# ---- mdu_iter ----
mdu_iter, placement by cell class:
Scale: 1.5 px per um. Fill, decap, tap and diode cells in gray.
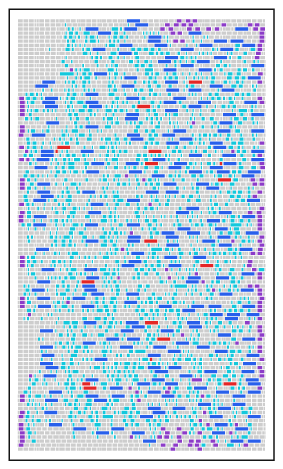

## src/rtl/mdu_iter.sv

```systemverilog
// Iterative multiply/divide unit with architectural HI/LO registers.
// Radix-2 shift-add multiply and restoring divide, one bit per cycle over WIDTH cycles.
module mdu_iter #(
    parameter int WIDTH = 32
) (
    input  logic             clk,
    input  logic             rst,
    input  logic             start,
    input  logic [2:0]       op,
    input  logic [WIDTH-1:0] src_a,
    input  logic [WIDTH-1:0] src_b,
    output logic             busy,
    output logic             done,
    output logic             div_zero,
    output logic [WIDTH-1:0] hi,
    output logic [WIDTH-1:0] lo
);

    localparam int CW = $clog2(WIDTH);

    typedef enum logic [1:0] {IDLE, CALC, FIX} state_t;

    state_t             state, state_nx;
    logic [CW-1:0]      cnt;
    logic               is_div, neg_q, neg_r, b_zero;
    logic [WIDTH-1:0]   a_orig, b_mag;
    logic [2*WIDTH-1:0] acc;
    logic [WIDTH-1:0]   rem;

    logic               accept_arith, signed_op, last_iter;
    logic [WIDTH-1:0]   a_mag_in, b_mag_in, mul_addend, quot, remd;
    logic [WIDTH:0]     mul_sum, div_shift, div_diff;
    logic [2*WIDTH-1:0] product;

    assign accept_arith = (state == IDLE) && start && !op[2];
    assign signed_op    = !op[0];
    assign last_iter    = (cnt == CW'(WIDTH - 1));
    assign a_mag_in     = (signed_op && src_a[WIDTH-1]) ? -src_a : src_a;
    assign b_mag_in     = (signed_op && src_b[WIDTH-1]) ? -src_b : src_b;

    // Multiply: low half of acc holds the remaining multiplier bits, high half the partial product.
    assign mul_addend = acc[0] ? b_mag : '0;
    assign mul_sum    = {1'b0, acc[2*WIDTH-1:WIDTH]} + {1'b0, mul_addend};

    // Divide: low half of acc shifts dividend bits out and quotient bits in.
    assign div_shift = {rem, acc[WIDTH-1]};
    assign div_diff  = div_shift - {1'b0, b_mag};

    assign product = neg_q ? -acc : acc;
    assign quot    = neg_q ? -acc[WIDTH-1:0] : acc[WIDTH-1:0];
    assign remd    = neg_r ? -rem : rem;

    always_ff @(posedge clk or posedge rst) begin
        if (rst) state <= IDLE;
        else     state <= state_nx;
    end

    // NOTE: every variable assigned in always_comb gets a default first so no latch is inferred.
    always_comb begin
        state_nx = state;
        case (state)
            IDLE:    if (accept_arith) state_nx = CALC;
            CALC:    if (last_iter)    state_nx = FIX;
            FIX:     state_nx = IDLE;
            default: state_nx = IDLE;
        endcase
    end

    // NOTE: sequential state uses non-blocking assignments; all registers here are small, so all are reset.
    always_ff @(posedge clk or posedge rst) begin
        if (rst) begin
            busy     <= 1'b0;
            done     <= 1'b0;
            div_zero <= 1'b0;
            hi       <= '0;
            lo       <= '0;
            cnt      <= '0;
            is_div   <= 1'b0;
            neg_q    <= 1'b0;
            neg_r    <= 1'b0;
            b_zero   <= 1'b0;
            a_orig   <= '0;
            b_mag    <= '0;
            acc      <= '0;
            rem      <= '0;
        end else begin
            busy <= (state_nx != IDLE);
            done <= (state == FIX);
            if (accept_arith) begin
                is_div   <= op[1];
                neg_q    <= signed_op && (src_a[WIDTH-1] ^ src_b[WIDTH-1]);
                neg_r    <= signed_op && src_a[WIDTH-1];
                b_zero   <= (src_b == '0);
                a_orig   <= src_a;
                b_mag    <= b_mag_in;
                acc      <= {{WIDTH{1'b0}}, a_mag_in};
                rem      <= '0;
                cnt      <= '0;
                div_zero <= 1'b0;
            end else if (state == IDLE && start && op == 3'b100) begin
                hi <= src_a;
            end else if (state == IDLE && start && op == 3'b101) begin
                lo <= src_a;
            end else if (state == CALC) begin
                cnt <= cnt + CW'(1);
                if (is_div) begin
                    acc <= {acc[2*WIDTH-1:WIDTH], acc[WIDTH-2:0], !div_diff[WIDTH]};
                    rem <= div_diff[WIDTH] ? div_shift[WIDTH-1:0] : div_diff[WIDTH-1:0];
                end else begin
                    acc <= {mul_sum, acc[WIDTH-1:1]};
                end
            end else if (state == FIX) begin
                if (!is_div) begin
                    {hi, lo} <= product;
                end else if (b_zero) begin
                    hi       <= a_orig;
                    lo       <= '1;
                    div_zero <= 1'b1;
                end else begin
                    hi <= remd;
                    lo <= quot;
                end
            end
        end
    end

endmodule

```

## config.mk

```make
export PLATFORM = sky130hd
export DESIGN_NAME = mdu_iter
export DESIGN_NICKNAME = d
export VERILOG_FILES = /design/src/rtl/mdu_iter.sv
export SDC_FILE = /design/constraint.sdc
export NUM_CORES = 1
export LEC_CHECK = 0
export CAP_MARGIN = 20
export CELL_PAD_IN_SITES_DETAIL_PLACEMENT = 1
export CELL_PAD_IN_SITES_GLOBAL_PLACEMENT = 2
export CORE_ASPECT_RATIO = 1.75
export CORE_MARGIN = 5
export CORE_UTILIZATION = 36
export CTS_CLUSTER_DIAMETER = 120
export CTS_CLUSTER_SIZE = 28
export DETAILED_ROUTE_END_ITERATION = 8
export PLACE_DENSITY_LB_ADDON = 0.15
export REMOVE_ABC_BUFFERS = 1
export SYNTH_ARGS = -nofsm -noshare
export SYNTH_HDL_FRONTEND = slang
export SYNTH_SLANG_ARGS = --single-unit
```

## constraint.sdc

```tcl
create_clock -name clk -period 10.58 [get_ports clk]
set_input_delay 2.116 -clock clk [delete_from_list [all_inputs] [get_ports clk]]
set_output_delay 2.116 -clock clk [all_outputs]
set_load 0.1 [all_outputs]
```

# ---- seq_alu ----
[src/rtl/seq_alu.sv]
// seq_alu: registered, handshaked execute-stage ALU.
//
// Keeps the 6-bit ALU_Control encodings and branch-decision semantics of the
// old combinational ALU. Results and the branch flag are registered and
// delivered through a valid/ready handshake. When SEQ_ALU_MULDIV_EN is
// defined, codes 100000-100111 (MUL/MULH/MULHSU/MULHU/DIV/DIVU/REM/REMU) run
// on an iterative radix-2 engine with a fixed latency of WIDTH+1 edges.
// Without the macro those codes behave as unknown base codes (result 0).
//
// Ports:
//   clock        rising-edge clock
//   reset        asynchronous, active-low reset
//   in_valid     operation presented
//   in_ready     block can accept an operation this cycle
//   branch_op    instruction is a conditional branch
//   ALU_Control  6-bit operation code
//   operand_A    first operand  (WIDTH)
//   operand_B    second operand (WIDTH)
//   out_valid    ALU_result/branch valid, held until consumed
//   out_ready    consumer takes the result this cycle
//   ALU_result   registered result (WIDTH)
//   branch       registered branch-taken flag
//
// state  | meaning
// -------+-------------------------------------------------------------
// S_IDLE | no operation held; in_ready=1, out_valid=0
// S_CALC | mul/div engine iterating, counter WIDTH-1 down to 0; in_ready=0
// S_DONE | result held on ALU_result/branch; in_ready follows out_ready

module seq_alu #(
  parameter int WIDTH = 32,
  parameter int SHW   = $clog2(WIDTH)
) (
  input  logic             clock,
  input  logic             reset,
  input  logic             in_valid,
  output logic             in_ready,
  input  logic             branch_op,
  input  logic [5:0]       ALU_Control,
  input  logic [WIDTH-1:0] operand_A,
  input  logic [WIDTH-1:0] operand_B,
  output logic             out_valid,
  input  logic             out_ready,
  output logic [WIDTH-1:0] ALU_result,
  output logic             branch
);

`ifdef SEQ_ALU_MULDIV_EN
  typedef enum logic [1:0] {
    S_IDLE = 2'd0,
    S_CALC = 2'd1,
    S_DONE = 2'd2
  } state_t;
`else
  typedef enum logic [1:0] {
    S_IDLE = 2'd0,
    S_DONE = 2'd2
  } state_t;
`endif

  state_t           state_q, state_d;
  logic [WIDTH-1:0] result_q, result_d;
  logic             branch_q, branch_d;
  logic             valid_q, valid_d;

  logic             accept;

  // Base (single-cycle) datapath, evaluated on the live inputs at accept.
  logic [WIDTH-1:0] base_res;
  logic             base_br;
  logic             lt_s, lt_u, eq_ab;
  logic [SHW-1:0]   shamt;

  always_comb begin
    shamt = operand_B[SHW-1:0];
    lt_s  = $signed(operand_A) < $signed(operand_B);
    lt_u  = operand_A < operand_B;
    eq_ab = operand_A == operand_B;

    base_res = '0;
    case (ALU_Control)
      6'b000000:            base_res = operand_A + operand_B;
      6'b001000:            base_res = operand_A - operand_B;
      6'b000010:            base_res = WIDTH'(lt_s);
      6'b000011, 6'b010110: base_res = WIDTH'(lt_u);
      6'b010101:            base_res = WIDTH'(!lt_s);
      6'b010111:            base_res = WIDTH'(!lt_u);
      6'b000110:            base_res = operand_A | operand_B;
      6'b000100:            base_res = operand_A ^ operand_B;
      6'b000111:            base_res = operand_A & operand_B;
      6'b000001:            base_res = operand_A << shamt;
      6'b000101:            base_res = operand_A >> shamt;
      6'b001101:            base_res = $unsigned($signed(operand_A) >>> shamt);
      6'b010000:            base_res = WIDTH'(eq_ab);
      6'b010001:            base_res = WIDTH'(!eq_ab);
      6'b011111, 6'b111111: base_res = operand_A;
      default:              base_res = '0;
    endcase

    base_br = 1'b0;
    if (branch_op) begin
      case (ALU_Control)
        6'b010000: base_br = eq_ab;
        6'b010001: base_br = !eq_ab;
        6'b000010: base_br = lt_s;
        6'b010101: base_br = !lt_s;
        6'b010110: base_br = lt_u;
        6'b010111: base_br = !lt_u;
        default:   base_br = 1'b0;
      endcase
    end
  end

`ifdef SEQ_ALU_MULDIV_EN
  // Engine registers. For multiply hi/lo is the running {product-high,
  // multiplier} pair; for divide hi is the partial remainder and lo shifts
  // the dividend out while the quotient bits shift in.
  logic [SHW-1:0]   cnt_q, cnt_d;
  logic [WIDTH-1:0] hi_q, hi_d;
  logic [WIDTH-1:0] lo_q, lo_d;
  logic [WIDTH-1:0] mcand_q, mcand_d;
  logic [2:0]       op_q, op_d;
  logic             neg_prod_q, neg_prod_d;
  logic             neg_rem_q, neg_rem_d;
  logic             bzero_q, bzero_d;

  logic             is_md;
  logic [2:0]       md_op;
  logic             a_sgn, b_sgn;
  logic [WIDTH-1:0] mag_a, mag_b;

  logic [WIDTH:0]     mul_sum;
  logic [WIDTH:0]     div_rs, div_diff;
  logic               div_ge;
  logic [WIDTH-1:0]   hi_n, lo_n;
  logic [2*WIDTH-1:0] prod_c;
  logic [WIDTH-1:0]   quo_c, rem_c;
  logic [WIDTH-1:0]   md_res;

  always_comb begin
    is_md = ALU_Control[5:3] == 3'b100;
    md_op = ALU_Control[2:0];
    // Signed operands: MUL/MULH/DIV/REM both, MULHSU only A.
    a_sgn = ((md_op == 3'b000) || (md_op == 3'b001) || (md_op == 3'b010) ||
             (md_op == 3'b100) || (md_op == 3'b110)) && operand_A[WIDTH-1];
    b_sgn = ((md_op == 3'b000) || (md_op == 3'b001) ||
             (md_op == 3'b100) || (md_op == 3'b110)) && operand_B[WIDTH-1];
    mag_a = a_sgn ? -operand_A : operand_A;
    mag_b = b_sgn ? -operand_B : operand_B;

    mul_sum  = {1'b0, hi_q} + (lo_q[0] ? {1'b0, mcand_q} : {(WIDTH+1){1'b0}});
    div_rs   = {hi_q, lo_q[WIDTH-1]};
    div_diff = div_rs - {1'b0, mcand_q};
    // The partial remainder is always below the divisor, so a borrow shows
    // up in the top bit of the (WIDTH+1)-bit difference.
    div_ge   = ~div_diff[WIDTH];

    if (op_q[2]) begin
      hi_n = div_ge ? div_diff[WIDTH-1:0] : div_rs[WIDTH-1:0];
      lo_n = {lo_q[WIDTH-2:0], div_ge};
    end else begin
      hi_n = mul_sum[WIDTH:1];
      lo_n = {mul_sum[0], lo_q[WIDTH-1:1]};
    end

    prod_c = neg_prod_q ? -{hi_n, lo_n} : {hi_n, lo_n};
    quo_c  = neg_prod_q ? -lo_n : lo_n;
    rem_c  = neg_rem_q ? -hi_n : hi_n;

    // Divide by zero: the restoring loop already leaves the dividend
    // magnitude as remainder, so only the quotient needs forcing.
    case (op_q)
      3'b000:                 md_res = prod_c[WIDTH-1:0];
      3'b001, 3'b010, 3'b011: md_res = prod_c[2*WIDTH-1:WIDTH];
      3'b100, 3'b101:         md_res = bzero_q ? '1 : quo_c;
      default:                md_res = rem_c;
    endcase
  end
`endif

  assign accept = in_valid && in_ready;

  always_comb begin
    case (state_q)
      S_IDLE:  in_ready = 1'b1;
      S_DONE:  in_ready = out_ready;
      default: in_ready = 1'b0;
    endcase
  end

  always_comb begin
    state_d  = state_q;
    result_d = result_q;
    branch_d = branch_q;
    valid_d  = valid_q;
`ifdef SEQ_ALU_MULDIV_EN
    cnt_d      = cnt_q;
    hi_d       = hi_q;
    lo_d       = lo_q;
    mcand_d    = mcand_q;
    op_d       = op_q;
    neg_prod_d = neg_prod_q;
    neg_rem_d  = neg_rem_q;
    bzero_d    = bzero_q;
`endif

    if (accept) begin
`ifdef SEQ_ALU_MULDIV_EN
      if (is_md) begin
        state_d    = S_CALC;
        valid_d    = 1'b0;
        branch_d   = 1'b0;
        cnt_d      = SHW'(WIDTH - 1);
        hi_d       = '0;
        lo_d       = md_op[2] ? mag_a : mag_b;
        mcand_d    = md_op[2] ? mag_b : mag_a;
        op_d       = md_op;
        neg_prod_d = a_sgn ^ b_sgn;
        neg_rem_d  = a_sgn;
        bzero_d    = operand_B == '0;
      end else begin
        state_d  = S_DONE;
        valid_d  = 1'b1;
        result_d = base_res;
        branch_d = base_br;
      end
`else
      state_d  = S_DONE;
      valid_d  = 1'b1;
      result_d = base_res;
      branch_d = base_br;
`endif
    end else if ((state_q == S_DONE) && out_ready) begin
      state_d = S_IDLE;
      valid_d = 1'b0;
    end
`ifdef SEQ_ALU_MULDIV_EN
    else if (state_q == S_CALC) begin
      hi_d = hi_n;
      lo_d = lo_n;
      if (cnt_q == '0) begin
        state_d  = S_DONE;
        valid_d  = 1'b1;
        result_d = md_res;
      end else begin
        cnt_d = cnt_q - 1'b1;
      end
    end
`endif
  end

  always_ff @(posedge clock or negedge reset) begin
    if (!reset) begin
      state_q  <= S_IDLE;
      result_q <= '0;
      branch_q <= 1'b0;
      valid_q  <= 1'b0;
`ifdef SEQ_ALU_MULDIV_EN
      cnt_q      <= '0;
      hi_q       <= '0;
      lo_q       <= '0;
      mcand_q    <= '0;
      op_q       <= '0;
      neg_prod_q <= 1'b0;
      neg_rem_q  <= 1'b0;
      bzero_q    <= 1'b0;
`endif
    end else begin
      state_q  <= state_d;
      result_q <= result_d;
      branch_q <= branch_d;
      valid_q  <= valid_d;
`ifdef SEQ_ALU_MULDIV_EN
      cnt_q      <= cnt_d;
      hi_q       <= hi_d;
      lo_q       <= lo_d;
      mcand_q    <= mcand_d;
      op_q       <= op_d;
      neg_prod_q <= neg_prod_d;
      neg_rem_q  <= neg_rem_d;
      bzero_q    <= bzero_d;
`endif
    end
  end

  assign out_valid  = valid_q;
  assign ALU_result = result_q;
  assign branch     = branch_q;

endmodule

[config.mk]
export PLATFORM = sky130hd
export DESIGN_NAME = seq_alu
export DESIGN_NICKNAME = d
export VERILOG_FILES = /design/src/rtl/seq_alu.sv
export SDC_FILE = /design/constraint.sdc
export NUM_CORES = 1
export LEC_CHECK = 0
export CORE_MARGIN = 5
export CORE_UTILIZATION = 35
export DETAILED_ROUTE_END_ITERATION = 8
export GPL_ROUTABILITY_DRIVEN = 0
export SLEW_MARGIN = 5
export SYNTH_ARGS = -nofsm -noshare
export SYNTH_HDL_FRONTEND = slang
export SYNTH_SLANG_ARGS = --single-unit
[constraint.sdc]
create_clock -name clock -period 4.4 [get_ports clock]
set_input_delay 1.32 -clock clock [delete_from_list [all_inputs] [get_ports clock]]
set_output_delay 1.32 -clock clock [all_outputs]
set_load 0.005 [all_outputs]
# ---- pc_gen_unit ----
$ cat src/rtl/pc_gen_unit.sv
// ============================================================================
// pc_gen_unit : fetch PC register with trap/redirect/RAS/sequential next-PC
//               selection, stall hold and misalignment flag
// Revision    : 1.0
// ============================================================================
`default_nettype none

module pc_gen_unit #(
  parameter int              XLEN         = 32,
  parameter logic [XLEN-1:0] RESET_VECTOR = '0,
  parameter int              IALIGN       = 32,
  parameter int              INC_BYTES    = 4,
  parameter int              RAS_DEPTH    = 4
) (
  input  logic            clk,
  input  logic            rst,
  input  logic            pc_write,
  input  logic            trap_valid,
  input  logic [XLEN-1:0] trap_vector,
  input  logic            redirect_valid,
  input  logic [XLEN-1:0] redirect_pc,
  input  logic            ras_push,
  input  logic [XLEN-1:0] ras_push_addr,
  input  logic            ras_pop,
  output logic [XLEN-1:0] current_pc,
  output logic [XLEN-1:0] pc_plus_inc,
  output logic            misaligned,
  output logic            ras_empty,
  output logic            ras_full
);

  localparam int PTR_W = $clog2(RAS_DEPTH);
  localparam int CNT_W = PTR_W + 1;

  function automatic logic is_misaligned(input logic [XLEN-1:0] addr);
    if (IALIGN == 16) return addr[0];
    else              return |addr[1:0];
  endfunction

  logic [XLEN-1:0]  pc_q, pc_d;
  logic             misaligned_q, misaligned_d;
  logic [PTR_W-1:0] top_q, top_d;
  logic [CNT_W-1:0] count_q, count_d;
  logic [XLEN-1:0]  ras_mem_q [RAS_DEPTH];

  logic             ras_wr_en;
  logic [PTR_W-1:0] ras_wr_idx;
  logic             do_pop;

  assign current_pc  = pc_q;
  assign pc_plus_inc = pc_q + XLEN'(INC_BYTES);
  assign misaligned  = misaligned_q;
  assign ras_empty   = (count_q == '0);
  assign ras_full    = (count_q == CNT_W'(RAS_DEPTH));
  assign do_pop      = ras_pop && !ras_empty;

  always_comb begin
    pc_d       = pc_q;
    top_d      = top_q;
    count_d    = count_q;
    ras_wr_en  = 1'b0;
    ras_wr_idx = top_q;
    if (trap_valid) begin
      pc_d    = trap_vector;
      count_d = '0;
    end else if (redirect_valid) begin
      pc_d = redirect_pc;
    end else if (pc_write) begin
      if (do_pop && ras_push) begin
        // Return and call together: consume the top, then reuse its slot.
        pc_d      = ras_mem_q[top_q];
        ras_wr_en = 1'b1;
      end else if (do_pop) begin
        pc_d    = ras_mem_q[top_q];
        top_d   = top_q - PTR_W'(1);
        count_d = count_q - CNT_W'(1);
      end else begin
        pc_d = pc_plus_inc;
        if (ras_push) begin
          // When full, top+1 is the oldest slot, giving a circular overwrite.
          top_d      = top_q + PTR_W'(1);
          ras_wr_en  = 1'b1;
          ras_wr_idx = top_q + PTR_W'(1);
          if (!ras_full) count_d = count_q + CNT_W'(1);
        end
      end
    end
    misaligned_d = is_misaligned(pc_d);
  end

  always_ff @(posedge clk or posedge rst) begin
    if (rst) begin
      pc_q         <= RESET_VECTOR;
      misaligned_q <= is_misaligned(RESET_VECTOR);
      top_q        <= '0;
      count_q      <= '0;
    end else begin
      pc_q         <= pc_d;
      misaligned_q <= misaligned_d;
      top_q        <= top_d;
      count_q      <= count_d;
    end
  end

  // Entry contents need no reset; validity is tracked by count_q alone.
  always_ff @(posedge clk) begin
    if (ras_wr_en) ras_mem_q[ras_wr_idx] <= ras_push_addr;
  end

endmodule

`default_nettype wire

$ cat config.mk
export PLATFORM = sky130hd
export DESIGN_NAME = pc_gen_unit
export DESIGN_NICKNAME = d
export VERILOG_FILES = /design/src/rtl/pc_gen_unit.sv
export SDC_FILE = /design/constraint.sdc
export NUM_CORES = 1
export LEC_CHECK = 0
export CORE_UTILIZATION = 40
export DETAILED_ROUTE_END_ITERATION = 12
export GPL_TIMING_DRIVEN = 1
export PLACE_DENSITY = 0.71
export REMOVE_ABC_BUFFERS = 1
export SYNTH_ARGS = -nofsm -noshare
export SYNTH_HDL_FRONTEND = slang
export SYNTH_SLANG_ARGS = --single-unit
$ cat constraint.sdc
create_clock -name clk -period 6.4 [get_ports clk]
set_clock_uncertainty 0.05 [all_clocks]
set_input_delay 0.64 -clock clk [delete_from_list [all_inputs] [get_ports clk]]
set_output_delay 0.64 -clock clk [all_outputs]
set_load 0.02 [all_outputs]

==> notes/layouts.md <==
Pictures saved along the way, in no particular order.

Logic cells by family.
panel A
Scale: 2 px per um.
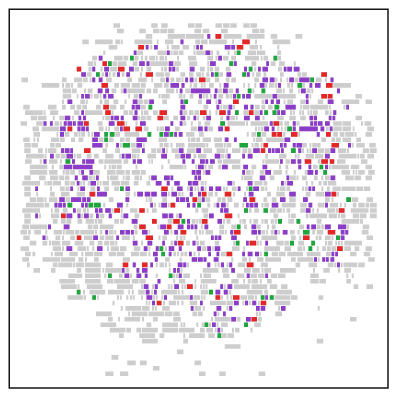
panel B
Scale: 3 px per um.
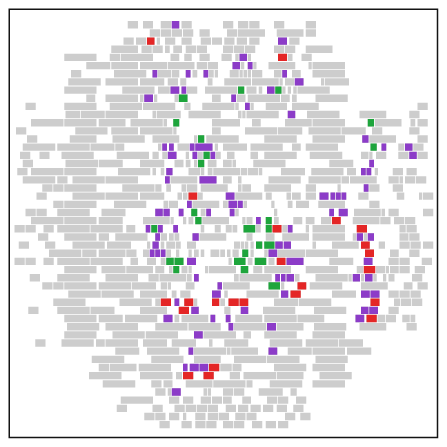
panel C
Scale: 1.5 px per um.
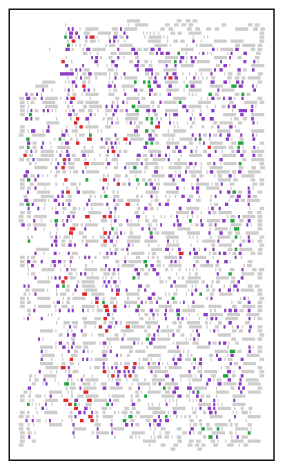
- panel B = pc_gen_unit
- panel A = seq_alu
- panel C = mdu_iter
The one with the smallest die is panel B.
The one with the most cells is panel C.

Key to panel B:
red -> non-inverting ao/oa cells  # cells 23, most used a32o_1
purple -> aoi and oai cells  # cells 98, most used a21oi_1
green -> and/or cells  # cells 25, most used or3_1, where center

mdu_iter, drive-strength map:
Scale: 1.5 px per um.
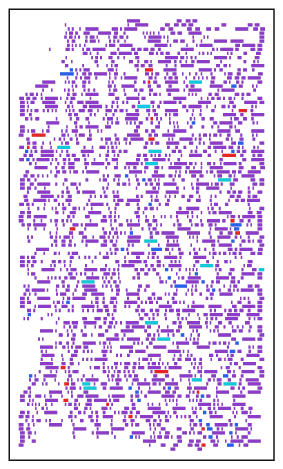
red -> x2  # cells 20, share 0.92%
blue -> x3 and x4  # cells 44, share 2.0%
cyan -> x6 and larger  # cells 16, share 0.74%
purple -> x1 and smaller  # cells 2,090, share 96%
Area growth syn-to-layout: 12.73%
worst setup margin: 5607 ps
Non-clk bufs: 170

About 'placement by cell class' of mdu_iter:
purple -> remaining buffers and delay cells  # cells 170, share of their area 8.7%
blue -> registers  # cells 238, share of their area 32%
cyan -> remaining logic cells  # cells 1,745, share of their area 58%
red -> clock drivers and dummy loads  # cells 17, share of their area 1.9%
Seq/total area: 30.64%
CORE AREA: 47,610 um^2
Final Util: 40.86%
# rows: 106
Post-Layout Inst Area: 19,450 um^2

==> impl_metrics.env, mdu_iter <==
# physical design summary
export IMPL_required_ps=10950
export IMPL_dpl_cell_area_um2=19080
export IMPL_die_w_um=175.5
export IMPL_comb_power_share_pct=64.9
export IMPL_synthCells=2126
export IMPL_grt_overflow_total=0
export IMPL_largest_class="combinational gates"
export IMPL_cts_num_sinks=238
export IMPL_taps=594
export IMPL_yosys_area_um2=17260
export IMPL_r2r_start="acc[31]"
export IMPL_sh_comb_area_pct=54.00
export IMPL_status="completed"
export IMPL_finalPower_uw=6880
export IMPL_grtUsageMet1_pct=25.34
export IMPL_grt_pass1_wl_mm=97.28
export IMPL_power_leakage_uw=0.007967
export IMPL_ios=137
export IMPL_ys_sh_aoi_pct=23.77
export IMPL_hold_path_class="flop to flop"
export IMPL_ctsResizeCount=0
export IMPL_buffer_area_share_pct=8.355
[mdu_iter: worst max-delay path, stage by stage]
cell and delay (ps):
clkdlybuf4s50_1 540, nor4_1 540, and2_1 300, nor3b_1 600
nand2_1 280, o21a_1 270, o21bai_1 210, a21oi_1 220
xor2_1 160, o21ai_0 90
[mdu_iter: cells in the mapped netlist, types with 9 or more instances]
| cell | count |
|---|---|
| nor2_1 | 139 |
| inv_1 | 68 |
| xor2_1 | 95 |
| or4_1 | 18 |
| mux2i_1 | 48 |
| a221oi_1 | 10 |
| a31oi_1 | 11 |
| nand4_1 | 10 |
| nor3_1 | 32 |
| or3_1 | 22 |
| nand3_1 | 72 |
| o211ai_1 | 42 |
| a211oi_1 | 11 |
| nor4_1 | 13 |
| clkbuf_1 | 121 |
| ha_1 | 70 |
| and3_1 | 9 |
| nor2b_1 | 12 |
| o221ai_1 | 10 |
| o41ai_1 | 25 |
| o21a_1 | 13 |
| dfrtp_1 | 238 |
| a21oi_1 | 115 |
| nand2_1 | 319 |
| a21o_1 | 22 |
| o22ai_1 | 43 |
| o21bai_1 | 11 |
| o21ai_0 | 238 |
| buf_1 | 9 |
| xnor2_1 | 104 |
| nand2b_1 | 19 |
| o31ai_1 | 49 |
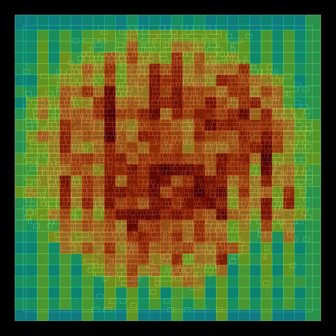
seq_alu: congestion heat map
M1 GR Usage: 39.51%
Final Util: 45.69%
met2 usage: 44.11%
DR WL/cell: 25.07 um

==> impl_metrics.env, seq_alu <==
# physical design summary
export IMPL_drt_iter0_drc=2585
export IMPL_xor_area_share_pct=1.254
export IMPL_whs_endpoint="ALU_result[2]"
export IMPL_vias=14430
export IMPL_p_switching_uw=1143
export IMPL_fp_util_pct=35.40
export IMPL_setup_viol=0
export IMPL_whs_ps=494.1
export IMPL_top_cell_area_share_pct=11.09
export IMPL_status="completed"
export IMPL_core_area_um2=31560
export IMPL_cp_num_cells=9
export IMPL_post_place_ws_ps=-432.7
export IMPL_critical_path_max_stage_delay_ps=660
export IMPL_dpl_cell_area_um2=14180
export IMPL_dp_cells=2186
export IMPL_skew_ps=3.182
export IMPL_fin_crit_ps=4374
export IMPL_irDropWorstVdd_mv=0.1422
export IMPL_ctsResizeCount=2
export IMPL_area_growth_pct=29.07
export IMPL_ys_ff=34
export IMPL_area_leaders="ha_1 11%, mux4_2 9.3%, dfrtp_1 7.6%, a21oi_1 5.3%, nand2_1 5.1%"
export IMPL_worst_hold_path_num_cells=2
export IMPL_root_buffer="clkbuf_16"
export IMPL_antenna_found_initial=0
export IMPL_ys_flop_type="dfrtp_1"
export IMPL_switching_share_pct=46.74
export IMPL_ys_sh_mux_pct=16.16
export IMPL_fp_row_count=65
export IMPL_grt_pass1_wl_mm=83.08
export IMPL_setup_slack_ps=26.10
seq_alu: cell type report:
cell class	instances	area, um^2
Clock inverter	1	5.005
Sequential cell	34	850.8
Clock buffer	7	142.6
Fill cell	3214	17140
Inverter	105	394.1
Timing Repair Buffer	361	3094
Multi-Input combinational cell	1284	9428
Tap cell	402	503.0
seq_alu: flip-flops by register name, summed over array words and instances, names as in the netlist:
signal      flops
ALU_result     32
branch          1
out_valid       1
seq_alu: routing by layer:
layer | up-vias | share of wire (%) | GRT usage (%)
met5 | - | 0 | 0
met4 | 0 | 7.9 | 17.01
met3 | 258 | 12 | 6.410
met2 | 1158 | 42 | 44.11
met1 | 6685 | 39 | 39.51
li1 | 6331 | - | -
seq_alu: worst register-to-register path: stages, from the launching register on:
cell       delay, ps
dfrtp_1          370
nand2b_1         140
and2_2           230
nand2_1          120
a2111oi_0        650
o21ai_0          210
nor2_1           340
a31oi_1          130
seq_alu: power by group through the flow:
stage | logic, uW | registers (uW) | clock network [uW]
2_1_floorplan | 882 | 378 | 0
3_3_place_gp | 1590 | 380 | 0
3_5_place_dp | 1600 | 381 | 0
4_1_cts | 1610 | 376 | 402
5_1_grt | 1770 | 380 | 414
6_report | 1670 | 376 | 397
pc_gen_unit, the metal 3 layer:
Scale: 3 px per um.
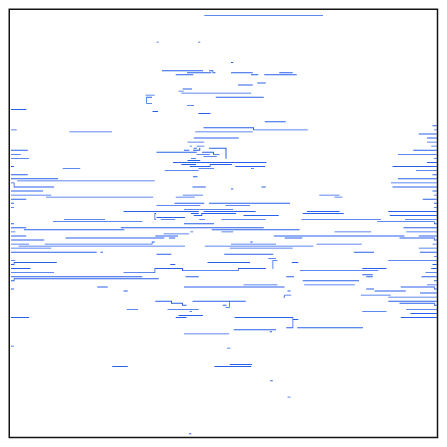
main direction = horizontal
wire length on this layer = 2,240 um
share of all routed wire = 9.6%
M3 GR Usage: 5.182%
Total Wirelength: 23.30 mm
via count: 5,981

pc_gen_unit, placement by cell class:
Scale: 3 px per um. Fill, decap, tap and diode cells in gray.
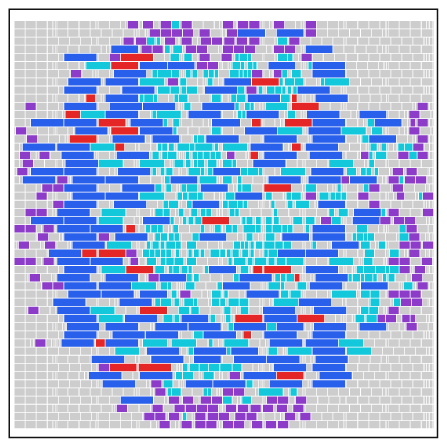
cyan -> remaining logic cells  # cells 380, share of their area 29%
purple -> remaining buffers and delay cells  # cells 177, share of their area 17%
red -> clock drivers and dummy loads  # cells 32, share of their area 5.9%
blue -> registers  # cells 166, share of their area 48%
# rows: 50
Seq/total area: 46.08%
Final Util: 54.72%
CORE AREA: 19,020 um^2
Post-Layout Inst Area: 10,410 um^2

==> impl_metrics.env, pc_gen_unit <==
# physical design summary
export IMPL_status="completed"
export IMPL_synthCells=587
export IMPL_dp_cells=983
export IMPL_antenna_left=0
export IMPL_yosys_area_um2=7873
export IMPL_cts_buffers=17
export IMPL_largest_reg_flops=128
export IMPL_wl_met3_mm=2.240
export IMPL_sh_comb_area_pct=27.61
export IMPL_grtUsageTotal_pct=23.72
export IMPL_buffers=177
export IMPL_wl_met1_mm=8.986
export IMPL_comb_cells=361
export IMPL_ctsResizeCount=0
export IMPL_finalPower_uw=3109
export IMPL_ios=170
## pc_gen_unit: path summary, 6_finish.rpt
path,startpoint,endpoint,slack [ps],cells after the start
worst max-delay path,current_pc[7],pc_plus_inc[30],2460,5
worst min-delay path,count_q[2],count_q[2],530,1
worst max register to register,count_q[2],ras_mem_q[0][25],3030,5
worst min register to register,count_q[2],count_q[2],530,1
max in group asynchronous,rst,top_q[0],5220,3
min in group asynchronous,rst,current_pc[24],620,3
## pc_gen_unit: power by group
part           switching, uW  internal, uW  total [uW]
registers                113          1220        1330
logic                    357           392         749
clock network            429           600        1030
total                    898          2210        3110
## pc_gen_unit: cells by family (layout without fill, tap and decap cells)
family | count (synthesis) | after routing | synth area share (%)
buffers and inverters | 60 | 228 | 3.067
AOI/OAI and AO/OA | 121 | 121 | 10.87
xor gates and xnor gates | 34 | 34 | 3.783
DFF | 166 | 166 | 60.90
adders and majority gates | 2 | 2 | 0.4132
and+or+nand+nor | 165 | 165 | 10.89
muxes | 39 | 39 | 10.08
## pc_gen_unit: critical path, cell delays in order (launching register included)
cell and delay (ps):
dfrtp_1 560, nand3_2 230, or4_4 640, nor4_1 480, xnor2_1 250, clkdlybuf4s50_1 660

# ---- if_id_fifo ----
if_id_fifo, logic cells by family:
Scale: 2 px per um.
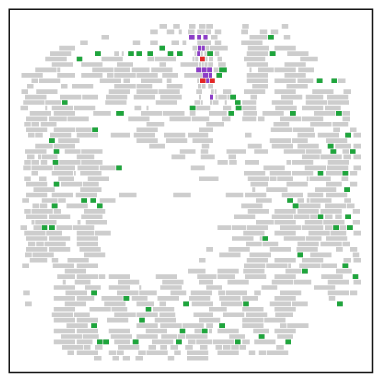

<file path="src/rtl/if_id_fifo.sv">
// Fetch->decode instruction queue with a show-ahead head: 1-cycle latency, 0 with IF_ID_FIFO_BYPASS_EN.
// Backpressure: in_ready drops only when full (never depends on out_ready); flush empties it in one cycle.
module if_id_fifo #(
  parameter int DEPTH = 4,
  parameter int WIDTH = 32
) (
  input  logic                     clk,
  input  logic                     rst,
  input  logic                     in_valid,
  output logic                     in_ready,
  input  logic [WIDTH-1:0]         in_pc,
  input  logic [WIDTH-1:0]         in_inst,
  input  logic                     flush,
  output logic                     out_valid,
  input  logic                     out_ready,
  output logic [WIDTH-1:0]         out_pc,
  output logic [WIDTH-1:0]         out_inst,
  output logic [$clog2(DEPTH):0]   count
);
  localparam int AW = $clog2(DEPTH);
  localparam logic [AW:0] FULL = (AW+1)'(DEPTH);

  typedef struct packed {
    logic [WIDTH-1:0] pc;
    logic [WIDTH-1:0] inst;
  } entry_t;

  entry_t        mem [DEPTH];
  entry_t        head;
  logic [AW-1:0] wr_ptr;
  logic [AW-1:0] rd_ptr;
  logic [AW:0]   cnt;
  logic          empty;
  logic          byp;
  logic          push;
  logic          pop;
  logic          wr_en;
  logic          rd_en;

  assign empty    = (cnt == '0);
  assign in_ready = (cnt != FULL);
  assign head     = mem[rd_ptr];
  assign count    = cnt;

`ifdef IF_ID_FIFO_BYPASS_EN
  // Gated by rst so the outputs stay zero while reset is held.
  assign byp = rst & empty & in_valid & ~flush;
`else
  assign byp = 1'b0;
`endif

  always_comb begin
    out_valid = 1'b0;
    out_pc    = '0;
    out_inst  = '0;
    if (!empty) begin
      out_valid = ~flush;
      out_pc    = head.pc;
      out_inst  = head.inst;
    end else if (byp) begin
      out_valid = 1'b1;
      out_pc    = in_pc;
      out_inst  = in_inst;
    end
  end

  assign push  = in_valid & in_ready & ~flush;
  assign pop   = out_valid & out_ready & ~flush;
  // A bypassed pair consumed the same cycle never touches storage.
  assign wr_en = push & ~(byp & out_ready);
  assign rd_en = pop & ~empty;

  always_ff @(posedge clk) begin
    if (wr_en) mem[wr_ptr] <= entry_t'({in_pc, in_inst});
  end

  always_ff @(posedge clk or negedge rst) begin
    if (!rst) begin
      wr_ptr <= '0;
      rd_ptr <= '0;
      cnt    <= '0;
    end else if (flush) begin
      wr_ptr <= '0;
      rd_ptr <= '0;
      cnt    <= '0;
    end else begin
      if (wr_en) wr_ptr <= wr_ptr + AW'(1);
      if (rd_en) rd_ptr <= rd_ptr + AW'(1);
      case ({wr_en, rd_en})
        2'b10:   cnt <= cnt + (AW+1)'(1);
        2'b01:   cnt <= cnt - (AW+1)'(1);
        default: cnt <= cnt;
      endcase
    end
  end

endmodule

</file>
<file path="config.mk">
export PLATFORM = sky130hd
export DESIGN_NAME = if_id_fifo
export DESIGN_NICKNAME = d
export VERILOG_FILES = /design/src/rtl/if_id_fifo.sv
export SDC_FILE = /design/constraint.sdc
export NUM_CORES = 1
export LEC_CHECK = 0
export CORE_MARGIN = 5
export CORE_UTILIZATION = 35
export DETAILED_ROUTE_END_ITERATION = 8
export PLACE_DENSITY = 0.64
export SLEW_MARGIN = 0
export SYNTH_ARGS = -nofsm -noshare
export SYNTH_HDL_FRONTEND = slang
export SYNTH_SLANG_ARGS = --single-unit
</file>
<file path="constraint.sdc">
create_clock -name clk -period 2.6 [get_ports clk]
set_input_delay 0.52 -clock clk [delete_from_list [all_inputs] [get_ports clk]]
set_output_delay 0.52 -clock clk [all_outputs]
set_load 0.02 [all_outputs]
</file>
# ---- nbit_mux_arbiter ----
$ cat config.mk
export PLATFORM = sky130hd
export DESIGN_NAME = nbit_mux_arbiter
export DESIGN_NICKNAME = d
export VERILOG_FILES = /design/src/rtl/nbit_mux_arbiter.sv
export SDC_FILE = /design/constraint.sdc
export NUM_CORES = 1
export LEC_CHECK = 0
export ABC_AREA = 1
export CAP_MARGIN = 25
export CORE_ASPECT_RATIO = 1.1
export CORE_UTILIZATION = 52
export DETAILED_ROUTE_END_ITERATION = 7
export HOLD_SLACK_MARGIN = 0.03
export PLACE_DENSITY_LB_ADDON = 0.2
export SYNTH_ARGS = -nofsm -noshare
export SYNTH_HDL_FRONTEND = slang
export SYNTH_SLANG_ARGS = --single-unit
$ cat constraint.sdc
create_clock -name clk -period 1.4 [get_ports clk]
set_input_delay 0.21 -clock clk [delete_from_list [all_inputs] [get_ports clk]]
set_output_delay 0.21 -clock clk [all_outputs]
set_load 0.03 [all_outputs]
$ cat src/rtl/nbit_mux_arbiter.sv
// Round-robin owner of a shared 2^SELECT_WIDTH:1 bit mux; grant/mux_sel one cycle after req, one dead cycle per handoff.
// No backpressure: a grant ends on req drop or hold expiry; mux_out is combinational from mux_in.

module nbit_mux #(
    parameter int SELECT_WIDTH = 1
) (
    input  logic [2**SELECT_WIDTH-1:0] MuxIn,
    input  logic [SELECT_WIDTH-1:0]    MuxSel,
    output logic                       MuxOut
);
    assign MuxOut = MuxIn[MuxSel];
endmodule

module nbit_mux_arbiter #(
    parameter int SELECT_WIDTH = 1,
    parameter int MAX_HOLD     = 4,
    parameter int HOLD_WIDTH   = 8
) (
    input  logic                       clk,
    input  logic                       rst,
    input  logic [2**SELECT_WIDTH-1:0] req,
    input  logic [2**SELECT_WIDTH-1:0] mux_in,
    output logic [2**SELECT_WIDTH-1:0] grant,
    output logic [SELECT_WIDTH-1:0]    mux_sel,
    output logic                       mux_out,
    output logic                       busy
);
    localparam int N = 2**SELECT_WIDTH;
    localparam logic [HOLD_WIDTH-1:0] HOLD_LAST =
        (MAX_HOLD == 0) ? '0 : HOLD_WIDTH'(MAX_HOLD - 1);

    typedef enum logic {IDLE, BUSY} state_t;

    state_t                  state, state_nxt;
    logic [N-1:0]            grant_nxt;
    logic [SELECT_WIDTH-1:0] sel_nxt;
    logic [SELECT_WIDTH-1:0] ptr, ptr_nxt;
    logic [SELECT_WIDTH-1:0] cand;
    logic [HOLD_WIDTH-1:0]   hold_cnt, hold_nxt;
    logic                    found;
    logic                    mux_bit;

    always_ff @(posedge clk or posedge rst) begin
        if (rst) begin
            state    <= IDLE;
            grant    <= '0;
            mux_sel  <= '0;
            ptr      <= '0;
            hold_cnt <= '0;
        end else begin
            state    <= state_nxt;
            grant    <= grant_nxt;
            mux_sel  <= sel_nxt;
            ptr      <= ptr_nxt;
            hold_cnt <= hold_nxt;
        end
    end

    always_comb begin
        state_nxt = state;
        grant_nxt = grant;
        sel_nxt   = mux_sel;
        ptr_nxt   = ptr;
        hold_nxt  = hold_cnt;
        cand      = '0;
        found     = 1'b0;
        case (state)
            IDLE: begin
                // Scan starting at ptr so the last owner goes to the back of the line.
                for (int k = 0; k < N; k++) begin
                    cand = ptr + SELECT_WIDTH'(k);
                    if (!found && req[cand]) begin
                        found   = 1'b1;
                        sel_nxt = cand;
                    end
                end
                if (found) begin
                    grant_nxt          = '0;
                    grant_nxt[sel_nxt] = 1'b1;
                    hold_nxt           = '0;
                    state_nxt          = BUSY;
                end
            end
            BUSY: begin
                if (!req[mux_sel] || (MAX_HOLD != 0 && hold_cnt == HOLD_LAST)) begin
                    grant_nxt = '0;
                    ptr_nxt   = mux_sel + SELECT_WIDTH'(1);
                    state_nxt = IDLE;
                end else if (hold_cnt != '1) begin
                    hold_nxt = hold_cnt + HOLD_WIDTH'(1);
                end
            end
            default: begin
                state_nxt = IDLE;
                grant_nxt = '0;
            end
        endcase
    end

    nbit_mux #(.SELECT_WIDTH(SELECT_WIDTH)) u_mux (
        .MuxIn  (mux_in),
        .MuxSel (mux_sel),
        .MuxOut (mux_bit)
    );

    assign busy    = (state == BUSY);
    assign mux_out = busy & mux_bit;

endmodule

# ---- mips_fetch ----
## config.mk

```make
export PLATFORM = sky130hd
export DESIGN_NAME = mips_fetch
export DESIGN_NICKNAME = d
export VERILOG_FILES = /design/src/rtl/mips_pkg.sv /design/src/rtl/mips_if_skid.sv /design/src/rtl/mips_fetch.sv
export SDC_FILE = /design/constraint.sdc
export NUM_CORES = 1
export LEC_CHECK = 0
export CORE_UTILIZATION = 50
export CTS_CLUSTER_DIAMETER = 80
export DETAILED_ROUTE_END_ITERATION = 7
export GPL_TIMING_DRIVEN = 0
export PLACE_DENSITY = 0.76
export SKIP_LAST_GASP = 1
export SLEW_MARGIN = 20
export SYNTH_ARGS = -nofsm -noshare
export SYNTH_HDL_FRONTEND = slang
export SYNTH_SLANG_ARGS = --single-unit
```

## constraint.sdc

```tcl
create_clock -name clock -period 2.75 [get_ports clock]
set_input_delay 0.55 -clock clock [delete_from_list [all_inputs] [get_ports clock]]
set_output_delay 0.55 -clock clock [all_outputs]
set_load 0.1 [all_outputs]
```

## src/rtl/mips_pkg.sv

```systemverilog
// rtl/mips_pkg.sv - shared types and constants for the MIPS instruction fetch stage
package mips_pkg;

    localparam int WORD_W = 32;

    // sll $0,$0,0 -- presented on id_instr whenever the IF/ID slot is empty
    localparam logic [WORD_W-1:0] NOP_INSTR = 32'h0000_0000;

    typedef enum logic [1:0] {
        FETCH  = 2'd0,
        HOLD   = 2'd1,
        SQUASH = 2'd2
    } fetch_state_t;

    function automatic logic [WORD_W-1:0] word_align(input logic [WORD_W-1:0] addr);
        return {addr[WORD_W-1:2], 2'b00};
    endfunction

endpackage

```

## src/rtl/mips_if_skid.sv

```systemverilog
// rtl/mips_if_skid.sv - IF/ID output register with a one-entry skid buffer
//
// Ports:
//   clock, reset         rising-edge clock, synchronous active-high reset
//   flush                drop the output slot and the skid entry (redirect)
//   in_valid             a fetched instruction is delivered this cycle
//   in_instr, in_pc      the delivered instruction and its address
//   id_ready             decode accepts the id_* outputs this cycle
//   id_valid, id_instr,
//   id_pc, id_pc_plus4   registered IF/ID outputs
module mips_if_skid #(
    parameter logic [mips_pkg::WORD_W-1:0] NOP_INSTR = mips_pkg::NOP_INSTR
) (
    input  logic                        clock,
    input  logic                        reset,
    input  logic                        flush,
    input  logic                        in_valid,
    input  logic [mips_pkg::WORD_W-1:0] in_instr,
    input  logic [mips_pkg::WORD_W-1:0] in_pc,
    input  logic                        id_ready,
    output logic                        id_valid,
    output logic [mips_pkg::WORD_W-1:0] id_instr,
    output logic [mips_pkg::WORD_W-1:0] id_pc,
    output logic [mips_pkg::WORD_W-1:0] id_pc_plus4
);

    import mips_pkg::*;

    logic              skid_valid;
    logic [WORD_W-1:0] skid_instr;
    logic [WORD_W-1:0] skid_pc;
    logic              slot_free;

    assign slot_free = !id_valid || id_ready;

    // The skid entry is only ever filled while the output slot is stalled,
    // so it is always older than anything that can arrive afterwards.
    always_ff @(posedge clock) begin
        if (reset) begin
            id_valid    <= 1'b0;
            id_instr    <= NOP_INSTR;
            id_pc       <= '0;
            id_pc_plus4 <= '0;
            skid_valid  <= 1'b0;
            skid_instr  <= '0;
            skid_pc     <= '0;
        end else if (flush) begin
            id_valid   <= 1'b0;
            id_instr   <= NOP_INSTR;
            skid_valid <= 1'b0;
        end else if (skid_valid) begin
            if (id_ready) begin
                id_valid    <= 1'b1;
                id_instr    <= skid_instr;
                id_pc       <= skid_pc;
                id_pc_plus4 <= skid_pc + 32'd4;
                skid_valid  <= 1'b0;
            end
        end else if (in_valid) begin
            if (slot_free) begin
                id_valid    <= 1'b1;
                id_instr    <= in_instr;
                id_pc       <= in_pc;
                id_pc_plus4 <= in_pc + 32'd4;
            end else begin
                skid_instr <= in_instr;
                skid_pc    <= in_pc;
                skid_valid <= 1'b1;
            end
        end else if (id_ready) begin
            id_valid <= 1'b0;
            id_instr <= NOP_INSTR;
        end
    end

endmodule

```

## src/rtl/mips_fetch.sv

```systemverilog
// rtl/mips_fetch.sv - MIPS instruction fetch stage with redirect squash and skid buffering
//
// Ports:
//   clock, reset                 rising-edge clock, synchronous active-high reset
//   imem_req, imem_addr          instruction memory read request and word address
//   imem_ack, imem_rdata         read completion strobe and returned instruction
//   redirect_valid, redirect_pc  branch/jump redirect from execute
//   id_ready                     decode accepts id_* this cycle
//   id_valid, id_instr, id_pc,
//   id_pc_plus4                  IF/ID outputs
//   misalign_err                 sticky flag: a redirect target was not word aligned
module mips_fetch #(
    parameter logic [mips_pkg::WORD_W-1:0] RESET_PC  = 32'h0000_0000,
    parameter logic [mips_pkg::WORD_W-1:0] NOP_INSTR = mips_pkg::NOP_INSTR
) (
    input  logic                        clock,
    input  logic                        reset,
    output logic                        imem_req,
    output logic [mips_pkg::WORD_W-1:0] imem_addr,
    input  logic                        imem_ack,
    input  logic [mips_pkg::WORD_W-1:0] imem_rdata,
    input  logic                        redirect_valid,
    input  logic [mips_pkg::WORD_W-1:0] redirect_pc,
    input  logic                        id_ready,
    output logic                        id_valid,
    output logic [mips_pkg::WORD_W-1:0] id_instr,
    output logic [mips_pkg::WORD_W-1:0] id_pc,
    output logic [mips_pkg::WORD_W-1:0] id_pc_plus4,
    output logic                        misalign_err
);

    import mips_pkg::*;

    fetch_state_t      state;
    logic [WORD_W-1:0] tgt_pc;
    logic [WORD_W-1:0] redirect_tgt;
    logic              slot_free;
    logic              deliver;

    assign redirect_tgt = word_align(redirect_pc);
    assign slot_free    = !id_valid || id_ready;
    assign deliver      = (state == FETCH) && imem_ack && !redirect_valid;

    // Gated by reset directly so no request leaks out while reset is held,
    // yet the very first cycle after release already requests RESET_PC.
    assign imem_req = !reset && (state != HOLD);

    always_ff @(posedge clock) begin
        if (reset) begin
            state        <= FETCH;
            imem_addr    <= RESET_PC;
            tgt_pc       <= RESET_PC;
            misalign_err <= 1'b0;
        end else begin
            if (redirect_valid && (redirect_pc[1:0] != 2'b00)) begin
                misalign_err <= 1'b1;
            end
            case (state)
                FETCH: begin
                    if (redirect_valid) begin
                        if (imem_ack) begin
                            imem_addr <= redirect_tgt;
                        end else begin
                            // The outstanding read must complete at its
                            // original address before the new target is issued.
                            tgt_pc <= redirect_tgt;
                            state  <= SQUASH;
                        end
                    end else if (imem_ack) begin
                        imem_addr <= imem_addr + 32'd4;
                        if (!slot_free) begin
                            state <= HOLD;
                        end
                    end
                end
                HOLD: begin
                    if (redirect_valid) begin
                        imem_addr <= redirect_tgt;
                        state     <= FETCH;
                    end else if (id_ready) begin
                        state <= FETCH;
                    end
                end
                SQUASH: begin
                    if (imem_ack) begin
                        imem_addr <= redirect_valid ? redirect_tgt : tgt_pc;
                        state     <= FETCH;
                    end else if (redirect_valid) begin
                        tgt_pc <= redirect_tgt;
                    end
                end
                default: state <= FETCH;
            endcase
        end
    end

    mips_if_skid #(
        .NOP_INSTR(NOP_INSTR)
    ) u_skid (
        .clock      (clock),
        .reset      (reset),
        .flush      (redirect_valid),
        .in_valid   (deliver),
        .in_instr   (imem_rdata),
        .in_pc      (imem_addr),
        .id_ready   (id_ready),
        .id_valid   (id_valid),
        .id_instr   (id_instr),
        .id_pc      (id_pc),
        .id_pc_plus4(id_pc_plus4)
    );

endmodule

```

# ---- pattern_sequencer ----
[src/rtl/pattern_sequencer_pkg.sv]
// ----------------------------------------------------------------------------
// pattern_sequencer_pkg
//   Shared constants for the pattern sequencer: default ring length and
//   repeat-counter width, the FSM state encoding, and the ring position used
//   as the reset/home pattern for the one-hot select.
// ----------------------------------------------------------------------------
package pattern_sequencer_pkg;

    localparam int LEN_DEF  = 11;
    localparam int REPW_DEF = 4;

    // Home position of the one-hot ring (Q[Q_HOME_IDX] = 1 after reset/load).
    localparam int Q_HOME_IDX = 0;

    typedef enum logic [1:0] {
        ST_IDLE = 2'd0,
        ST_RUN  = 2'd1,
        ST_DONE = 2'd2
    } seq_state_t;

endpackage

[src/rtl/pattern_sequencer_onehot_ring.sv]
// ----------------------------------------------------------------------------
// pattern_sequencer_onehot_ring
//   LEN-bit one-hot rotate register. Index 0 is the home position.
//   Ports:
//     i_clk         clock, rising edge
//     i_rst         asynchronous active-high reset (ring goes home)
//     i_load0       force the home position (wins over i_adv)
//     i_adv         rotate one position: q[i+1] <= q[i], q[0] <= q[LEN-1]
//     o_q           one-hot position, [0:LEN-1]
//     o_at_end      o_q[LEN-1]
//     o_at_end_nxt  value o_q[LEN-1] will take after the coming edge
// ----------------------------------------------------------------------------
module pattern_sequencer_onehot_ring
    import pattern_sequencer_pkg::*;
#(
    parameter int LEN = LEN_DEF
) (
    input  logic           i_clk,
    input  logic           i_rst,
    input  logic           i_load0,
    input  logic           i_adv,
    output logic [0:LEN-1] o_q,
    output logic           o_at_end,
    output logic           o_at_end_nxt
);

    // Position 0 is the leftmost bit of a [0:LEN-1] vector, i.e. the MSB.
    localparam logic [0:LEN-1] POS_HOME =
        {{(LEN-1){1'b0}}, 1'b1} << (LEN-1-Q_HOME_IDX);

    logic [0:LEN-1] r_q;
    logic [0:LEN-1] w_q_nxt;

    always_comb begin
        w_q_nxt = r_q;
        if (i_load0) begin
            w_q_nxt = POS_HOME;
        end else if (i_adv) begin
            w_q_nxt = {r_q[LEN-1], r_q[0:LEN-2]};
        end
    end

    always_ff @(posedge i_clk or posedge i_rst) begin
        if (i_rst) begin
            r_q <= POS_HOME;
        end else begin
            r_q <= w_q_nxt;
        end
    end

    assign o_q          = r_q;
    assign o_at_end     = r_q[LEN-1];
    assign o_at_end_nxt = w_q_nxt[LEN-1];

endmodule

[src/rtl/pattern_sequencer.sv]
// ----------------------------------------------------------------------------
// pattern_sequencer
//   Flow-controlled sequencer for the one-hot pattern ring feeding the
//   external pattern encoder. Advances one ring position per accepted beat
//   (valid && ready), runs reps+1 passes, then pulses done.
//   Ports:
//     CLK, RST      clock; asynchronous active-high reset
//     start         begin a sequence (IDLE only); reps latched here
//     stop          abort a running sequence (RUN only), no done pulse
//     reps          extra passes, total passes = reps+1
//     ready         downstream accepts the current beat
//     Q             one-hot position select, [0:LEN-1]
//     valid, last   beat offered / final beat of the sequence
//     busy, done    in RUN / one-cycle pulse on normal completion
//   All outputs come straight from flops.
//
//   state | meaning
//   ------+-----------------------------------------------
//   IDLE  | waiting for start, Q at home, no beat offered
//   RUN   | offering beats, Q advances on each accept
//   DONE  | single cycle with done=1, then back to IDLE
// ----------------------------------------------------------------------------
module pattern_sequencer
    import pattern_sequencer_pkg::*;
#(
    parameter int LEN  = LEN_DEF,
    parameter int REPW = REPW_DEF
) (
    input  logic            CLK,
    input  logic            RST,
    input  logic            start,
    input  logic            stop,
    input  logic [REPW-1:0] reps,
    input  logic            ready,
    output logic [0:LEN-1]  Q,
    output logic            valid,
    output logic            last,
    output logic            busy,
    output logic            done
);

    localparam logic [REPW-1:0] PASS_ONE = {{(REPW-1){1'b0}}, 1'b1};

    seq_state_t      r_state, w_state_nxt;
    logic [REPW-1:0] r_pass,  w_pass_nxt;
    logic            r_valid, w_valid_nxt;
    logic            r_last,  w_last_nxt;
    logic            r_busy,  w_busy_nxt;
    logic            r_done,  w_done_nxt;

    logic            w_load0;
    logic            w_adv;
    logic            w_accept;
    logic            w_at_end;
    logic            w_at_end_nxt;

    pattern_sequencer_onehot_ring #(
        .LEN (LEN)
    ) u_ring (
        .i_clk        (CLK),
        .i_rst        (RST),
        .i_load0      (w_load0),
        .i_adv        (w_adv),
        .o_q          (Q),
        .o_at_end     (w_at_end),
        .o_at_end_nxt (w_at_end_nxt)
    );

    // r_valid is only ever set in RUN, so it doubles as the RUN qualifier.
    assign w_accept = r_valid && ready;

    always_comb begin
        w_state_nxt = r_state;
        w_pass_nxt  = r_pass;
        w_valid_nxt = 1'b0;
        w_busy_nxt  = 1'b0;
        w_done_nxt  = 1'b0;
        w_load0     = 1'b0;
        w_adv       = 1'b0;

        unique case (r_state)
            ST_IDLE: begin
                if (start) begin
                    w_pass_nxt  = reps;
                    w_load0     = 1'b1;
                    w_state_nxt = ST_RUN;
                    w_valid_nxt = 1'b1;
                    w_busy_nxt  = 1'b1;
                end
            end
            ST_RUN: begin
                w_valid_nxt = 1'b1;
                w_busy_nxt  = 1'b1;
                if (w_accept) begin
                    if (!w_at_end) begin
                        w_adv = 1'b1;
                    end else if (r_pass != '0) begin
                        // Rotating from the last position wraps to home.
                        w_adv      = 1'b1;
                        w_pass_nxt = r_pass - PASS_ONE;
                    end else begin
                        w_load0     = 1'b1;
                        w_state_nxt = ST_DONE;
                        w_valid_nxt = 1'b0;
                        w_busy_nxt  = 1'b0;
                        w_done_nxt  = 1'b1;
                    end
                end
                // Abort overrides any accept on the same edge; that beat
                // still counts as consumed, but nothing follows it.
                if (stop) begin
                    w_adv       = 1'b0;
                    w_load0     = 1'b1;
                    w_state_nxt = ST_IDLE;
                    w_valid_nxt = 1'b0;
                    w_busy_nxt  = 1'b0;
                    w_done_nxt  = 1'b0;
                end
            end
            ST_DONE: begin
                w_state_nxt = ST_IDLE;
            end
            default: begin
                w_state_nxt = ST_IDLE;
                w_load0     = 1'b1;
            end
        endcase

        // last is registered, so derive it from the post-edge values.
        w_last_nxt = w_valid_nxt && w_at_end_nxt && (w_pass_nxt == '0);
    end

    always_ff @(posedge CLK or posedge RST) begin
        if (RST) begin
            r_state <= ST_IDLE;
            r_pass  <= '0;
            r_valid <= 1'b0;
            r_last  <= 1'b0;
            r_busy  <= 1'b0;
            r_done  <= 1'b0;
        end else begin
            r_state <= w_state_nxt;
            r_pass  <= w_pass_nxt;
            r_valid <= w_valid_nxt;
            r_last  <= w_last_nxt;
            r_busy  <= w_busy_nxt;
            r_done  <= w_done_nxt;
        end
    end

    assign valid = r_valid;
    assign last  = r_last;
    assign busy  = r_busy;
    assign done  = r_done;

endmodule

[config.mk]
export PLATFORM = sky130hd
export DESIGN_NAME = pattern_sequencer
export DESIGN_NICKNAME = d
export VERILOG_FILES = /design/src/rtl/pattern_sequencer_pkg.sv /design/src/rtl/pattern_sequencer_onehot_ring.sv /design/src/rtl/pattern_sequencer.sv
export SDC_FILE = /design/constraint.sdc
export NUM_CORES = 1
export LEC_CHECK = 0
export ABC_AREA = 1
export CAP_MARGIN = 20
export CELL_PAD_IN_SITES_DETAIL_PLACEMENT = 1
export CELL_PAD_IN_SITES_GLOBAL_PLACEMENT = 2
export CORE_MARGIN = 10
export CORE_UTILIZATION = 24
export CTS_CLUSTER_SIZE = 12
export DETAILED_ROUTE_END_ITERATION = 7
export PLACE_DENSITY_LB_ADDON = 0.15
export SLEW_MARGIN = 10
export SYNTH_ARGS = -nofsm -noshare
export SYNTH_HDL_FRONTEND = slang
export SYNTH_HIERARCHICAL = 1
export SYNTH_SLANG_ARGS = --single-unit
[constraint.sdc]
create_clock -name CLK -period 1.83 [get_ports CLK]
set_clock_uncertainty 0.1 [all_clocks]
set_input_delay 0.183 -clock CLK [delete_from_list [all_inputs] [get_ports CLK]]
set_output_delay 0.183 -clock CLK [all_outputs]
set_load 0.01 [all_outputs]
pattern_sequencer, logic cells by family:
Scale: 4 px per um.
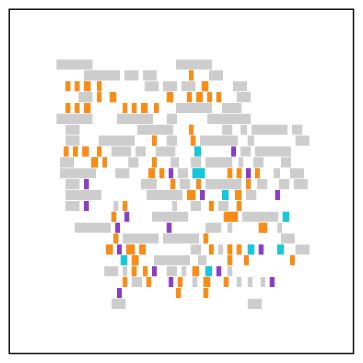
cyan -> aoi and oai cells  # cells 8, most used a21oi_1
orange -> nand cells  # cells 68, most used nand2_1
purple -> inv cells  # cells 17, most used inv_1
Final Instance Count excl. Fillers: 232
Comb area share: 30.33%
Commonest Layout Cell: nand2_1

==> impl_metrics.env, pattern_sequencer <==
# physical design summary
export IMPL_status="completed"
export IMPL_grt_pass1_wl_mm=5.230
export IMPL_die_h_um=85.70
export IMPL_wl_mm=3.246
export IMPL_syn_avg_cell_area_um2=7.453
export IMPL_nFlopsAndLatches=20
export IMPL_rsz0062_at_grt="yes"
export IMPL_dpl_cell_area_um2=1421
export IMPL_irDropWorstVdd_mv=0.4568
export IMPL_tool_warnings=27
export IMPL_crit_fanout=3
export IMPL_drt_iter0_drc=89
export IMPL_ys_ff=20
export IMPL_critPathMostFrequentCell="nand2_1"
export IMPL_setup_slack_ps=15.62
export IMPL_worstMarginPinSlew_ps=468.9
export IMPL_max_freq_mhz=551.2
export IMPL_ios=24
export IMPL_comb_cells=98
export IMPL_synthCells=139
export IMPL_largest_reg_flops=11
export IMPL_holdBufCountCts=0
export IMPL_post_dp_hpwl_mm=2.492
export IMPL_slew_viol_final=0
export IMPL_synth_cell_types=19
export IMPL_rr_worst_depth=14
export IMPL_die_w_um=85.70
export IMPL_h_tree_depth=1
export IMPL_cts_num_sinks=20
export IMPL_die_area_um2=7344
export IMPL_clock_latency_late_pin_ps=260
export IMPL_slowest_stage="dfrtp_1"
export IMPL_yosys_warnings=6
export IMPL_top_logic_kind="simple AND/OR/NAND/NOR gates"
export IMPL_fin_crit_ps=1814
export IMPL_setup_viol=0
pattern_sequencer: report_power, final:
part	switching, uW	internal (uW)	total (uW)
logic	191	159	350
registers	28.3	476	504
clock network	154	292	446
total	373	927	1300
pattern_sequencer: critical path: cells and delay by family (launching register included):
family                   cells  cell delay (ps)
flip-flops                   1              370
adder cells (fa/ha/maj)      1              160
AND/OR/NAND/NOR             10              910
AND-OR/OR-AND                1              110
buffers and inverters        2              110
pattern_sequencer: synthesized netlist by cell type, drive strengths merged:
cell,instances
nand2,51
dfrtp,19
inv,17
nand3,17
nor2,15
a21oi,5
buf,4
nor3,3
o21ai,3
dfstp,1
ha,1
nor3b,1
o21a,1
or2,1
pattern_sequencer: worst paths after layout:
kind,from,to,slack [ps]
max,r_pass[1],last,20
min,RST,last,120
max reg2reg,r_pass[1],last,20
min reg2reg,u_ring/o_q[0],u_ring/o_q[0],390
max in group asynchronous,RST,u_ring/o_q[0],1130
min in group CLK,u_ring/o_q[0],u_ring/o_q[0],390
pattern_sequencer: routing by layer:
metal  track usage, %  vias to the layer above  wire length (um)
li1                 -                      515                 -
met1            10.86                      491              1499
met2            13.28                       18              1491
met3            4.541                        2               242
met4            1.497                        0                12
met5                0                        -                 0
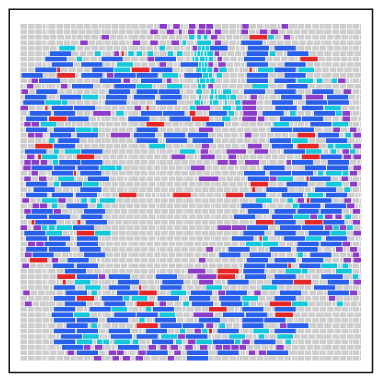
if_id_fifo: placement by cell class
Scale: 2 px per um. Fill, decap, tap and diode cells in gray.
blue -> registers  # cells 263, share of their area 59%
cyan -> remaining logic cells  # cells 183, share of their area 18%
purple -> remaining buffers and delay cells  # cells 175, share of their area 16%
red -> clock drivers and dummy loads  # cells 49, share of their area 6.6%
Seq/total area: 57.41%
# rows: 62
Post-Layout Inst Area: 13,710 um^2
Final Util: 47.63%
CORE AREA: 28,780 um^2

Notes on 'logic cells by family' of if_id_fifo above:
purple -> aoi and oai cells  # cells 13, where top center
red -> non-inverting ao/oa cells  # cells 3
green -> and/or cells  # cells 72, most used and2_4, where all over the die
Final Instance Count excl. Fillers: 1,054
Commonest Layout Cell: edfxtp_1
Comb area share: 17.26%

==> impl_metrics.env, if_id_fifo <==
# physical design summary
export IMPL_tns_ps=-162.7
export IMPL_skew_ps=10.80
export IMPL_taps=384
export IMPL_setup_viol=5
export IMPL_top_logic_kind="multiplexers"
export IMPL_grtUsageMet3_pct=2.654
export IMPL_cts_num_sinks=263
export IMPL_cp_num_cells=6
export IMPL_ys_sh_aoi_pct=1.040
export IMPL_top_cell_area_share_pct=75.19
export IMPL_num_antenna_cells=0
export IMPL_ctsResizeCount=320
export IMPL_portBuffers=137
export IMPL_drc=0
export IMPL_comb_cells=179
export IMPL_violations="setup timing"
export IMPL_ios=138
export IMPL_area_growth_pct=34.08
export IMPL_whs_ps=284.4
export IMPL_cts_buffers=27
export IMPL_tool_warnings=31
export IMPL_finalPower_uw=11240
export IMPL_die_h_um=180.9
export IMPL_slowest_stage="dfrtp_4"
export IMPL_setup_slack_ps=-73.41
export IMPL_timing_final_crit_share_pct=102.8
export IMPL_power_density_nw_per_um2=819.7
export IMPL_status="complete, but fails checks"
export IMPL_wl_mm=21.58
export IMPL_r2r_start="count[2]"
export IMPL_xor_area_share_pct=0.2570
export IMPL_fin_crit_ps=2673
export IMPL_first_global_vias=5576
export IMPL_largest_area_cell="edfxtp_1"
export IMPL_die_area_um2=32730
export IMPL_antenna_left=0
export IMPL_rr_worst_depth=8
export IMPL_synth_cell_types=34
export IMPL_crit_fanout=5
export IMPL_finalNetCount=724
export IMPL_irDropWorstVdd_mv=0.4645
export IMPL_drive_above_1_share_pct=41.79
export IMPL_path_delay_family="buffers and inverters"
==> if_id_fifo: power breakdown <==
| part | switching (uW) | total (uW) | internal, uW |
|---|---|---|---|
| Clock | 1490 | 3780 | 2290 |
| Sequential | 50.8 | 4880 | 4820 |
| Combinational | 1140 | 2580 | 1430 |
| Total | 2690 | 11200 | 8550 |
==> if_id_fifo: flip-flops by register name, summed over array words and instances (netlist names) <==
register	count
wr_ptr	2
mem	256
rd_ptr	2
count	3
==> if_id_fifo: routing by layer <==
layer  up-vias  wire, um  share of wire (%)
li1       2270         -                  -
met3        27      1087                5.0
met1      2644      9076                 42
met2       146     10990                 51
met4         0       426                2.0
met5         -         0                  0
==> if_id_fifo: worst max path at each step <==
stage | to | slack (ps) | from
global route | out_inst[15] | -160 | rd_ptr[0]
global placement | out_inst[12] | 100 | rd_ptr[0]
floorplan | mem[0][0] | 130 | count[0]
CTS | out_pc[15] | -120 | rd_ptr[0]
detailed placement | out_pc[8] | 90 | rd_ptr[0]
finish | out_inst[15] | -70 | rd_ptr[0]
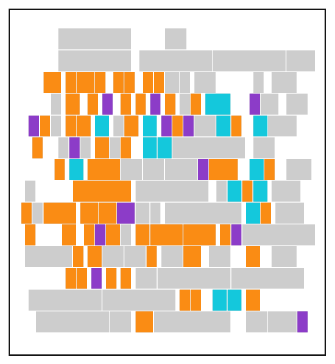
nbit_mux_arbiter: logic cells by family
Scale: 8 px per um.
purple -> inv cells  # cells 13, most used inv_1
orange -> nand cells  # cells 55, most used nand2_1
cyan -> aoi and oai cells  # cells 14, most used o21ai_0
Comb area share: 44.88%
Commonest Layout Cell: nand2_1
Final Instance Count excl. Fillers: 153

nbit_mux_arbiter, the metal 3 layer:
Scale: 12 px per um.
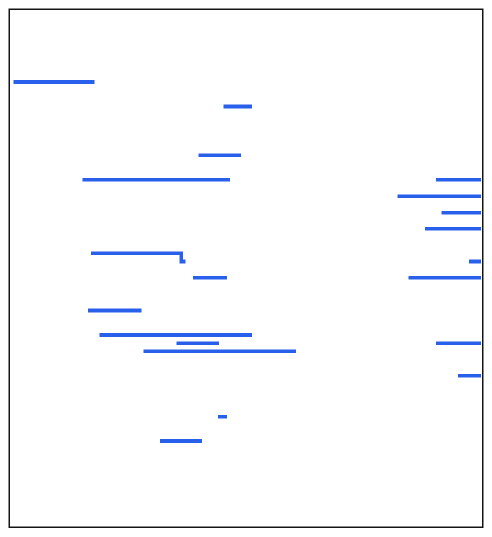
main direction = horizontal
nets with wire on the layer = 17
wire length on this layer = 99.1 um
share of all routed wire = 5.1%
longest straight run = 12.4 um
M3 GR Usage: 3.141%
Total Wirelength: 1.931 mm

==> impl_metrics.env, nbit_mux_arbiter <==
# physical design summary
export IMPL_fp_row_count=14
export IMPL_clock_tree_area_fraction_pct=2.591
export IMPL_wl_met3_um=99
export IMPL_seq_area_share_pct=30.86
export IMPL_comb_cells=88
export IMPL_yosys_warnings=0
export IMPL_ys_flop_type="dfrtp_1"
export IMPL_antenna_left=0
export IMPL_status="completed"
export IMPL_slew_viol_final=0
export IMPL_root_buffer="clkbuf_4"
export IMPL_drive_above_1_share_pct=27.74
export IMPL_most_common_cell="nand2_1"
export IMPL_path_clk_slew_ps=80
export IMPL_start_kind="flop"
export IMPL_critical_path_max_stage_delay_ps=430
export IMPL_timing_rr_end="hold_cnt[2]"
export IMPL_fp_util_pct=56.87
export IMPL_max_freq_mhz=723.8
export IMPL_post_route_util_pct=75.80
export IMPL_dpl_cell_area_um2=959.7
export IMPL_pwr_share_seq_pct=32.9
export IMPL_finalNetCount=145
export IMPL_route_met2_wl_um=993
export IMPL_finalPower_uw=1843
export IMPL_die_h_um=43.06
export IMPL_h_tree_depth=1
export IMPL_grt_overflow_total=0
export IMPL_grt_max_degree=14
export IMPL_drv_cap=0
export IMPL_ys_seq_share_pct=40.82
export IMPL_num_antenna_cells=0
export IMPL_power_density_nw_per_um2=1735
export IMPL_path_cells="ha_4 -> nand2_2 -> nor2_1 -> nand2_1 -> nand3_2 -> nand2_4 -> nand2_8 -> nand2_1 -> nand2_1"
==> nbit_mux_arbiter: critical path: cells and delay by family (launching register included) <==
family                   cells  cell delay [ps]
adder cells (fa/ha/maj)      1              190
flip-flops                   1              430
AND/OR/NAND/NOR              8              650
==> nbit_mux_arbiter: cell families after synthesis <==
logic type | Yosys count | share of synthesized area [%]
simple gates | 71 | 41.29
compound gates | 14 | 9.262
buf+inv | 14 | 7.065
flops | 13 | 40.82
fa+ha+maj | 1 | 1.570
==> nbit_mux_arbiter: cells in the final DEF, fill, tap and decap left out <==
cell and n:
nand2_1 33, nor2_1 14, dfrtp_1 11, buf_4 11
o21ai_0 10, nand3_1 10, inv_1 9, nand2_2 6
clkdlybuf4s50_1 5, nand2_4 4, inv_2 3, clkbuf_4 3
dlygate4sd2_1 3, a21oi_1 2, dfrtp_2 2, o21ai_1 1
nand3_2 1, o21ai_2 1, inv_4 1, nor3_4 1
nand2_8 1, nor3_1 1, nor2_4 1, nor2_2 1
ha_4 1, clkinv_2 1
==> nbit_mux_arbiter: what timing repair did <==
item | CTS | global route
gates cloned | 1 | 1
setup buffers | 2 | 0
hold buffers | 0 | 0
pin swaps | 1 | 5
gates resized | 3 | 15
endpoints found under the setup margin | 5 | 10
mips_fetch, congestion heat map:
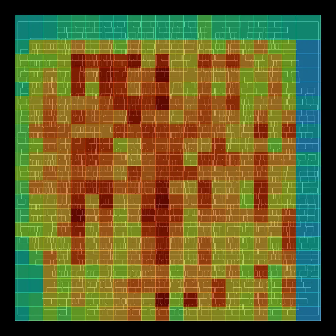
met2 usage: 50.93%
M3 GR Usage: 5.697%
M1 GR Usage: 45.42%
DR WL/cell: 19.74 um
GRT Overall Usage: 32.84%

==> impl_metrics.env, mips_fetch <==
# physical design summary
export IMPL_clock_latency_late_pin_ps=530
export IMPL_crit_fanout=7
export IMPL_seqCellArea_um2=4567
export IMPL_top_logic_kind="AND-OR/OR-AND gates"
export IMPL_whs_endpoint="misalign_err"
export IMPL_seq_area_share_pct=31.80
export IMPL_finalNetCount=1677
export IMPL_power_leader="clock"
export IMPL_final_area_um2=14360
export IMPL_timing_final_crit_share_pct=99.14
export IMPL_ys_ff=227
export IMPL_top_cell_area_share_pct=41.41
export IMPL_xor_area_share_pct=3.272
export IMPL_root_buffer="clkbuf_16"
export IMPL_comb_power_uw=2680
export IMPL_comb_cells=1001
export IMPL_portBuffers=198
export IMPL_ys_flop_type="dfxtp_1"
export IMPL_die_h_um=150.2
export IMPL_area_growth_pct=30.85
export IMPL_cts_buffers=25
export IMPL_cp_end_kind="output port"
export IMPL_async_reset_ff_share_pct=0
export IMPL_syn_num_nets=1453
export IMPL_path_clk_slew_ps=60
export IMPL_rsz0062_at_grt="yes"
export IMPL_path_delay_family="buffers and inverters"
export IMPL_grt_overflow_total=0
export IMPL_rr_worst_depth=9
export IMPL_path_class="flop to output port"
export IMPL_power_leakage_uw=0.004843
export IMPL_required_ps=2200
export IMPL_fp_row_count=53
export IMPL_cts_tree="built"
export IMPL_dpl_cell_area_um2=13330
export IMPL_taps=275
export IMPL_max_freq_mhz=366.8
export IMPL_yosys_warnings=0
export IMPL_post_route_util_pct=67.46
export IMPL_grt_pass1_wl_mm=57.35
export IMPL_critical_path_max_stage_delay_ps=1190
export IMPL_status="completed"
export IMPL_setup_viol=0
export IMPL_drc=0
export IMPL_post_dp_hpwl_mm=27.79
export IMPL_power_density_nw_per_um2=707.7
==> mips_fetch: layer usage <==
layer	wire [um]	GRT usage, %	vias to the layer above
met5	0	0	-
met4	1251	12.53	0
met3	3579	5.697	89
met2	16500	50.93	591
met1	16090	45.42	5407
li1	-	-	5376
==> mips_fetch: cells in the final DEF, fill, tap and decap left out, types with 18 or more instances in the layout <==
cell type and instances:
o21ai_0 49, clkbuf_1 75, nand2_1 259, nand3_1 27
inv_1 19, dfxtp_1 209, dfxtp_2 18, xor2_1 21
a211oi_1 76, a22oi_1 46, clkdlybuf4s50_1 191, clkbuf_16 25
nor2_1 101, a21oi_1 149, mux2i_1 46, clkbuf_2 18
xnor2_1 20
==> mips_fetch: per-stage QoR <==
stage | hold slack, ps | worst slack, ps | power, uW
detailed placement | 439.5 | -823.9 | 6343
global placement | 433.8 | -1160 | 6315
global route | 470.8 | -144.2 | 10440
CTS | 448.6 | -59.22 | 10120
finish | 450.0 | 23.59 | 10160
floorplan | 433.8 | 13.96 | 5557
==> mips_fetch: timing repair <==
item / in CTS / in global routing
buffers inserted: 0 / 3
pin swaps: 0 / 1
setup endpoints to repair: 135 / 178
resized: 28 / 20

# ---- prog_loader_flat ----
prog_loader_flat, logic cells by family:
Scale: 2 px per um.
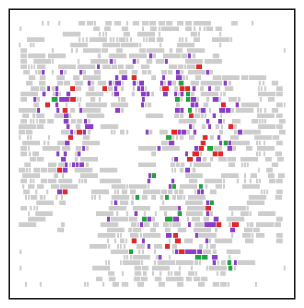

`config.mk`:
```
export PLATFORM = sky130hd
export DESIGN_NAME = prog_loader_flat
export DESIGN_NICKNAME = d
export VERILOG_FILES = /design/src/rtl/prog_loader_pkg.sv /design/src/rtl/prog_loader_if.sv /design/src/rtl/prog_loader_addr_gen.sv /design/src/rtl/prog_loader.sv /design/src/flat_wrapper.sv
export SDC_FILE = /design/constraint.sdc
export NUM_CORES = 1
export LEC_CHECK = 0
export CORE_AREA = 4 4 138 140
export DETAILED_ROUTE_END_ITERATION = 10
export DIE_AREA = 0 0 142 144
export SETUP_SLACK_MARGIN = 0.2
export SLEW_MARGIN = 10
export SYNTH_ARGS = -nofsm -noshare
export SYNTH_HDL_FRONTEND = slang
export SYNTH_SLANG_ARGS = --single-unit
export TNS_END_PERCENT = 5
```
`constraint.sdc`:
```
create_clock -name clk -period 3.55 [get_ports clk]
set_clock_uncertainty 0.1 [all_clocks]
set_input_delay 0.5325 -clock clk [delete_from_list [all_inputs] [get_ports clk]]
set_output_delay 0.5325 -clock clk [all_outputs]
set_load 0.02 [all_outputs]
```
`src/rtl/prog_loader_pkg.sv`:
```
// Shared definitions for the boot-time program loader: FSM encoding,
// bank indices and a constant-width helper.
package loader_pkg;

  typedef enum logic [1:0] {
    IDLE = 2'd0,
    LOAD = 2'd1,
    HOLD = 2'd2,
    RUN  = 2'd3
  } state_t;

  localparam int BANK_INST = 0;
  localparam int BANK_DATA = 1;

  function automatic int clog2(input int value);
    int r;
    r = 0;
    while ((1 << r) < value) r++;
    return r;
  endfunction

endpackage

```
`src/rtl/prog_loader_if.sv`:
```
// Stream input and memory write bus of the program loader, grouped so the
// loader and its environment connect through one port.
interface prog_loader_if #(
  parameter int DATA_W    = 32,
  parameter int ADDR_W    = 32,
  parameter int NUM_BANKS = 2
);

  logic                 s_valid;
  logic [DATA_W-1:0]    s_data;
  logic                 s_ready;
  logic [NUM_BANKS-1:0] mem_we;
  logic [ADDR_W-1:0]    mem_addr;
  logic [DATA_W-1:0]    mem_wdata;

  modport master (
    output s_valid, s_data,
    input  s_ready, mem_we, mem_addr, mem_wdata
  );

  modport slave (
    input  s_valid, s_data,
    output s_ready, mem_we, mem_addr, mem_wdata
  );

endinterface

```
`src/rtl/prog_loader_addr_gen.sv`:
```
// Word index counter and byte-address generator; kept separate so a future
// readback/verify pass can walk the same address sequence.
module ldr_addr_gen #(
  parameter int                DATA_W    = 32,
  parameter int                ADDR_W    = 32,
  parameter int                CNT_W     = 9,
  parameter logic [ADDR_W-1:0] BASE_ADDR = '0
) (
  input  logic              clk,
  input  logic              rst,
  input  logic              clear,
  input  logic              inc,
  output logic [CNT_W-1:0]  idx,
  output logic [ADDR_W-1:0] byte_addr
);

  always_ff @(posedge clk or posedge rst) begin
    if (rst) begin
      idx <= '0;
    end else if (clear) begin
      idx <= '0;
    end else if (inc) begin
      idx <= idx + CNT_W'(1);
    end
  end

  assign byte_addr = BASE_ADDR + ADDR_W'(idx) * ADDR_W'(DATA_W / 8);

endmodule

```
`src/rtl/prog_loader.sv`:
```
// Boot-time program loader: streams words into one of NUM_BANKS memories and
// keeps the CPU in reset until the load and a hold period have completed.
module prog_loader
  import loader_pkg::*;
#(
  parameter int                DATA_W      = 32,
  parameter int                ADDR_W      = 32,
  parameter int                DEPTH       = 256,
  parameter int                NUM_BANKS   = 2,
  parameter logic [ADDR_W-1:0] BASE_ADDR   = '0,
  parameter int                HOLD_CYCLES = 2,
  localparam int               CNT_W       = clog2(DEPTH + 1),
  localparam int               SEL_W       = (NUM_BANKS > 1) ? clog2(NUM_BANKS) : 1
) (
  input  logic              clk,
  input  logic              rst,
  input  logic              start,
  input  logic [SEL_W-1:0]  bank_sel,
  input  logic [CNT_W-1:0]  word_cnt,
  prog_loader_if.slave      bus,
  output logic              cpu_rst_n,
  output logic              busy,
  output logic              done,
  output logic              err,
  output logic [DATA_W-1:0] checksum
);

  localparam int HOLD_W = clog2(HOLD_CYCLES + 1);

  state_t              state_q, state_d;
  logic [SEL_W-1:0]    bank_q;
  logic [CNT_W-1:0]    count_q;
  logic [HOLD_W-1:0]   hold_q;
  logic [CNT_W-1:0]    idx;
  logic [ADDR_W-1:0]   byte_addr;
  logic                args_ok, start_ok, start_bad;
  logic                accept, last_accept, hold_done;

  ldr_addr_gen #(
    .DATA_W   (DATA_W),
    .ADDR_W   (ADDR_W),
    .CNT_W    (CNT_W),
    .BASE_ADDR(BASE_ADDR)
  ) u_addr_gen (
    .clk      (clk),
    .rst      (rst),
    .clear    (start_ok),
    .inc      (accept),
    .idx      (idx),
    .byte_addr(byte_addr)
  );

  assign bus.s_ready  = (state_q == LOAD) && (idx < count_q);
  assign accept       = bus.s_ready && bus.s_valid;
  assign last_accept  = accept && (idx == count_q - CNT_W'(1));
  assign hold_done    = (hold_q == HOLD_W'(HOLD_CYCLES));
  assign busy         = (state_q == LOAD) || (state_q == HOLD);
  assign done         = (state_q == RUN);
  assign cpu_rst_n    = (state_q == RUN);

  always_ff @(posedge clk or posedge rst) begin
    if (rst) begin
      state_q <= IDLE;
    end else begin
      state_q <= state_d;
    end
  end

  // Start is only honoured while idle or running; a load or hold in progress ignores it.
  always_comb begin
    args_ok   = (word_cnt != '0) && (int'(word_cnt) <= DEPTH) && (int'(bank_sel) < NUM_BANKS);
    start_ok  = 1'b0;
    start_bad = 1'b0;
    state_d   = state_q;
    unique case (state_q)
      IDLE, RUN: begin
        start_ok  = start && args_ok;
        start_bad = start && !args_ok;
        if (start_ok) state_d = LOAD;
      end
      LOAD: begin
        if (last_accept) state_d = HOLD;
      end
      HOLD: begin
        if (hold_done) state_d = RUN;
      end
      default: state_d = IDLE;
    endcase
  end

  // Each accepted word becomes a registered write on the following cycle.
  always_ff @(posedge clk or posedge rst) begin
    if (rst) begin
      bank_q        <= '0;
      count_q       <= '0;
      hold_q        <= '0;
      err           <= 1'b0;
      checksum      <= '0;
      bus.mem_we    <= '0;
      bus.mem_addr  <= '0;
      bus.mem_wdata <= '0;
    end else begin
      bus.mem_we <= '0;
      if (start_ok) begin
        bank_q   <= bank_sel;
        count_q  <= word_cnt;
        checksum <= '0;
        err      <= 1'b0;
      end else if (start_bad) begin
        err <= 1'b1;
      end
      if (accept) begin
        checksum      <= checksum + bus.s_data;
        bus.mem_we    <= NUM_BANKS'(1) << bank_q;
        bus.mem_addr  <= byte_addr;
        bus.mem_wdata <= bus.s_data;
      end
      hold_q <= ((state_q == HOLD) && !hold_done) ? hold_q + HOLD_W'(1) : '0;
    end
  end

endmodule

```
`src/flat_wrapper.sv`:
```
// flat-port wrapper written by rule: the top's interface ports become plain ports
module prog_loader_flat import loader_pkg::*;
#(
  parameter int                DATA_W      = 32,
  parameter int                ADDR_W      = 32,
  parameter int                DEPTH       = 256,
  parameter int                NUM_BANKS   = 2,
  parameter logic [ADDR_W-1:0] BASE_ADDR   = '0,
  parameter int                HOLD_CYCLES = 2,
  localparam int               CNT_W       = clog2(DEPTH + 1),
  localparam int               SEL_W       = (NUM_BANKS > 1) ? clog2(NUM_BANKS) : 1
)
  (clk, rst, start, bank_sel, word_cnt, cpu_rst_n, busy, done, err, checksum, bus_s_valid, bus_s_data, bus_s_ready, bus_mem_we, bus_mem_addr, bus_mem_wdata);
  prog_loader_if #(.DATA_W(DATA_W), .ADDR_W(ADDR_W), .NUM_BANKS(NUM_BANKS)) bus_i ();
  input  logic clk;
  input  logic rst;
  input  logic start;
  input  logic [SEL_W-1:0] bank_sel;
  input  logic [CNT_W-1:0] word_cnt;
  output logic cpu_rst_n;
  output logic busy;
  output logic done;
  output logic err;
  output logic [DATA_W-1:0] checksum;
  input wire logic [$bits(bus_i.s_valid)-1:0] bus_s_valid;
  input wire logic [$bits(bus_i.s_data)-1:0] bus_s_data;
  output wire logic [$bits(bus_i.s_ready)-1:0] bus_s_ready;
  output wire logic [$bits(bus_i.mem_we)-1:0] bus_mem_we;
  output wire logic [$bits(bus_i.mem_addr)-1:0] bus_mem_addr;
  output wire logic [$bits(bus_i.mem_wdata)-1:0] bus_mem_wdata;
  assign bus_i.s_valid = bus_s_valid;
  assign bus_i.s_data = bus_s_data;
  assign bus_s_ready = bus_i.s_ready;
  assign bus_mem_we = bus_i.mem_we;
  assign bus_mem_addr = bus_i.mem_addr;
  assign bus_mem_wdata = bus_i.mem_wdata;
  prog_loader #(.DATA_W(DATA_W), .ADDR_W(ADDR_W), .DEPTH(DEPTH), .NUM_BANKS(NUM_BANKS), .BASE_ADDR(BASE_ADDR), .HOLD_CYCLES(HOLD_CYCLES)) u_core (.clk(clk), .rst(rst), .start(start), .bank_sel(bank_sel), .word_cnt(word_cnt), .bus(bus_i), .cpu_rst_n(cpu_rst_n), .busy(busy), .done(done), .err(err), .checksum(checksum));
endmodule
```
# ---- mmio_timer ----
===== src/rtl/dev_defs.sv =====
// rtl/dev_defs.sv - shared register offsets, mode codes and FSM encodings for the MMIO timer
//
// Word offsets within the timer window (addr[3:2]), CTRL field layout,
// MODE codes and the 2-bit FSM state encoding.

package dev_defs;

  // Word offsets, selected by addr[3:2]
  localparam logic [1:0] TMR_CTRL   = 2'd0;
  localparam logic [1:0] TMR_PRESET = 2'd1;
  localparam logic [1:0] TMR_COUNT  = 2'd2;

  // MODE codes; 1x is reserved and treated as one-shot
  localparam logic [1:0] MODE_ONESHOT = 2'b00;
  localparam logic [1:0] MODE_RELOAD  = 2'b01;

  typedef enum logic [1:0] {
    IDLE = 2'd0,
    LOAD = 2'd1,
    CNT  = 2'd2,
    INT  = 2'd3
  } tmr_state_t;

  // CTRL[3:0] = {IM, MODE[1:0], EN}
  typedef struct packed {
    logic       im;
    logic [1:0] mode;
    logic       en;
  } tmr_ctrl_t;

endpackage


===== src/rtl/mmio_timer.sv =====
// rtl/mmio_timer.sv - memory-mapped countdown timer with interrupt on expiry
//
// Ports:
//   clk    - system clock, all state updates on the rising edge
//   reset  - synchronous active-high reset
//   addr   - CPU byte address, bits [1:0] ignored
//   we     - store strobe, effective only inside the window
//   wdata  - store data
//   rdata  - combinational read data, 0 outside the window
//   hit    - addr decodes to CTRL, PRESET or COUNT
//   irq    - pending interrupt gated by CTRL.IM

module mmio_timer
  import dev_defs::*;
#(
  parameter logic [31:0] BASE_ADDR = 32'h0000_7F00
) (
  input  logic        clk,
  input  logic        reset,
  input  logic [31:0] addr,
  input  logic        we,
  input  logic [31:0] wdata,
  output logic [31:0] rdata,
  output logic        hit,
  output logic        irq
);

  tmr_state_t state_q, state_d;
  tmr_ctrl_t  ctrl_q;
  logic [31:0] preset_q;
  logic [31:0] count_q, count_d;
  logic        irq_pending_q;

  logic        pend_set;
  logic        pend_clr;
  logic        en_clr;

  logic [1:0]  off;
  logic        wr_ctrl;
  logic        wr_preset;

  // Address decode: offset 3 inside the 16-byte block is not part of the window
  assign off       = addr[3:2];
  assign hit       = (addr[31:4] == BASE_ADDR[31:4]) && (off != 2'b11);
  assign wr_ctrl   = we && hit && (off == TMR_CTRL);
  assign wr_preset = we && hit && (off == TMR_PRESET);

  assign irq = irq_pending_q & ctrl_q.im;

  always_comb begin
    rdata = 32'd0;
    if (hit) begin
      case (off)
        TMR_CTRL:   rdata = {28'd0, ctrl_q};
        TMR_PRESET: rdata = preset_q;
        TMR_COUNT:  rdata = count_q;
        default:    rdata = 32'd0;
      endcase
    end
  end

  always_comb begin
    state_d  = state_q;
    count_d  = count_q;
    pend_set = 1'b0;
    pend_clr = 1'b0;
    en_clr   = 1'b0;
    case (state_q)
      IDLE: begin
        if (ctrl_q.en) state_d = LOAD;
      end
      LOAD: begin
        count_d = preset_q;
        state_d = CNT;
      end
      CNT: begin
        if (!ctrl_q.en) begin
          state_d = IDLE;
        end else if (count_q > 32'd1) begin
          count_d = count_q - 32'd1;
        end else begin
          // Covers COUNT==1 and COUNT==0 (PRESET of 0), so COUNT never wraps
          count_d  = 32'd0;
          pend_set = 1'b1;
          state_d  = INT;
        end
      end
      INT: begin
        if (ctrl_q.mode == MODE_RELOAD) begin
          pend_clr = 1'b1;
          state_d  = LOAD;
        end else begin
          en_clr  = 1'b1;
          state_d = IDLE;
        end
      end
      default: state_d = IDLE;
    endcase
  end

  always_ff @(posedge clk) begin
    if (reset) begin
      state_q       <= IDLE;
      ctrl_q        <= '0;
      preset_q      <= 32'd0;
      count_q       <= 32'd0;
      irq_pending_q <= 1'b0;
    end else begin
      state_q <= state_d;
      count_q <= count_d;

      // A bus write to CTRL overrides the one-shot auto-clear of EN
      if (wr_ctrl)     ctrl_q    <= tmr_ctrl_t'(wdata[3:0]);
      else if (en_clr) ctrl_q.en <= 1'b0;

      if (wr_preset) preset_q <= wdata;

      // Expiry beats a concurrent clearing write so no interrupt is lost
      if (pend_set)                               irq_pending_q <= 1'b1;
      else if (pend_clr || wr_ctrl || wr_preset)  irq_pending_q <= 1'b0;
    end
  end

endmodule


===== config.mk =====
export PLATFORM = sky130hd
export DESIGN_NAME = mmio_timer
export DESIGN_NICKNAME = d
export VERILOG_FILES = /design/src/rtl/dev_defs.sv /design/src/rtl/mmio_timer.sv
export SDC_FILE = /design/constraint.sdc
export NUM_CORES = 1
export LEC_CHECK = 0
export ABC_AREA = 1
export CAP_MARGIN = 10
export CORE_AREA = 2 2 114 116
export DETAILED_ROUTE_END_ITERATION = 12
export DIE_AREA = 0 0 116 118
export PLACE_DENSITY_LB_ADDON = 0.08
export SLEW_MARGIN = 5
export SYNTH_ARGS = -nofsm -noshare
export SYNTH_HDL_FRONTEND = slang
export SYNTH_SLANG_ARGS = --single-unit

===== constraint.sdc =====
create_clock -name clk -period 2 [get_ports clk]
set_clock_uncertainty 0.2 [all_clocks]
set_input_delay 0.4 -clock clk [delete_from_list [all_inputs] [get_ports clk]]
set_output_delay 0.4 -clock clk [all_outputs]
set_load 0.005 [all_outputs]

# ---- uart_rx_frame ----
**src/rtl/uart_pkg.sv**
```systemverilog
// Shared UART definitions: receiver FSM states and parity-mode encodings,
// reused by the future transmitter.
package uart_pkg;
  typedef enum logic [2:0] {IDLE, START, DATA, PARITY, STOP} uart_state_t;

  localparam int PAR_EVEN = 0;
  localparam int PAR_ODD  = 1;
endpackage

```
**src/rtl/sync_2ff.sv**
```systemverilog
// Two-flop synchronizer for an idle-high asynchronous input.
module sync_2ff (
  input  logic clk,
  input  logic rst_n,
  input  logic d,
  output logic q
);
  logic meta;

  always_ff @(posedge clk or negedge rst_n) begin
    if (!rst_n) begin
      meta <= 1'b1;
      q    <= 1'b1;
    end else begin
      meta <= d;
      q    <= meta;
    end
  end
endmodule

```
**src/rtl/uart_rx_frame.sv**
```systemverilog
// UART frame receiver: mid-bit sampling, optional parity, 1-2 stop bits,
// single-entry holding register with valid/ready handshake and overrun pulse.
module uart_rx_frame
  import uart_pkg::*;
#(
  parameter int CLK_DIV    = 8,
  parameter int DATA_BITS  = 8,
  parameter int PARITY_EN  = 0,
  parameter int PARITY_ODD = 0,
  parameter int STOP_BITS  = 1
) (
  input  logic                 clk,
  input  logic                 rst_n,
  input  logic                 rx,
  output logic [DATA_BITS-1:0] out_data,
  output logic                 out_valid,
  input  logic                 out_ready,
  output logic                 out_perr,
  output logic                 out_ferr,
  output logic                 overrun
);
  localparam int             CW      = $clog2(CLK_DIV);
  localparam logic [CW-1:0]  HALF    = CW'(CLK_DIV/2 - 1);
  localparam logic [CW-1:0]  FULL    = CW'(CLK_DIV - 1);
  localparam logic [2:0]     LAST_DB = 3'(DATA_BITS - 1);
  localparam logic [2:0]     LAST_SB = 3'(STOP_BITS - 1);
  localparam logic           ODD     = (PARITY_ODD == PAR_ODD);

  uart_state_t          state;
  logic                 rx_s, rx_prev;
  logic [CW-1:0]        cnt;
  logic [2:0]           bit_cnt;
  logic [DATA_BITS-1:0] shreg;
  logic                 perr_r, ferr_r, done;
  logic                 tick;

  assign tick = (cnt == '0);

  sync_2ff u_sync (.clk(clk), .rst_n(rst_n), .d(rx), .q(rx_s));

  always_ff @(posedge clk or negedge rst_n) begin
    if (!rst_n) begin
      state     <= IDLE;
      rx_prev   <= 1'b1;
      cnt       <= '0;
      bit_cnt   <= '0;
      shreg     <= '0;
      perr_r    <= 1'b0;
      ferr_r    <= 1'b0;
      done      <= 1'b0;
      out_data  <= '0;
      out_valid <= 1'b0;
      out_perr  <= 1'b0;
      out_ferr  <= 1'b0;
      overrun   <= 1'b0;
    end else begin
      rx_prev <= rx_s;
      overrun <= 1'b0;
      done    <= 1'b0;

      // Completion lands one cycle after the last stop sample; a load wins
      // over a same-cycle transfer so valid stays high with the new word.
      if (done) begin
        if (!out_valid || out_ready) begin
          out_data  <= shreg;
          out_perr  <= perr_r;
          out_ferr  <= ferr_r;
          out_valid <= 1'b1;
        end else begin
          overrun <= 1'b1;
        end
      end else if (out_valid && out_ready) begin
        out_valid <= 1'b0;
      end

      case (state)
        IDLE: begin
          // Edge-triggered start: a line stuck low after a break never re-arms.
          if (rx_prev && !rx_s) begin
            state <= START;
            cnt   <= HALF;
          end
        end
        START: begin
          if (tick) begin
            if (!rx_s) begin
              state   <= DATA;
              cnt     <= FULL;
              bit_cnt <= '0;
              perr_r  <= 1'b0;
              ferr_r  <= 1'b0;
            end else begin
              state <= IDLE;
            end
          end else begin
            cnt <= cnt - 1'b1;
          end
        end
        DATA: begin
          if (tick) begin
            shreg <= {rx_s, shreg[DATA_BITS-1:1]};
            cnt   <= FULL;
            if (bit_cnt == LAST_DB) begin
              bit_cnt <= '0;
              state   <= (PARITY_EN != 0) ? PARITY : STOP;
            end else begin
              bit_cnt <= bit_cnt + 1'b1;
            end
          end else begin
            cnt <= cnt - 1'b1;
          end
        end
        PARITY: begin
          if (tick) begin
            perr_r <= ^shreg ^ rx_s ^ ODD;
            cnt    <= FULL;
            state  <= STOP;
          end else begin
            cnt <= cnt - 1'b1;
          end
        end
        STOP: begin
          if (tick) begin
            ferr_r <= ferr_r | ~rx_s;
            if (bit_cnt == LAST_SB) begin
              bit_cnt <= '0;
              cnt     <= '0;
              done    <= 1'b1;
              state   <= IDLE;
            end else begin
              bit_cnt <= bit_cnt + 1'b1;
              cnt     <= FULL;
            end
          end else begin
            cnt <= cnt - 1'b1;
          end
        end
        default: state <= IDLE;
      endcase
    end
  end
endmodule

```
**config.mk**
```make
export PLATFORM = sky130hd
export DESIGN_NAME = uart_rx_frame
export DESIGN_NICKNAME = d
export VERILOG_FILES = /design/src/rtl/uart_pkg.sv /design/src/rtl/sync_2ff.sv /design/src/rtl/uart_rx_frame.sv
export SDC_FILE = /design/constraint.sdc
export NUM_CORES = 1
export LEC_CHECK = 0
export ABC_AREA = 1
export CAP_MARGIN = 30
export CORE_MARGIN = 3
export CORE_UTILIZATION = 40
export DETAILED_ROUTE_END_ITERATION = 12
export PLACE_DENSITY = 0.67
export SYNTH_ARGS = -nofsm -noshare
export SYNTH_HDL_FRONTEND = slang
export SYNTH_SLANG_ARGS = --single-unit
export TNS_END_PERCENT = 20
```
**constraint.sdc**
```tcl
create_clock -name clk -period 1.65 [get_ports clk]
set_clock_uncertainty 0.05 [all_clocks]
set_input_delay 0.2475 -clock clk [delete_from_list [all_inputs] [get_ports clk]]
set_output_delay 0.2475 -clock clk [all_outputs]
set_load 0.03 [all_outputs]
```
mmio_timer, logic cells by family:
Scale: 3 px per um.
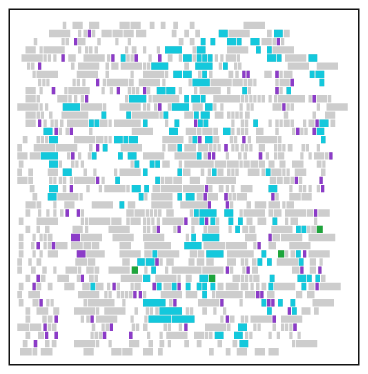
cyan -> aoi and oai cells  # cells 144, most used o21ai_0
green -> and/or cells  # cells 4, most used or2_2
purple -> inv cells  # cells 97, most used inv_1, where all over the die
Commonest Layout Cell: nand2_1
Comb area share: 47.17%
Final Instance Count excl. Fillers: 1,113

==> impl_metrics.env, mmio_timer <==
# physical design summary
export IMPL_synthCells=803
export IMPL_setup_viol=32
export IMPL_mostFrequentLayoutCells="215 x nand2_1, 138 x nor2_1, 90 x inv_1"
export IMPL_syn_cell_area_um2=4860
export IMPL_power_leakage_uw=0.003213
export IMPL_num_antenna_cells=0
export IMPL_path_class="input pin to output port"
export IMPL_clock_tree_area_fraction_pct=4.061
export IMPL_use_met2_pct=37.79
export IMPL_hold_path_class="flop to flop"
export IMPL_post_route_util_pct=55.34
export IMPL_cts_buffers=9
export IMPL_die_h_um=118
export IMPL_violations="setup timing"
export IMPL_ys_sh_aoi_pct=17.02
export IMPL_grtUsageMet3_pct=7.055
export IMPL_ys_sh_simple_pct=41.12
export IMPL_clock_latency_late_pin_ps=350
export IMPL_wl_met1_mm=8.108
export IMPL_antenna_found_initial=0
export IMPL_async_reset_ff_share_pct=0
export IMPL_finalNetCount=1005
export IMPL_pg_seq_uw=1410
export IMPL_ys_flop_type="dfxtp_1"
export IMPL_die_w_um=116
export IMPL_rsz0062_at_grt="yes"
export IMPL_start_kind="input pin"
export IMPL_ctsResizeCount=283
export IMPL_tool_warnings=31
export IMPL_top_cells_by_count="217 x nand2_1, 147 x nor2_1, 94 x inv_1"
export IMPL_comb_power_share_pct=7.2
export IMPL_drc=0
export IMPL_nClkBuffers=9
export IMPL_crit_fanout=6
export IMPL_synth_cell_types=33
export IMPL_h_tree_depth=3
export IMPL_adder_share_pct=0.5149
export IMPL_die_area_um2=13690
export IMPL_slowest_stage="buf_16"
export IMPL_path_buffers=4
export IMPL_yosys_warnings=0
export IMPL_whs_ps=338.9
export IMPL_seqCellArea_um2=1421
export IMPL_setup_slack_ps=-202.7
export IMPL_avgRoutedWirePerCell_um=15.41
export IMPL_status="complete, but fails checks"
export IMPL_grtUsageMet1_pct=36.74
export IMPL_top_logic_kind="simple AND/OR/NAND/NOR gates"
mmio_timer: worst reg2reg max path, stage by stage, from the launching register on:
cell	delay [ps]
dfxtp_1	310
buf_4	160
nor2_4	160
nand2_2	100
nor2_4	170
nand2_4	70
nor2_4	110
buf_12	120
nor2_4	40
buf_12	160
a21oi_1	140
nor2_1	50
mmio_timer: state kept, by name, indices dropped and copies added, names as in the netlist:
register and count:
count_q 32, ctrl_q 4, irq_pending_q 1, preset_q 32
state_q 2
mmio_timer: through the flow:
step           TNS, ps  std cells  instance area, um^2  worst slack, ps  total power (uW)
2_1_floorplan        0        803                 4860            62.17              1495
3_3_place_gp    -34530       1080                 6262           -928.3              1663
3_5_place_dp    -37550       1080                 6262           -952.6              1666
4_1_cts          -2536       1108                 6690           -192.8              3230
5_1_grt          -9191       1113                 6870           -310.3              3293
6_report         -5541       1113                 6870           -202.7              3209
mmio_timer: worst paths after layout:
check,from,end,cells after the start
worst min register to register,preset_q[19],preset_q[19],4
worst max-delay path,addr[27],rdata[3],10
worst min-delay path,preset_q[19],preset_q[19],4
worst max register to register,count_q[14],count_q[18],11
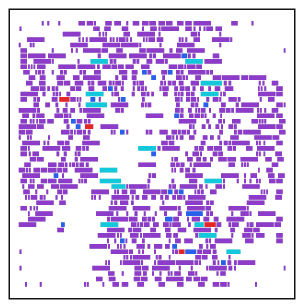
prog_loader_flat: drive-strength map
Scale: 2 px per um.
purple -> x1 and smaller  # cells 797, share 95%
red -> x2  # cells 4, share 0.48%
blue -> x3 and x4  # cells 23, share 2.7%
cyan -> x6 and larger  # cells 15, share 1.8%
Area growth syn-to-layout: 30.84%
Non-clk bufs: 145
Post-Layout Inst Area: 7995 um^2
worst setup margin: 382.4 ps

## Picture notes: 'logic cells by family' of prog_loader_flat
green -> and/or cells  # cells 23, most used and3_1
purple -> aoi and oai cells  # cells 129, most used o21ai_0
red -> non-inverting ao/oa cells  # cells 33, most used a21o_1
Final Instance Count excl. Fillers: 1,068
Comb area share: 42.22%
Commonest Layout Cell: nand2_1

==> impl_metrics.env, prog_loader_flat <==
# physical design summary
export IMPL_wl_mm=16.07
export IMPL_viasPerCell=5.026
export IMPL_top_cell_area_share_pct=40.54
export IMPL_path_class="input pin to flop"
export IMPL_enable_flop_cells=0
export IMPL_ctsResizeCount=1
export IMPL_slew_viol_final=0
export IMPL_die_w_um=142
export IMPL_max_freq_mhz=315.7
export IMPL_rsz0062_at_grt="no"
export IMPL_ys_sh_aoi_pct=16.89
export IMPL_slowest_stage="clkdlybuf4s50_1"
export IMPL_p_clk_share_pct=19.4
export IMPL_ys_seq_share_pct=40.54
export IMPL_fp_util_pct=34.25
export IMPL_die_h_um=144
export IMPL_yosys_area_um2=6111
export IMPL_worst_hold_path_num_cells=1
export IMPL_cts_tree="built"
export IMPL_setup_viol=0
export IMPL_post_route_util_pct=44.81
export IMPL_hold_path_class="flop to flop"
export IMPL_adder_share_pct=9.951
export IMPL_timing_rr_end="u_core.state_q[0]"
export IMPL_maxUsedRoutingLayer="met4"
export IMPL_grtUsageMet1_pct=23.13
export IMPL_post_cts_buffers=0
export IMPL_drt_iter0_drc=207
export IMPL_top_cells_by_count="165 x nand2_1, 99 x dfrtp_1, 51 x o21ai_0"
export IMPL_ys_ff=99
export IMPL_fin_crit_ps=3168
export IMPL_route_met2_wl_mm=7.047
export IMPL_synth_cell_types=53
export IMPL_hold_viol=0
export IMPL_crit_fanout=3
export IMPL_status="completed"
export IMPL_wl_met3_um=902
prog_loader_flat: area by class of cell:
type / instances / area, um^2
clock buffer: 11 / 242.7
clock inverter: 4 / 98.84
fill: 1791 / 9846
inverter: 23 / 88.84
multi-input combinational: 557 / 3376
sequential: 99 / 2477
tap: 229 / 286.5
timing repair buffer: 145 / 1425
prog_loader_flat: layout by cell type, fill, tap and decap left out, drive strengths merged, types with 9 or more instances in the layout:
| cell type | n |
|---|---|
| inv | 23 |
| a21oi | 34 |
| nor2b | 9 |
| clkbuf | 11 |
| xnor2 | 18 |
| dfrtp | 99 |
| conb | 23 |
| clkdlybuf4s50 | 124 |
| nand3 | 40 |
| ha | 47 |
| o21ai | 51 |
| nand2 | 165 |
| a21o | 16 |
| xor2 | 15 |
| nor2 | 25 |
| buf | 20 |
prog_loader_flat: stage by stage:
stage,std cells,total power [uW]
5_1_grt,1068,6376
6_report,1068,5901
4_1_cts,1068,5955
2_1_floorplan,729,3665
3_5_place_dp,1053,4767
3_3_place_gp,1053,4762
uart_rx_frame, logic cells by family:
Scale: 4 px per um.
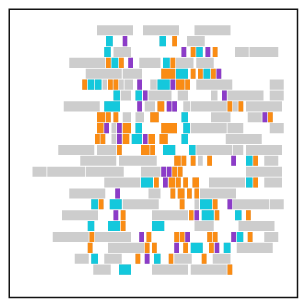
purple -> inv cells  # cells 31, most used inv_1
cyan -> aoi and oai cells  # cells 38, most used o21ai_0
orange -> nand cells  # cells 75, most used nand2_1
Comb area share: 34.59%
Commonest Layout Cell: nand2_1
Final Instance Count excl. Fillers: 275

==> impl_metrics.env, uart_rx_frame <==
# physical design summary
export IMPL_status="completed"
export IMPL_mostFrequentLayoutCells="59 x nand2_1, 32 x dfrtp_1, 26 x inv_1"
export IMPL_die_h_um=71.70
export IMPL_timing_final_crit_share_pct=96.78
export IMPL_cts_num_sinks=35
export IMPL_path_delay_family="buffers and inverters"
export IMPL_root_buffer="clkbuf_8"
export IMPL_busiest_layer="met2"
export IMPL_holdBufCountCts=0
export IMPL_drv_cap=0
export IMPL_hold_path_class="input pin to async pin"
export IMPL_core_area_um2=4086
export IMPL_power_leader="sequential cells"
export IMPL_route_met2_wl_mm=1.240
export IMPL_syn_cell_area_um2=1727
export IMPL_relSlewSlack_pct=73.68
export IMPL_area_growth_pct=19.42
export IMPL_post_route_util_pct=50.46
export IMPL_irDropWorstVdd_mv=0.5143
export IMPL_drt_iter0_drc=73
export IMPL_first_pass_iters=4
export IMPL_die_w_um=71.70
export IMPL_viasPerCell=4.622
export IMPL_largest_area_cell="dfrtp_1"
export IMPL_path_clk_slew_ps=70
uart_rx_frame: cell type report:
cell class                      instances  area [um^2]  area share [%]
Clock inverter                          2        12.51          0.6068
Tap cell                               50        62.56           3.034
Clock buffer                            6        72.57           3.519
Timing Repair Buffer                   19        205.2           9.951
Sequential cell                        35        879.6           42.66
Multi-Input combinational cell        132        713.2           34.59
Inverter                               31        116.4           5.643
uart_rx_frame: stage by stage:
| step | instances | area, um^2 | power (uW) | setup TNS, ps | setup WS [ps] |
|---|---|---|---|---|---|
| finish | 275 | 2062 | 2616 | 0 | 53.15 |
| global route | 275 | 2062 | 2831 | -3.677 | -3.677 |
| CTS | 275 | 2044 | 2646 | 0 | 18.67 |
| detailed placement | 267 | 1959 | 2036 | 0 | 41.79 |
| global placement | 267 | 1959 | 2031 | 0 | 84.23 |
| floorplan | 201 | 1727 | 1815 | 0 | 99.54 |
uart_rx_frame: sequential cells by signal (all words and copies together) (netlist names):
name,cells
out_valid,1
ferr_r,1
state,3
out_perr,1
rx_prev,1
u_sync.meta,1
perr_r,1
overrun,1
out_data,8
done,1
cnt,3
out_ferr,1
bit_cnt,3
shreg,8
u_sync.q,1

# ---- wokwi_395061443288867841 ----
wokwi_395061443288867841, drive-strength map:
Scale: 4 px per um.
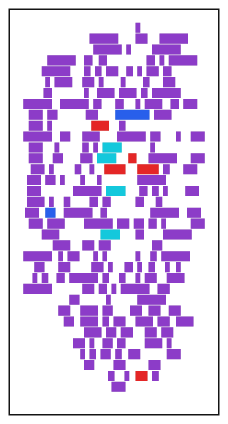

--- src/rtl/wokwi_395061443288867841_pkg.sv ---
// ---------------------------------------------------------------------------
// wokwi_395061443288867841_pkg
//
// Purpose:
//   Shared definitions for the 8-bit pattern generator tile. Holds the mode
//   encoding carried on ui_in[7:6], the LFSR feedback tap mask and the PWM
//   duty shift. It also holds a helper that turns the 6-bit operand into the
//   8-bit PWM compare threshold.
//
// Contents:
//   mode_e          2-bit operating mode (LOAD, COUNT, LFSR, PWM)
//   LFSR_TAPS       feedback taps for x^8 + x^6 + x^5 + x^4 + 1 (bits 7,5,4,3)
//   PWM_SHIFT       left shift applied to the operand to form the threshold
//   pwm_threshold   operand -> 8-bit compare value
// ---------------------------------------------------------------------------
package wokwi_395061443288867841_pkg;

  typedef enum logic [1:0] {
    MODE_LOAD  = 2'b00,
    MODE_COUNT = 2'b01,
    MODE_LFSR  = 2'b10,
    MODE_PWM   = 2'b11
  } mode_e;

  localparam logic [7:0] LFSR_TAPS = 8'hB8;
  localparam int         PWM_SHIFT = 2;

  // A 6-bit operand shifted left by two fills the 8-bit phase range exactly.
  // D=63 therefore tops out at 252, so the output is never high for a full
  // period.
  function automatic logic [7:0] pwm_threshold(input logic [5:0] d);
    logic [7:0] wide;
    wide = {2'b00, d};
    return wide << PWM_SHIFT;
  endfunction

endpackage

--- src/rtl/wokwi_395061443288867841_lfsr8_step.sv ---
// ---------------------------------------------------------------------------
// lfsr8_step
//
// Purpose:
//   Combinational next-state function of an 8-bit Fibonacci LFSR that shifts
//   left. The period is 255. The all-zero state cannot be reached from any
//   other state. It maps to 0x01 so that a cleared register still starts the
//   sequence.
//
// Ports:
//   cur  input  [7:0]  current register value
//   nxt  output [7:0]  value after one step
// ---------------------------------------------------------------------------
module lfsr8_step
  import wokwi_395061443288867841_pkg::*;
(
  input  logic [7:0] cur,
  output logic [7:0] nxt
);

  logic feedback;

  // Feedback is the XOR of the tapped bits. Masking followed by a reduction
  // XOR keeps the tap choice in one place, the package.
  always_comb begin
    feedback = ^(cur & LFSR_TAPS);
    if (cur == 8'h00) begin
      nxt = 8'h01;
    end else begin
      nxt = {cur[6:0], feedback};
    end
  end

endmodule

--- src/rtl/wokwi_395061443288867841.sv ---
// ---------------------------------------------------------------------------
// wokwi_395061443288867841
//
// Purpose:
//   A mode-selectable 8-bit pattern generator microtile. On every rising
//   edge it does one of four things to a working register R: it loads the
//   operand, counts up or down, or steps a maximal-length LFSR. The fourth
//   mode instead emits a PWM waveform derived from a free-running phase
//   counter P. The output comes straight from a register, so there is no
//   combinational path from ui_in to uo_out.
//
// Ports:
//   clk     input        rising-edge clock for all state
//   rst     input        synchronous active-high reset, highest priority
//   ui_in   input  [7:0] [7:6] mode, [5:0] operand D
//   uo_out  output [7:0] registered output
// ---------------------------------------------------------------------------
module wokwi_395061443288867841
  import wokwi_395061443288867841_pkg::*;
(
  input  logic       clk,
  input  logic       rst,
  input  logic [7:0] ui_in,
  output logic [7:0] uo_out
);

  mode_e      mode;
  logic [5:0] operand;

  logic [7:0] r;
  logic [7:0] p;
  logic [7:0] uo_q;

  logic [7:0] r_next;
  logic [7:0] p_next;
  logic [7:0] uo_next;
  logic [7:0] lfsr_next;

  assign mode    = mode_e'(ui_in[7:6]);
  assign operand = ui_in[5:0];
  assign uo_out  = uo_q;

  lfsr8_step u_lfsr8_step (
    .cur (r),
    .nxt (lfsr_next)
  );

  // Next-state mux. P advances in every mode. In the three R-modifying
  // modes the output mirrors the new R. In PWM mode R holds and the output
  // compares against the incremented phase, so that after reset the first
  // PWM decision sees P=1.
  always_comb begin
    p_next  = p + 8'h01;
    r_next  = r;
    uo_next = r;
    case (mode)
      MODE_LOAD: begin
        r_next  = {2'b00, operand};
        uo_next = r_next;
      end
      MODE_COUNT: begin
        if (operand[0]) begin
          r_next = r - 8'h01;
        end else begin
          r_next = r + 8'h01;
        end
        uo_next = r_next;
      end
      MODE_LFSR: begin
        r_next  = lfsr_next;
        uo_next = r_next;
      end
      MODE_PWM: begin
        r_next  = r;
        uo_next = (p_next < pwm_threshold(operand)) ? 8'hFF : 8'h00;
      end
      default: begin
        r_next  = r;
        uo_next = r;
      end
    endcase
  end

  // All state lives here. Reset clears everything regardless of mode.
  always_ff @(posedge clk) begin
    if (rst) begin
      r    <= 8'h00;
      p    <= 8'h00;
      uo_q <= 8'h00;
    end else begin
      r    <= r_next;
      p    <= p_next;
      uo_q <= uo_next;
    end
  end

endmodule

--- config.mk ---
export PLATFORM = sky130hd
export DESIGN_NAME = wokwi_395061443288867841
export DESIGN_NICKNAME = d
export VERILOG_FILES = /design/src/rtl/wokwi_395061443288867841_pkg.sv /design/src/rtl/wokwi_395061443288867841_lfsr8_step.sv /design/src/rtl/wokwi_395061443288867841.sv
export SDC_FILE = /design/constraint.sdc
export NUM_CORES = 1
export LEC_CHECK = 0
export CELL_PAD_IN_SITES_DETAIL_PLACEMENT = 1
export CELL_PAD_IN_SITES_GLOBAL_PLACEMENT = 2
export CORE_AREA = 2 2 50 99
export CTS_CLUSTER_DIAMETER = 200
export DETAILED_ROUTE_END_ITERATION = 12
export DIE_AREA = 0 0 52 101
export PLACE_DENSITY = 0.8
export SETUP_SLACK_MARGIN = 0.05
export SYNTH_ARGS = -nofsm -noshare
export SYNTH_HDL_FRONTEND = slang
export SYNTH_SLANG_ARGS = --single-unit
export TNS_END_PERCENT = 50
--- constraint.sdc ---
create_clock -name clk -period 3.93 [get_ports clk]
set_input_delay 0.393 -clock clk [delete_from_list [all_inputs] [get_ports clk]]
set_output_delay 0.393 -clock clk [all_outputs]
set_load 0.01 [all_outputs]
# ---- ysyx22041405_stage_buf ----
`config.mk`:
```
export PLATFORM = sky130hd
export DESIGN_NAME = ysyx22041405_stage_buf
export DESIGN_NICKNAME = d
export VERILOG_FILES = /design/src/rtl/ysyx22041405_stage_buf.sv
export SDC_FILE = /design/constraint.sdc
export NUM_CORES = 1
export LEC_CHECK = 0
export CAP_MARGIN = 20
export CORE_ASPECT_RATIO = 0.5
export CORE_UTILIZATION = 51
export CTS_CLUSTER_SIZE = 25
export DETAILED_ROUTE_END_ITERATION = 6
export PLACE_DENSITY_LB_ADDON = 0.05
export SYNTH_ARGS = -nofsm -noshare
export SYNTH_HDL_FRONTEND = slang
export SYNTH_SLANG_ARGS = --single-unit
```
`constraint.sdc`:
```
create_clock -name clk -period 8.55 [get_ports clk]
set_input_delay 0.855 -clock clk [delete_from_list [all_inputs] [get_ports clk]]
set_output_delay 0.855 -clock clk [all_outputs]
set_load 0.05 [all_outputs]
```
`src/rtl/ysyx22041405_stage_buf.sv`:
```
// Elastic pipeline-stage buffer: DEPTH-entry circular FIFO with valid/ready on both sides.
// Optional STAGE_BUF_STALL_CNT_EN adds a saturating 32-bit back-pressure cycle counter.
module ysyx22041405_stage_buf #(
  parameter int unsigned WIDTH = 64,
  parameter int unsigned DEPTH = 2
) (
  input  logic                     clk,
  input  logic                     rst,
  input  logic                     flush,
  input  logic                     in_valid,
  output logic                     in_ready,
  input  logic [WIDTH-1:0]         in_data,
  output logic                     out_valid,
  input  logic                     out_ready,
  output logic [WIDTH-1:0]         out_data,
  output logic [$clog2(DEPTH):0]   count
`ifdef STAGE_BUF_STALL_CNT_EN
  ,
  output logic [31:0]              stall_cnt
`endif
);

  localparam int unsigned AW = $clog2(DEPTH);
  localparam int unsigned PW = AW + 1;

  logic [WIDTH-1:0] mem_q [DEPTH];
  logic [PW-1:0]    wp_q, wp_d;
  logic [PW-1:0]    rp_q, rp_d;
  logic             empty, full, push, pop;

  // The extra top pointer bit separates full from empty when the low bits match.
  assign empty = (wp_q == rp_q);
  assign full  = (wp_q[AW-1:0] == rp_q[AW-1:0]) && (wp_q[AW] != rp_q[AW]);

  assign in_ready  = ~full;
  assign out_valid = ~empty;
  assign push      = in_valid & in_ready;
  assign pop       = out_valid & out_ready;
  assign count     = wp_q - rp_q;
  assign out_data  = mem_q[rp_q[AW-1:0]];

  always_comb begin
    wp_d = wp_q;
    rp_d = rp_q;
    if (flush) begin
      wp_d = '0;
      rp_d = '0;
    end else begin
      if (push) wp_d = wp_q + {{AW{1'b0}}, 1'b1};
      if (pop)  rp_d = rp_q + {{AW{1'b0}}, 1'b1};
    end
  end

  always_ff @(posedge clk) begin
    if (rst) begin
      wp_q <= '0;
      rp_q <= '0;
    end else begin
      wp_q <= wp_d;
      rp_q <= rp_d;
    end
  end

  // Storage is deliberately left out of reset; only the pointers define occupancy.
  always_ff @(posedge clk) begin
    if (push && !flush && !rst) begin
      mem_q[wp_q[AW-1:0]] <= in_data;
    end
  end

`ifdef STAGE_BUF_STALL_CNT_EN
  logic stall;
  assign stall = (out_valid & ~out_ready) | (in_valid & ~in_ready);

  always_ff @(posedge clk) begin
    if (rst) begin
      stall_cnt <= '0;
    end else if (stall && (stall_cnt != 32'hFFFF_FFFF)) begin
      stall_cnt <= stall_cnt + 32'd1;
    end
  end
`endif

endmodule

```
ysyx22041405_stage_buf, drive-strength map:
Scale: 3 px per um.
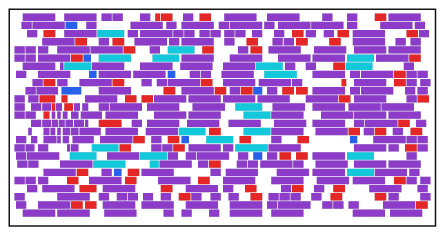
cyan -> x6 and larger  # cells 22, share 5.5%
purple -> x1 and smaller  # cells 296, share 74%
red -> x2  # cells 73, share 18%
blue -> x3 and x4  # cells 10, share 2.5%
Non-clk bufs: 139
worst setup margin: 5084 ps

ysyx22041405_stage_buf, the metal 3 layer:
Scale: 4 px per um.
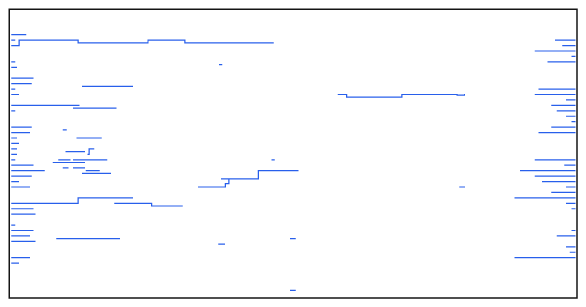
nets with wire on the layer = 75
main direction = horizontal
longest straight run = 22.1 um
wire length on this layer = 547 um
M3 GR Usage: 7.086%
Total Wirelength: 8.793 mm
via count: 2,648

==> impl_metrics.env, ysyx22041405_stage_buf <==
# physical design summary
export IMPL_holdBufCountCts=0
export IMPL_power_leakage_uw=0.002349
export IMPL_cts_tree="built"
export IMPL_dp_cells=505
export IMPL_skew_ps=9.923
export IMPL_avgRoutedWirePerCell_um=16.40
export IMPL_fp_util_pct=52.58
export IMPL_clock_latency_late_pin_ps=400
export IMPL_worstMarginPinSlew_ps=774.8
export IMPL_busiest_layer="met2"
export IMPL_status="completed"
export IMPL_switching_share_pct=21.32
export IMPL_power_leader="clock"
export IMPL_syn_avg_cell_area_um2=20.78
export IMPL_power_density_nw_per_um2=230.6
export IMPL_path_delay_family="buffers and inverters"
export IMPL_antenna_found_initial=0
export IMPL_first_pass_iters=4
export IMPL_die_area_um2=10160
export IMPL_cts_num_sinks=133
export IMPL_use_met2_pct=32.46
export IMPL_yosys_warnings=0
export IMPL_root_buffer="clkbuf_16"
export IMPL_ys_cells=239
export IMPL_num_fill_cells=592
export IMPL_rsz0062_at_grt="no"
export IMPL_die_w_um=141.6
export IMPL_syn_num_nets=309
export IMPL_max_freq_mhz=288.5
export IMPL_fin_crit_ps=3466
[ysyx22041405_stage_buf: cells by family after synthesis]
family                   count (synthesis)  synth area share (%)
flip-flops                             133                 79.40
XOR/XNOR                                 2                0.5039
AND/OR/NAND/NOR                         18                 2.192
buffers and inverters                   10                 1.385
multiplexers                            65                 14.71
adder cells (fa/ha/maj)                  1                0.2518
AND-OR/OR-AND                           10                 1.562
[ysyx22041405_stage_buf: layer usage]
metal  vias up  routed length (um)
li1       1256                   -
met1      1278                3639
met2       102                4475
met3        12                 546
met4         0                 132
met5         -                   0
[ysyx22041405_stage_buf: registers in the layout, summed over array words and instances, names as in the netlist, named ones only]
name / count
mem_q: 128
rp_q: 2
wp_q: 2
[ysyx22041405_stage_buf: cell type report]
type / count / area (um^2) / share of cell area (%)
flip-flops and latches: 133 / 3945 / 55.68
repair buffers: 139 / 1384 / 19.53
multi-input cells: 96 / 968.4 / 13.67
clock buffers: 18 / 429.2 / 6.057
clock inverters: 13 / 182.7 / 2.578
well taps: 135 / 168.9 / 2.384
inverters: 2 / 7.507 / 0.1060
[ysyx22041405_stage_buf: final timing paths]
kind	endpoint
max reg2reg	mem_q[0][45]
min reg2reg	rp_q[1]
min	rp_q[1]
max	out_data[48]
wokwi_395061443288867841, the metal 3 layer:
Scale: 6 px per um.
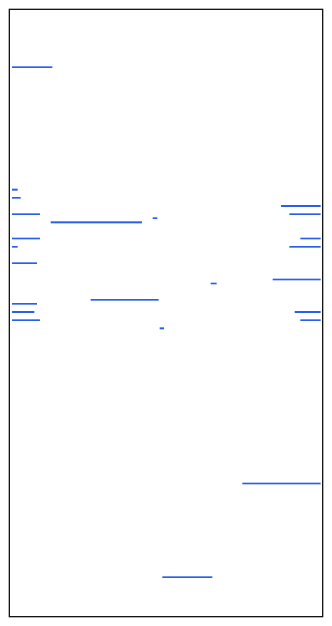
nets with wire on the layer = 21
main direction = horizontal
wire length on this layer = 115 um
M3 GR Usage: 1.632%
Total Wirelength: 4.036 mm

Notes on 'drive-strength map' of wokwi_395061443288867841 above:
purple -> x1 and smaller  # cells 183, share 94%
blue -> x3 and x4  # cells 2, share 1.0%
cyan -> x6 and larger  # cells 4, share 2.1%
red -> x2  # cells 5, share 2.6%
worst setup margin: 1228 ps
Area growth syn-to-layout: 17.84%
Non-clk bufs: 18
Post-Layout Inst Area: 1843 um^2

==> impl_metrics.env, wokwi_395061443288867841 <==
# physical design summary
export IMPL_ios=18
export IMPL_path_clk_slew_ps=80
export IMPL_grtUsageTotal_pct=16.90
export IMPL_path_delay_family="AND-OR/OR-AND gates"
export IMPL_path_cells="clkdlybuf4s50_1 -> fa_1 -> a21o_1 -> a21oi_1 -> xnor2_1 -> a2111oi_0 -> a211oi_1"
export IMPL_root_buffer="clkbuf_8"
export IMPL_status="completed"
export IMPL_path_buffers=1
export IMPL_syn_cell_area_um2=1564
export IMPL_ys_seq_share_pct=30.72
export IMPL_ys_sh_aoi_pct=22.08
export IMPL_worst_hold_path_num_cells=1
export IMPL_first_global_vias=1358
export IMPL_drt_iter0_drc=21
export IMPL_cp_num_cells=7
export IMPL_sh_comb_area_pct=53.90
export IMPL_tns_ps=0
export IMPL_post_dp_hpwl_mm=3.174
export IMPL_logic_area_um2=993.5
export IMPL_rsz0062_at_grt="no"
export IMPL_seq_area_share_pct=26.07
export IMPL_finalNetCount=223
export IMPL_adder_share_pct=14.88
export IMPL_power_leakage_uw=0.0007564
export IMPL_power_leader="sequential cells"
export IMPL_pwr_share_seq_pct=44.3
export IMPL_fp_row_count=35
export IMPL_fin_crit_ps=2702
export IMPL_hold_viol=0
export IMPL_nClkBuffers=4
export IMPL_finalPower_uw=620.4
export IMPL_yosys_warnings=0
export IMPL_portBuffers=17
export IMPL_dp_cells=245
export IMPL_max_freq_mhz=370.1
export IMPL_syn_avg_cell_area_um2=8.787
export IMPL_whs_endpoint="p[0]"
export IMPL_hold_path_class="flop to flop"
export IMPL_r2r_start="p[2]"
export IMPL_rr_worst_depth=9
export IMPL_drv_cap=0
export IMPL_seqCellArea_um2=480.5
export IMPL_holdBufCountCts=0
[wokwi_395061443288867841: synthesized netlist by cell type, drive strengths merged]
master	instances	area [um^2]
o311ai	1	8.760
a22o	1	8.760
or3	1	6.260
nand4b	1	8.760
a21oi	5	25.02
nor4b	2	32.53
xor2	4	35.03
and3	1	6.260
ha	17	212.7
a32oi	2	17.52
nor3	5	25.02
or3b	1	8.760
a211o	1	8.760
dfxtp	24	480.5
a2111oi	4	35.03
o22ai	2	12.51
a31oi	2	12.51
and2	7	43.79
xnor2	11	96.34
nor2	14	55.06
o21ai	8	40.04
o21bai	1	7.510
inv	18	67.56
a22oi	1	7.510
clkbuf	6	22.52
nor3b	2	15.01
nor2b	2	12.51
a21o	3	22.52
a221oi	3	38.79
fa	1	20.02
a311oi	1	8.760
nand2	7	26.28
nor4	1	6.260
a2bb2oi	1	8.760
a211oi	9	72.57
nand3	5	25.02
nand4	2	12.51
o211a	1	10.01
[wokwi_395061443288867841: registers in the layout, indices dropped and copies added, names as in the netlist]
signal	count
uo_out	8
p	8
r	8
[wokwi_395061443288867841: metal layers]
layer  GRT usage (%)  routed length [um]
met1           20.42                1735
met2           29.99                2092
met3           1.632                 115
met4           5.870                  94
met5               0                   0

## Gallery

Placement by cell class.
(a)
Scale: 4 px per um. Fill, decap, tap and diode cells in gray.
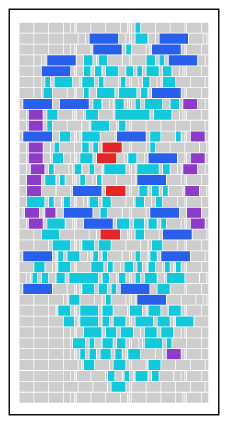
(b)
Scale: 3 px per um. Fill, decap, tap and diode cells in gray.
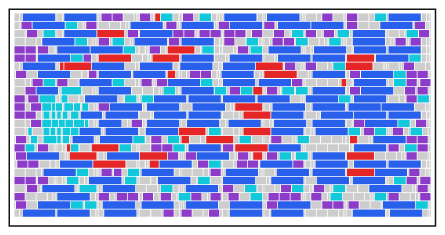
The one with the most cells is (b).
The one with the largest die is (b).
| from | picture |
|---|---|
| ysyx22041405_stage_buf | (b) |
| wokwi_395061443288867841 | (a) |

Key to (b):
cyan -> remaining logic cells  # cells 98, share of their area 14%
blue -> registers  # cells 133, share of their area 57%
purple -> remaining buffers and delay cells  # cells 139, share of their area 20%
red -> clock drivers and dummy loads  # cells 31, share of their area 8.8%



==> screenshots <==
Placement by cell class.
picture 1
Scale: 3 px per um. Fill, decap, tap and diode cells in gray.
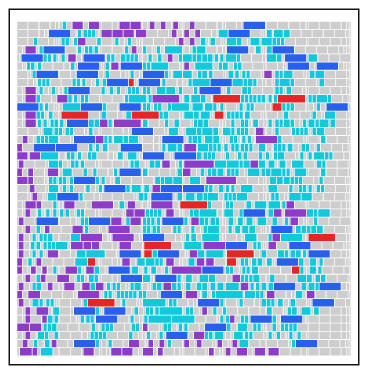
picture 2
Scale: 4 px per um. Fill, decap, tap and diode cells in gray.
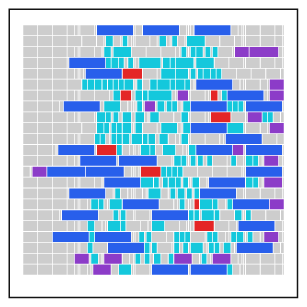
picture 3
Scale: 4 px per um. Fill, decap, tap and diode cells in gray.
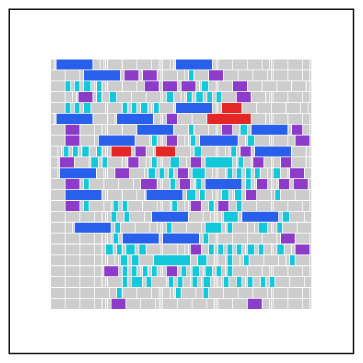
picture 4
Scale: 2 px per um. Fill, decap, tap and diode cells in gray.
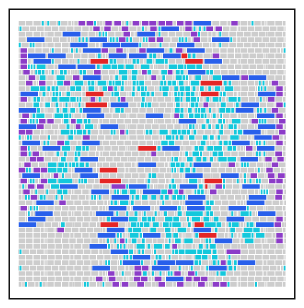
picture 5
Scale: 8 px per um. Fill, decap, tap and diode cells in gray.
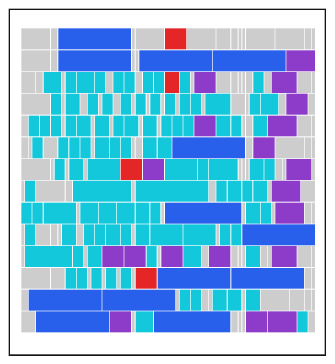
picture 6
Scale: 2 px per um. Fill, decap, tap and diode cells in gray.
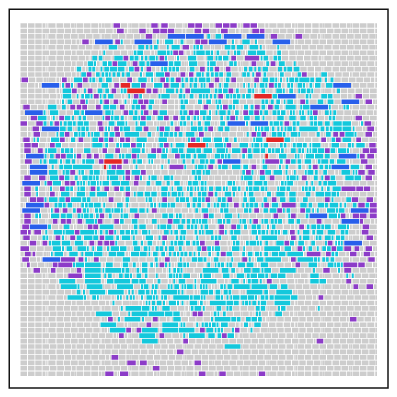
- uart_rx_frame = picture 2
- pattern_sequencer = picture 3
- nbit_mux_arbiter = picture 5
- seq_alu = picture 6
- prog_loader_flat = picture 4
- mmio_timer = picture 1
- lowest utilization: picture 3


==> gallery <==
Drive-strength map.
image #1
Scale: 8 px per um.
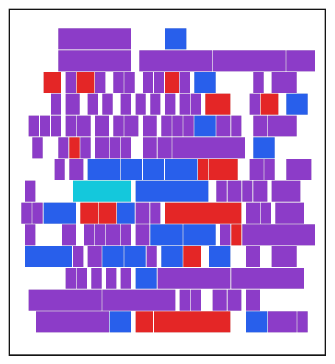
image #2
Scale: 2 px per um.
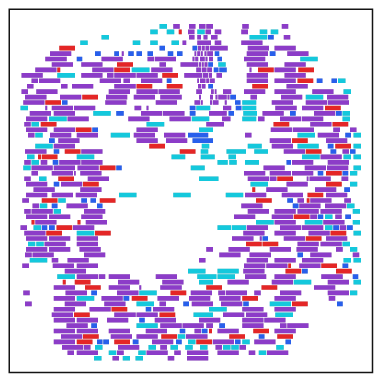
image #3
Scale: 2 px per um.
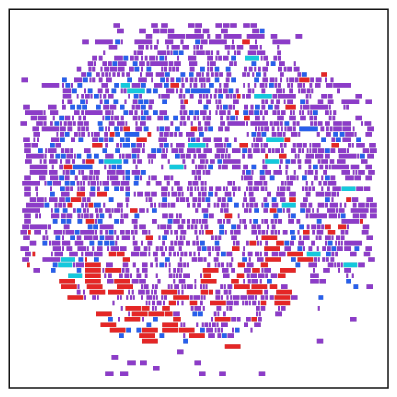
image #4
Scale: 3 px per um.
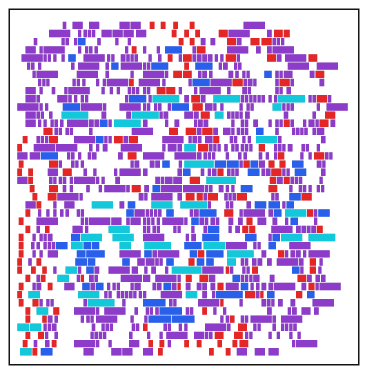
image #5
Scale: 2 px per um.
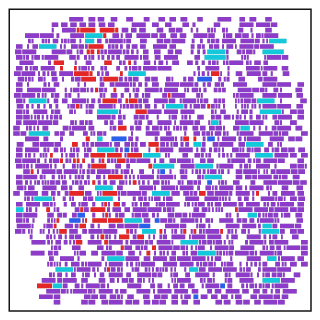
image #6
Scale: 4 px per um.
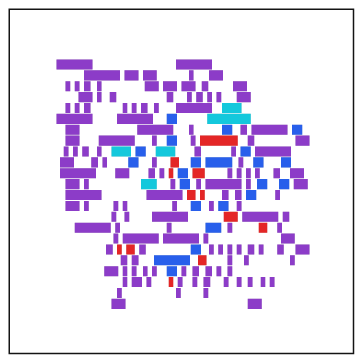
| picture | from |
|---|---|
| image #4 | mmio_timer |
| image #2 | if_id_fifo |
| image #3 | seq_alu |
| image #1 | nbit_mux_arbiter |
| image #6 | pattern_sequencer |
| image #5 | mips_fetch |
Of these, most cells: image #3
Of these, smallest die: image #1

Key to image #2:
red -> x2  # cells 74, share 11%
cyan -> x6 and larger  # cells 124, share 19%
purple -> x1 and smaller  # cells 390, share 58%
blue -> x3 and x4  # cells 82, share 12%

Power and IR drop assume default switching activity.
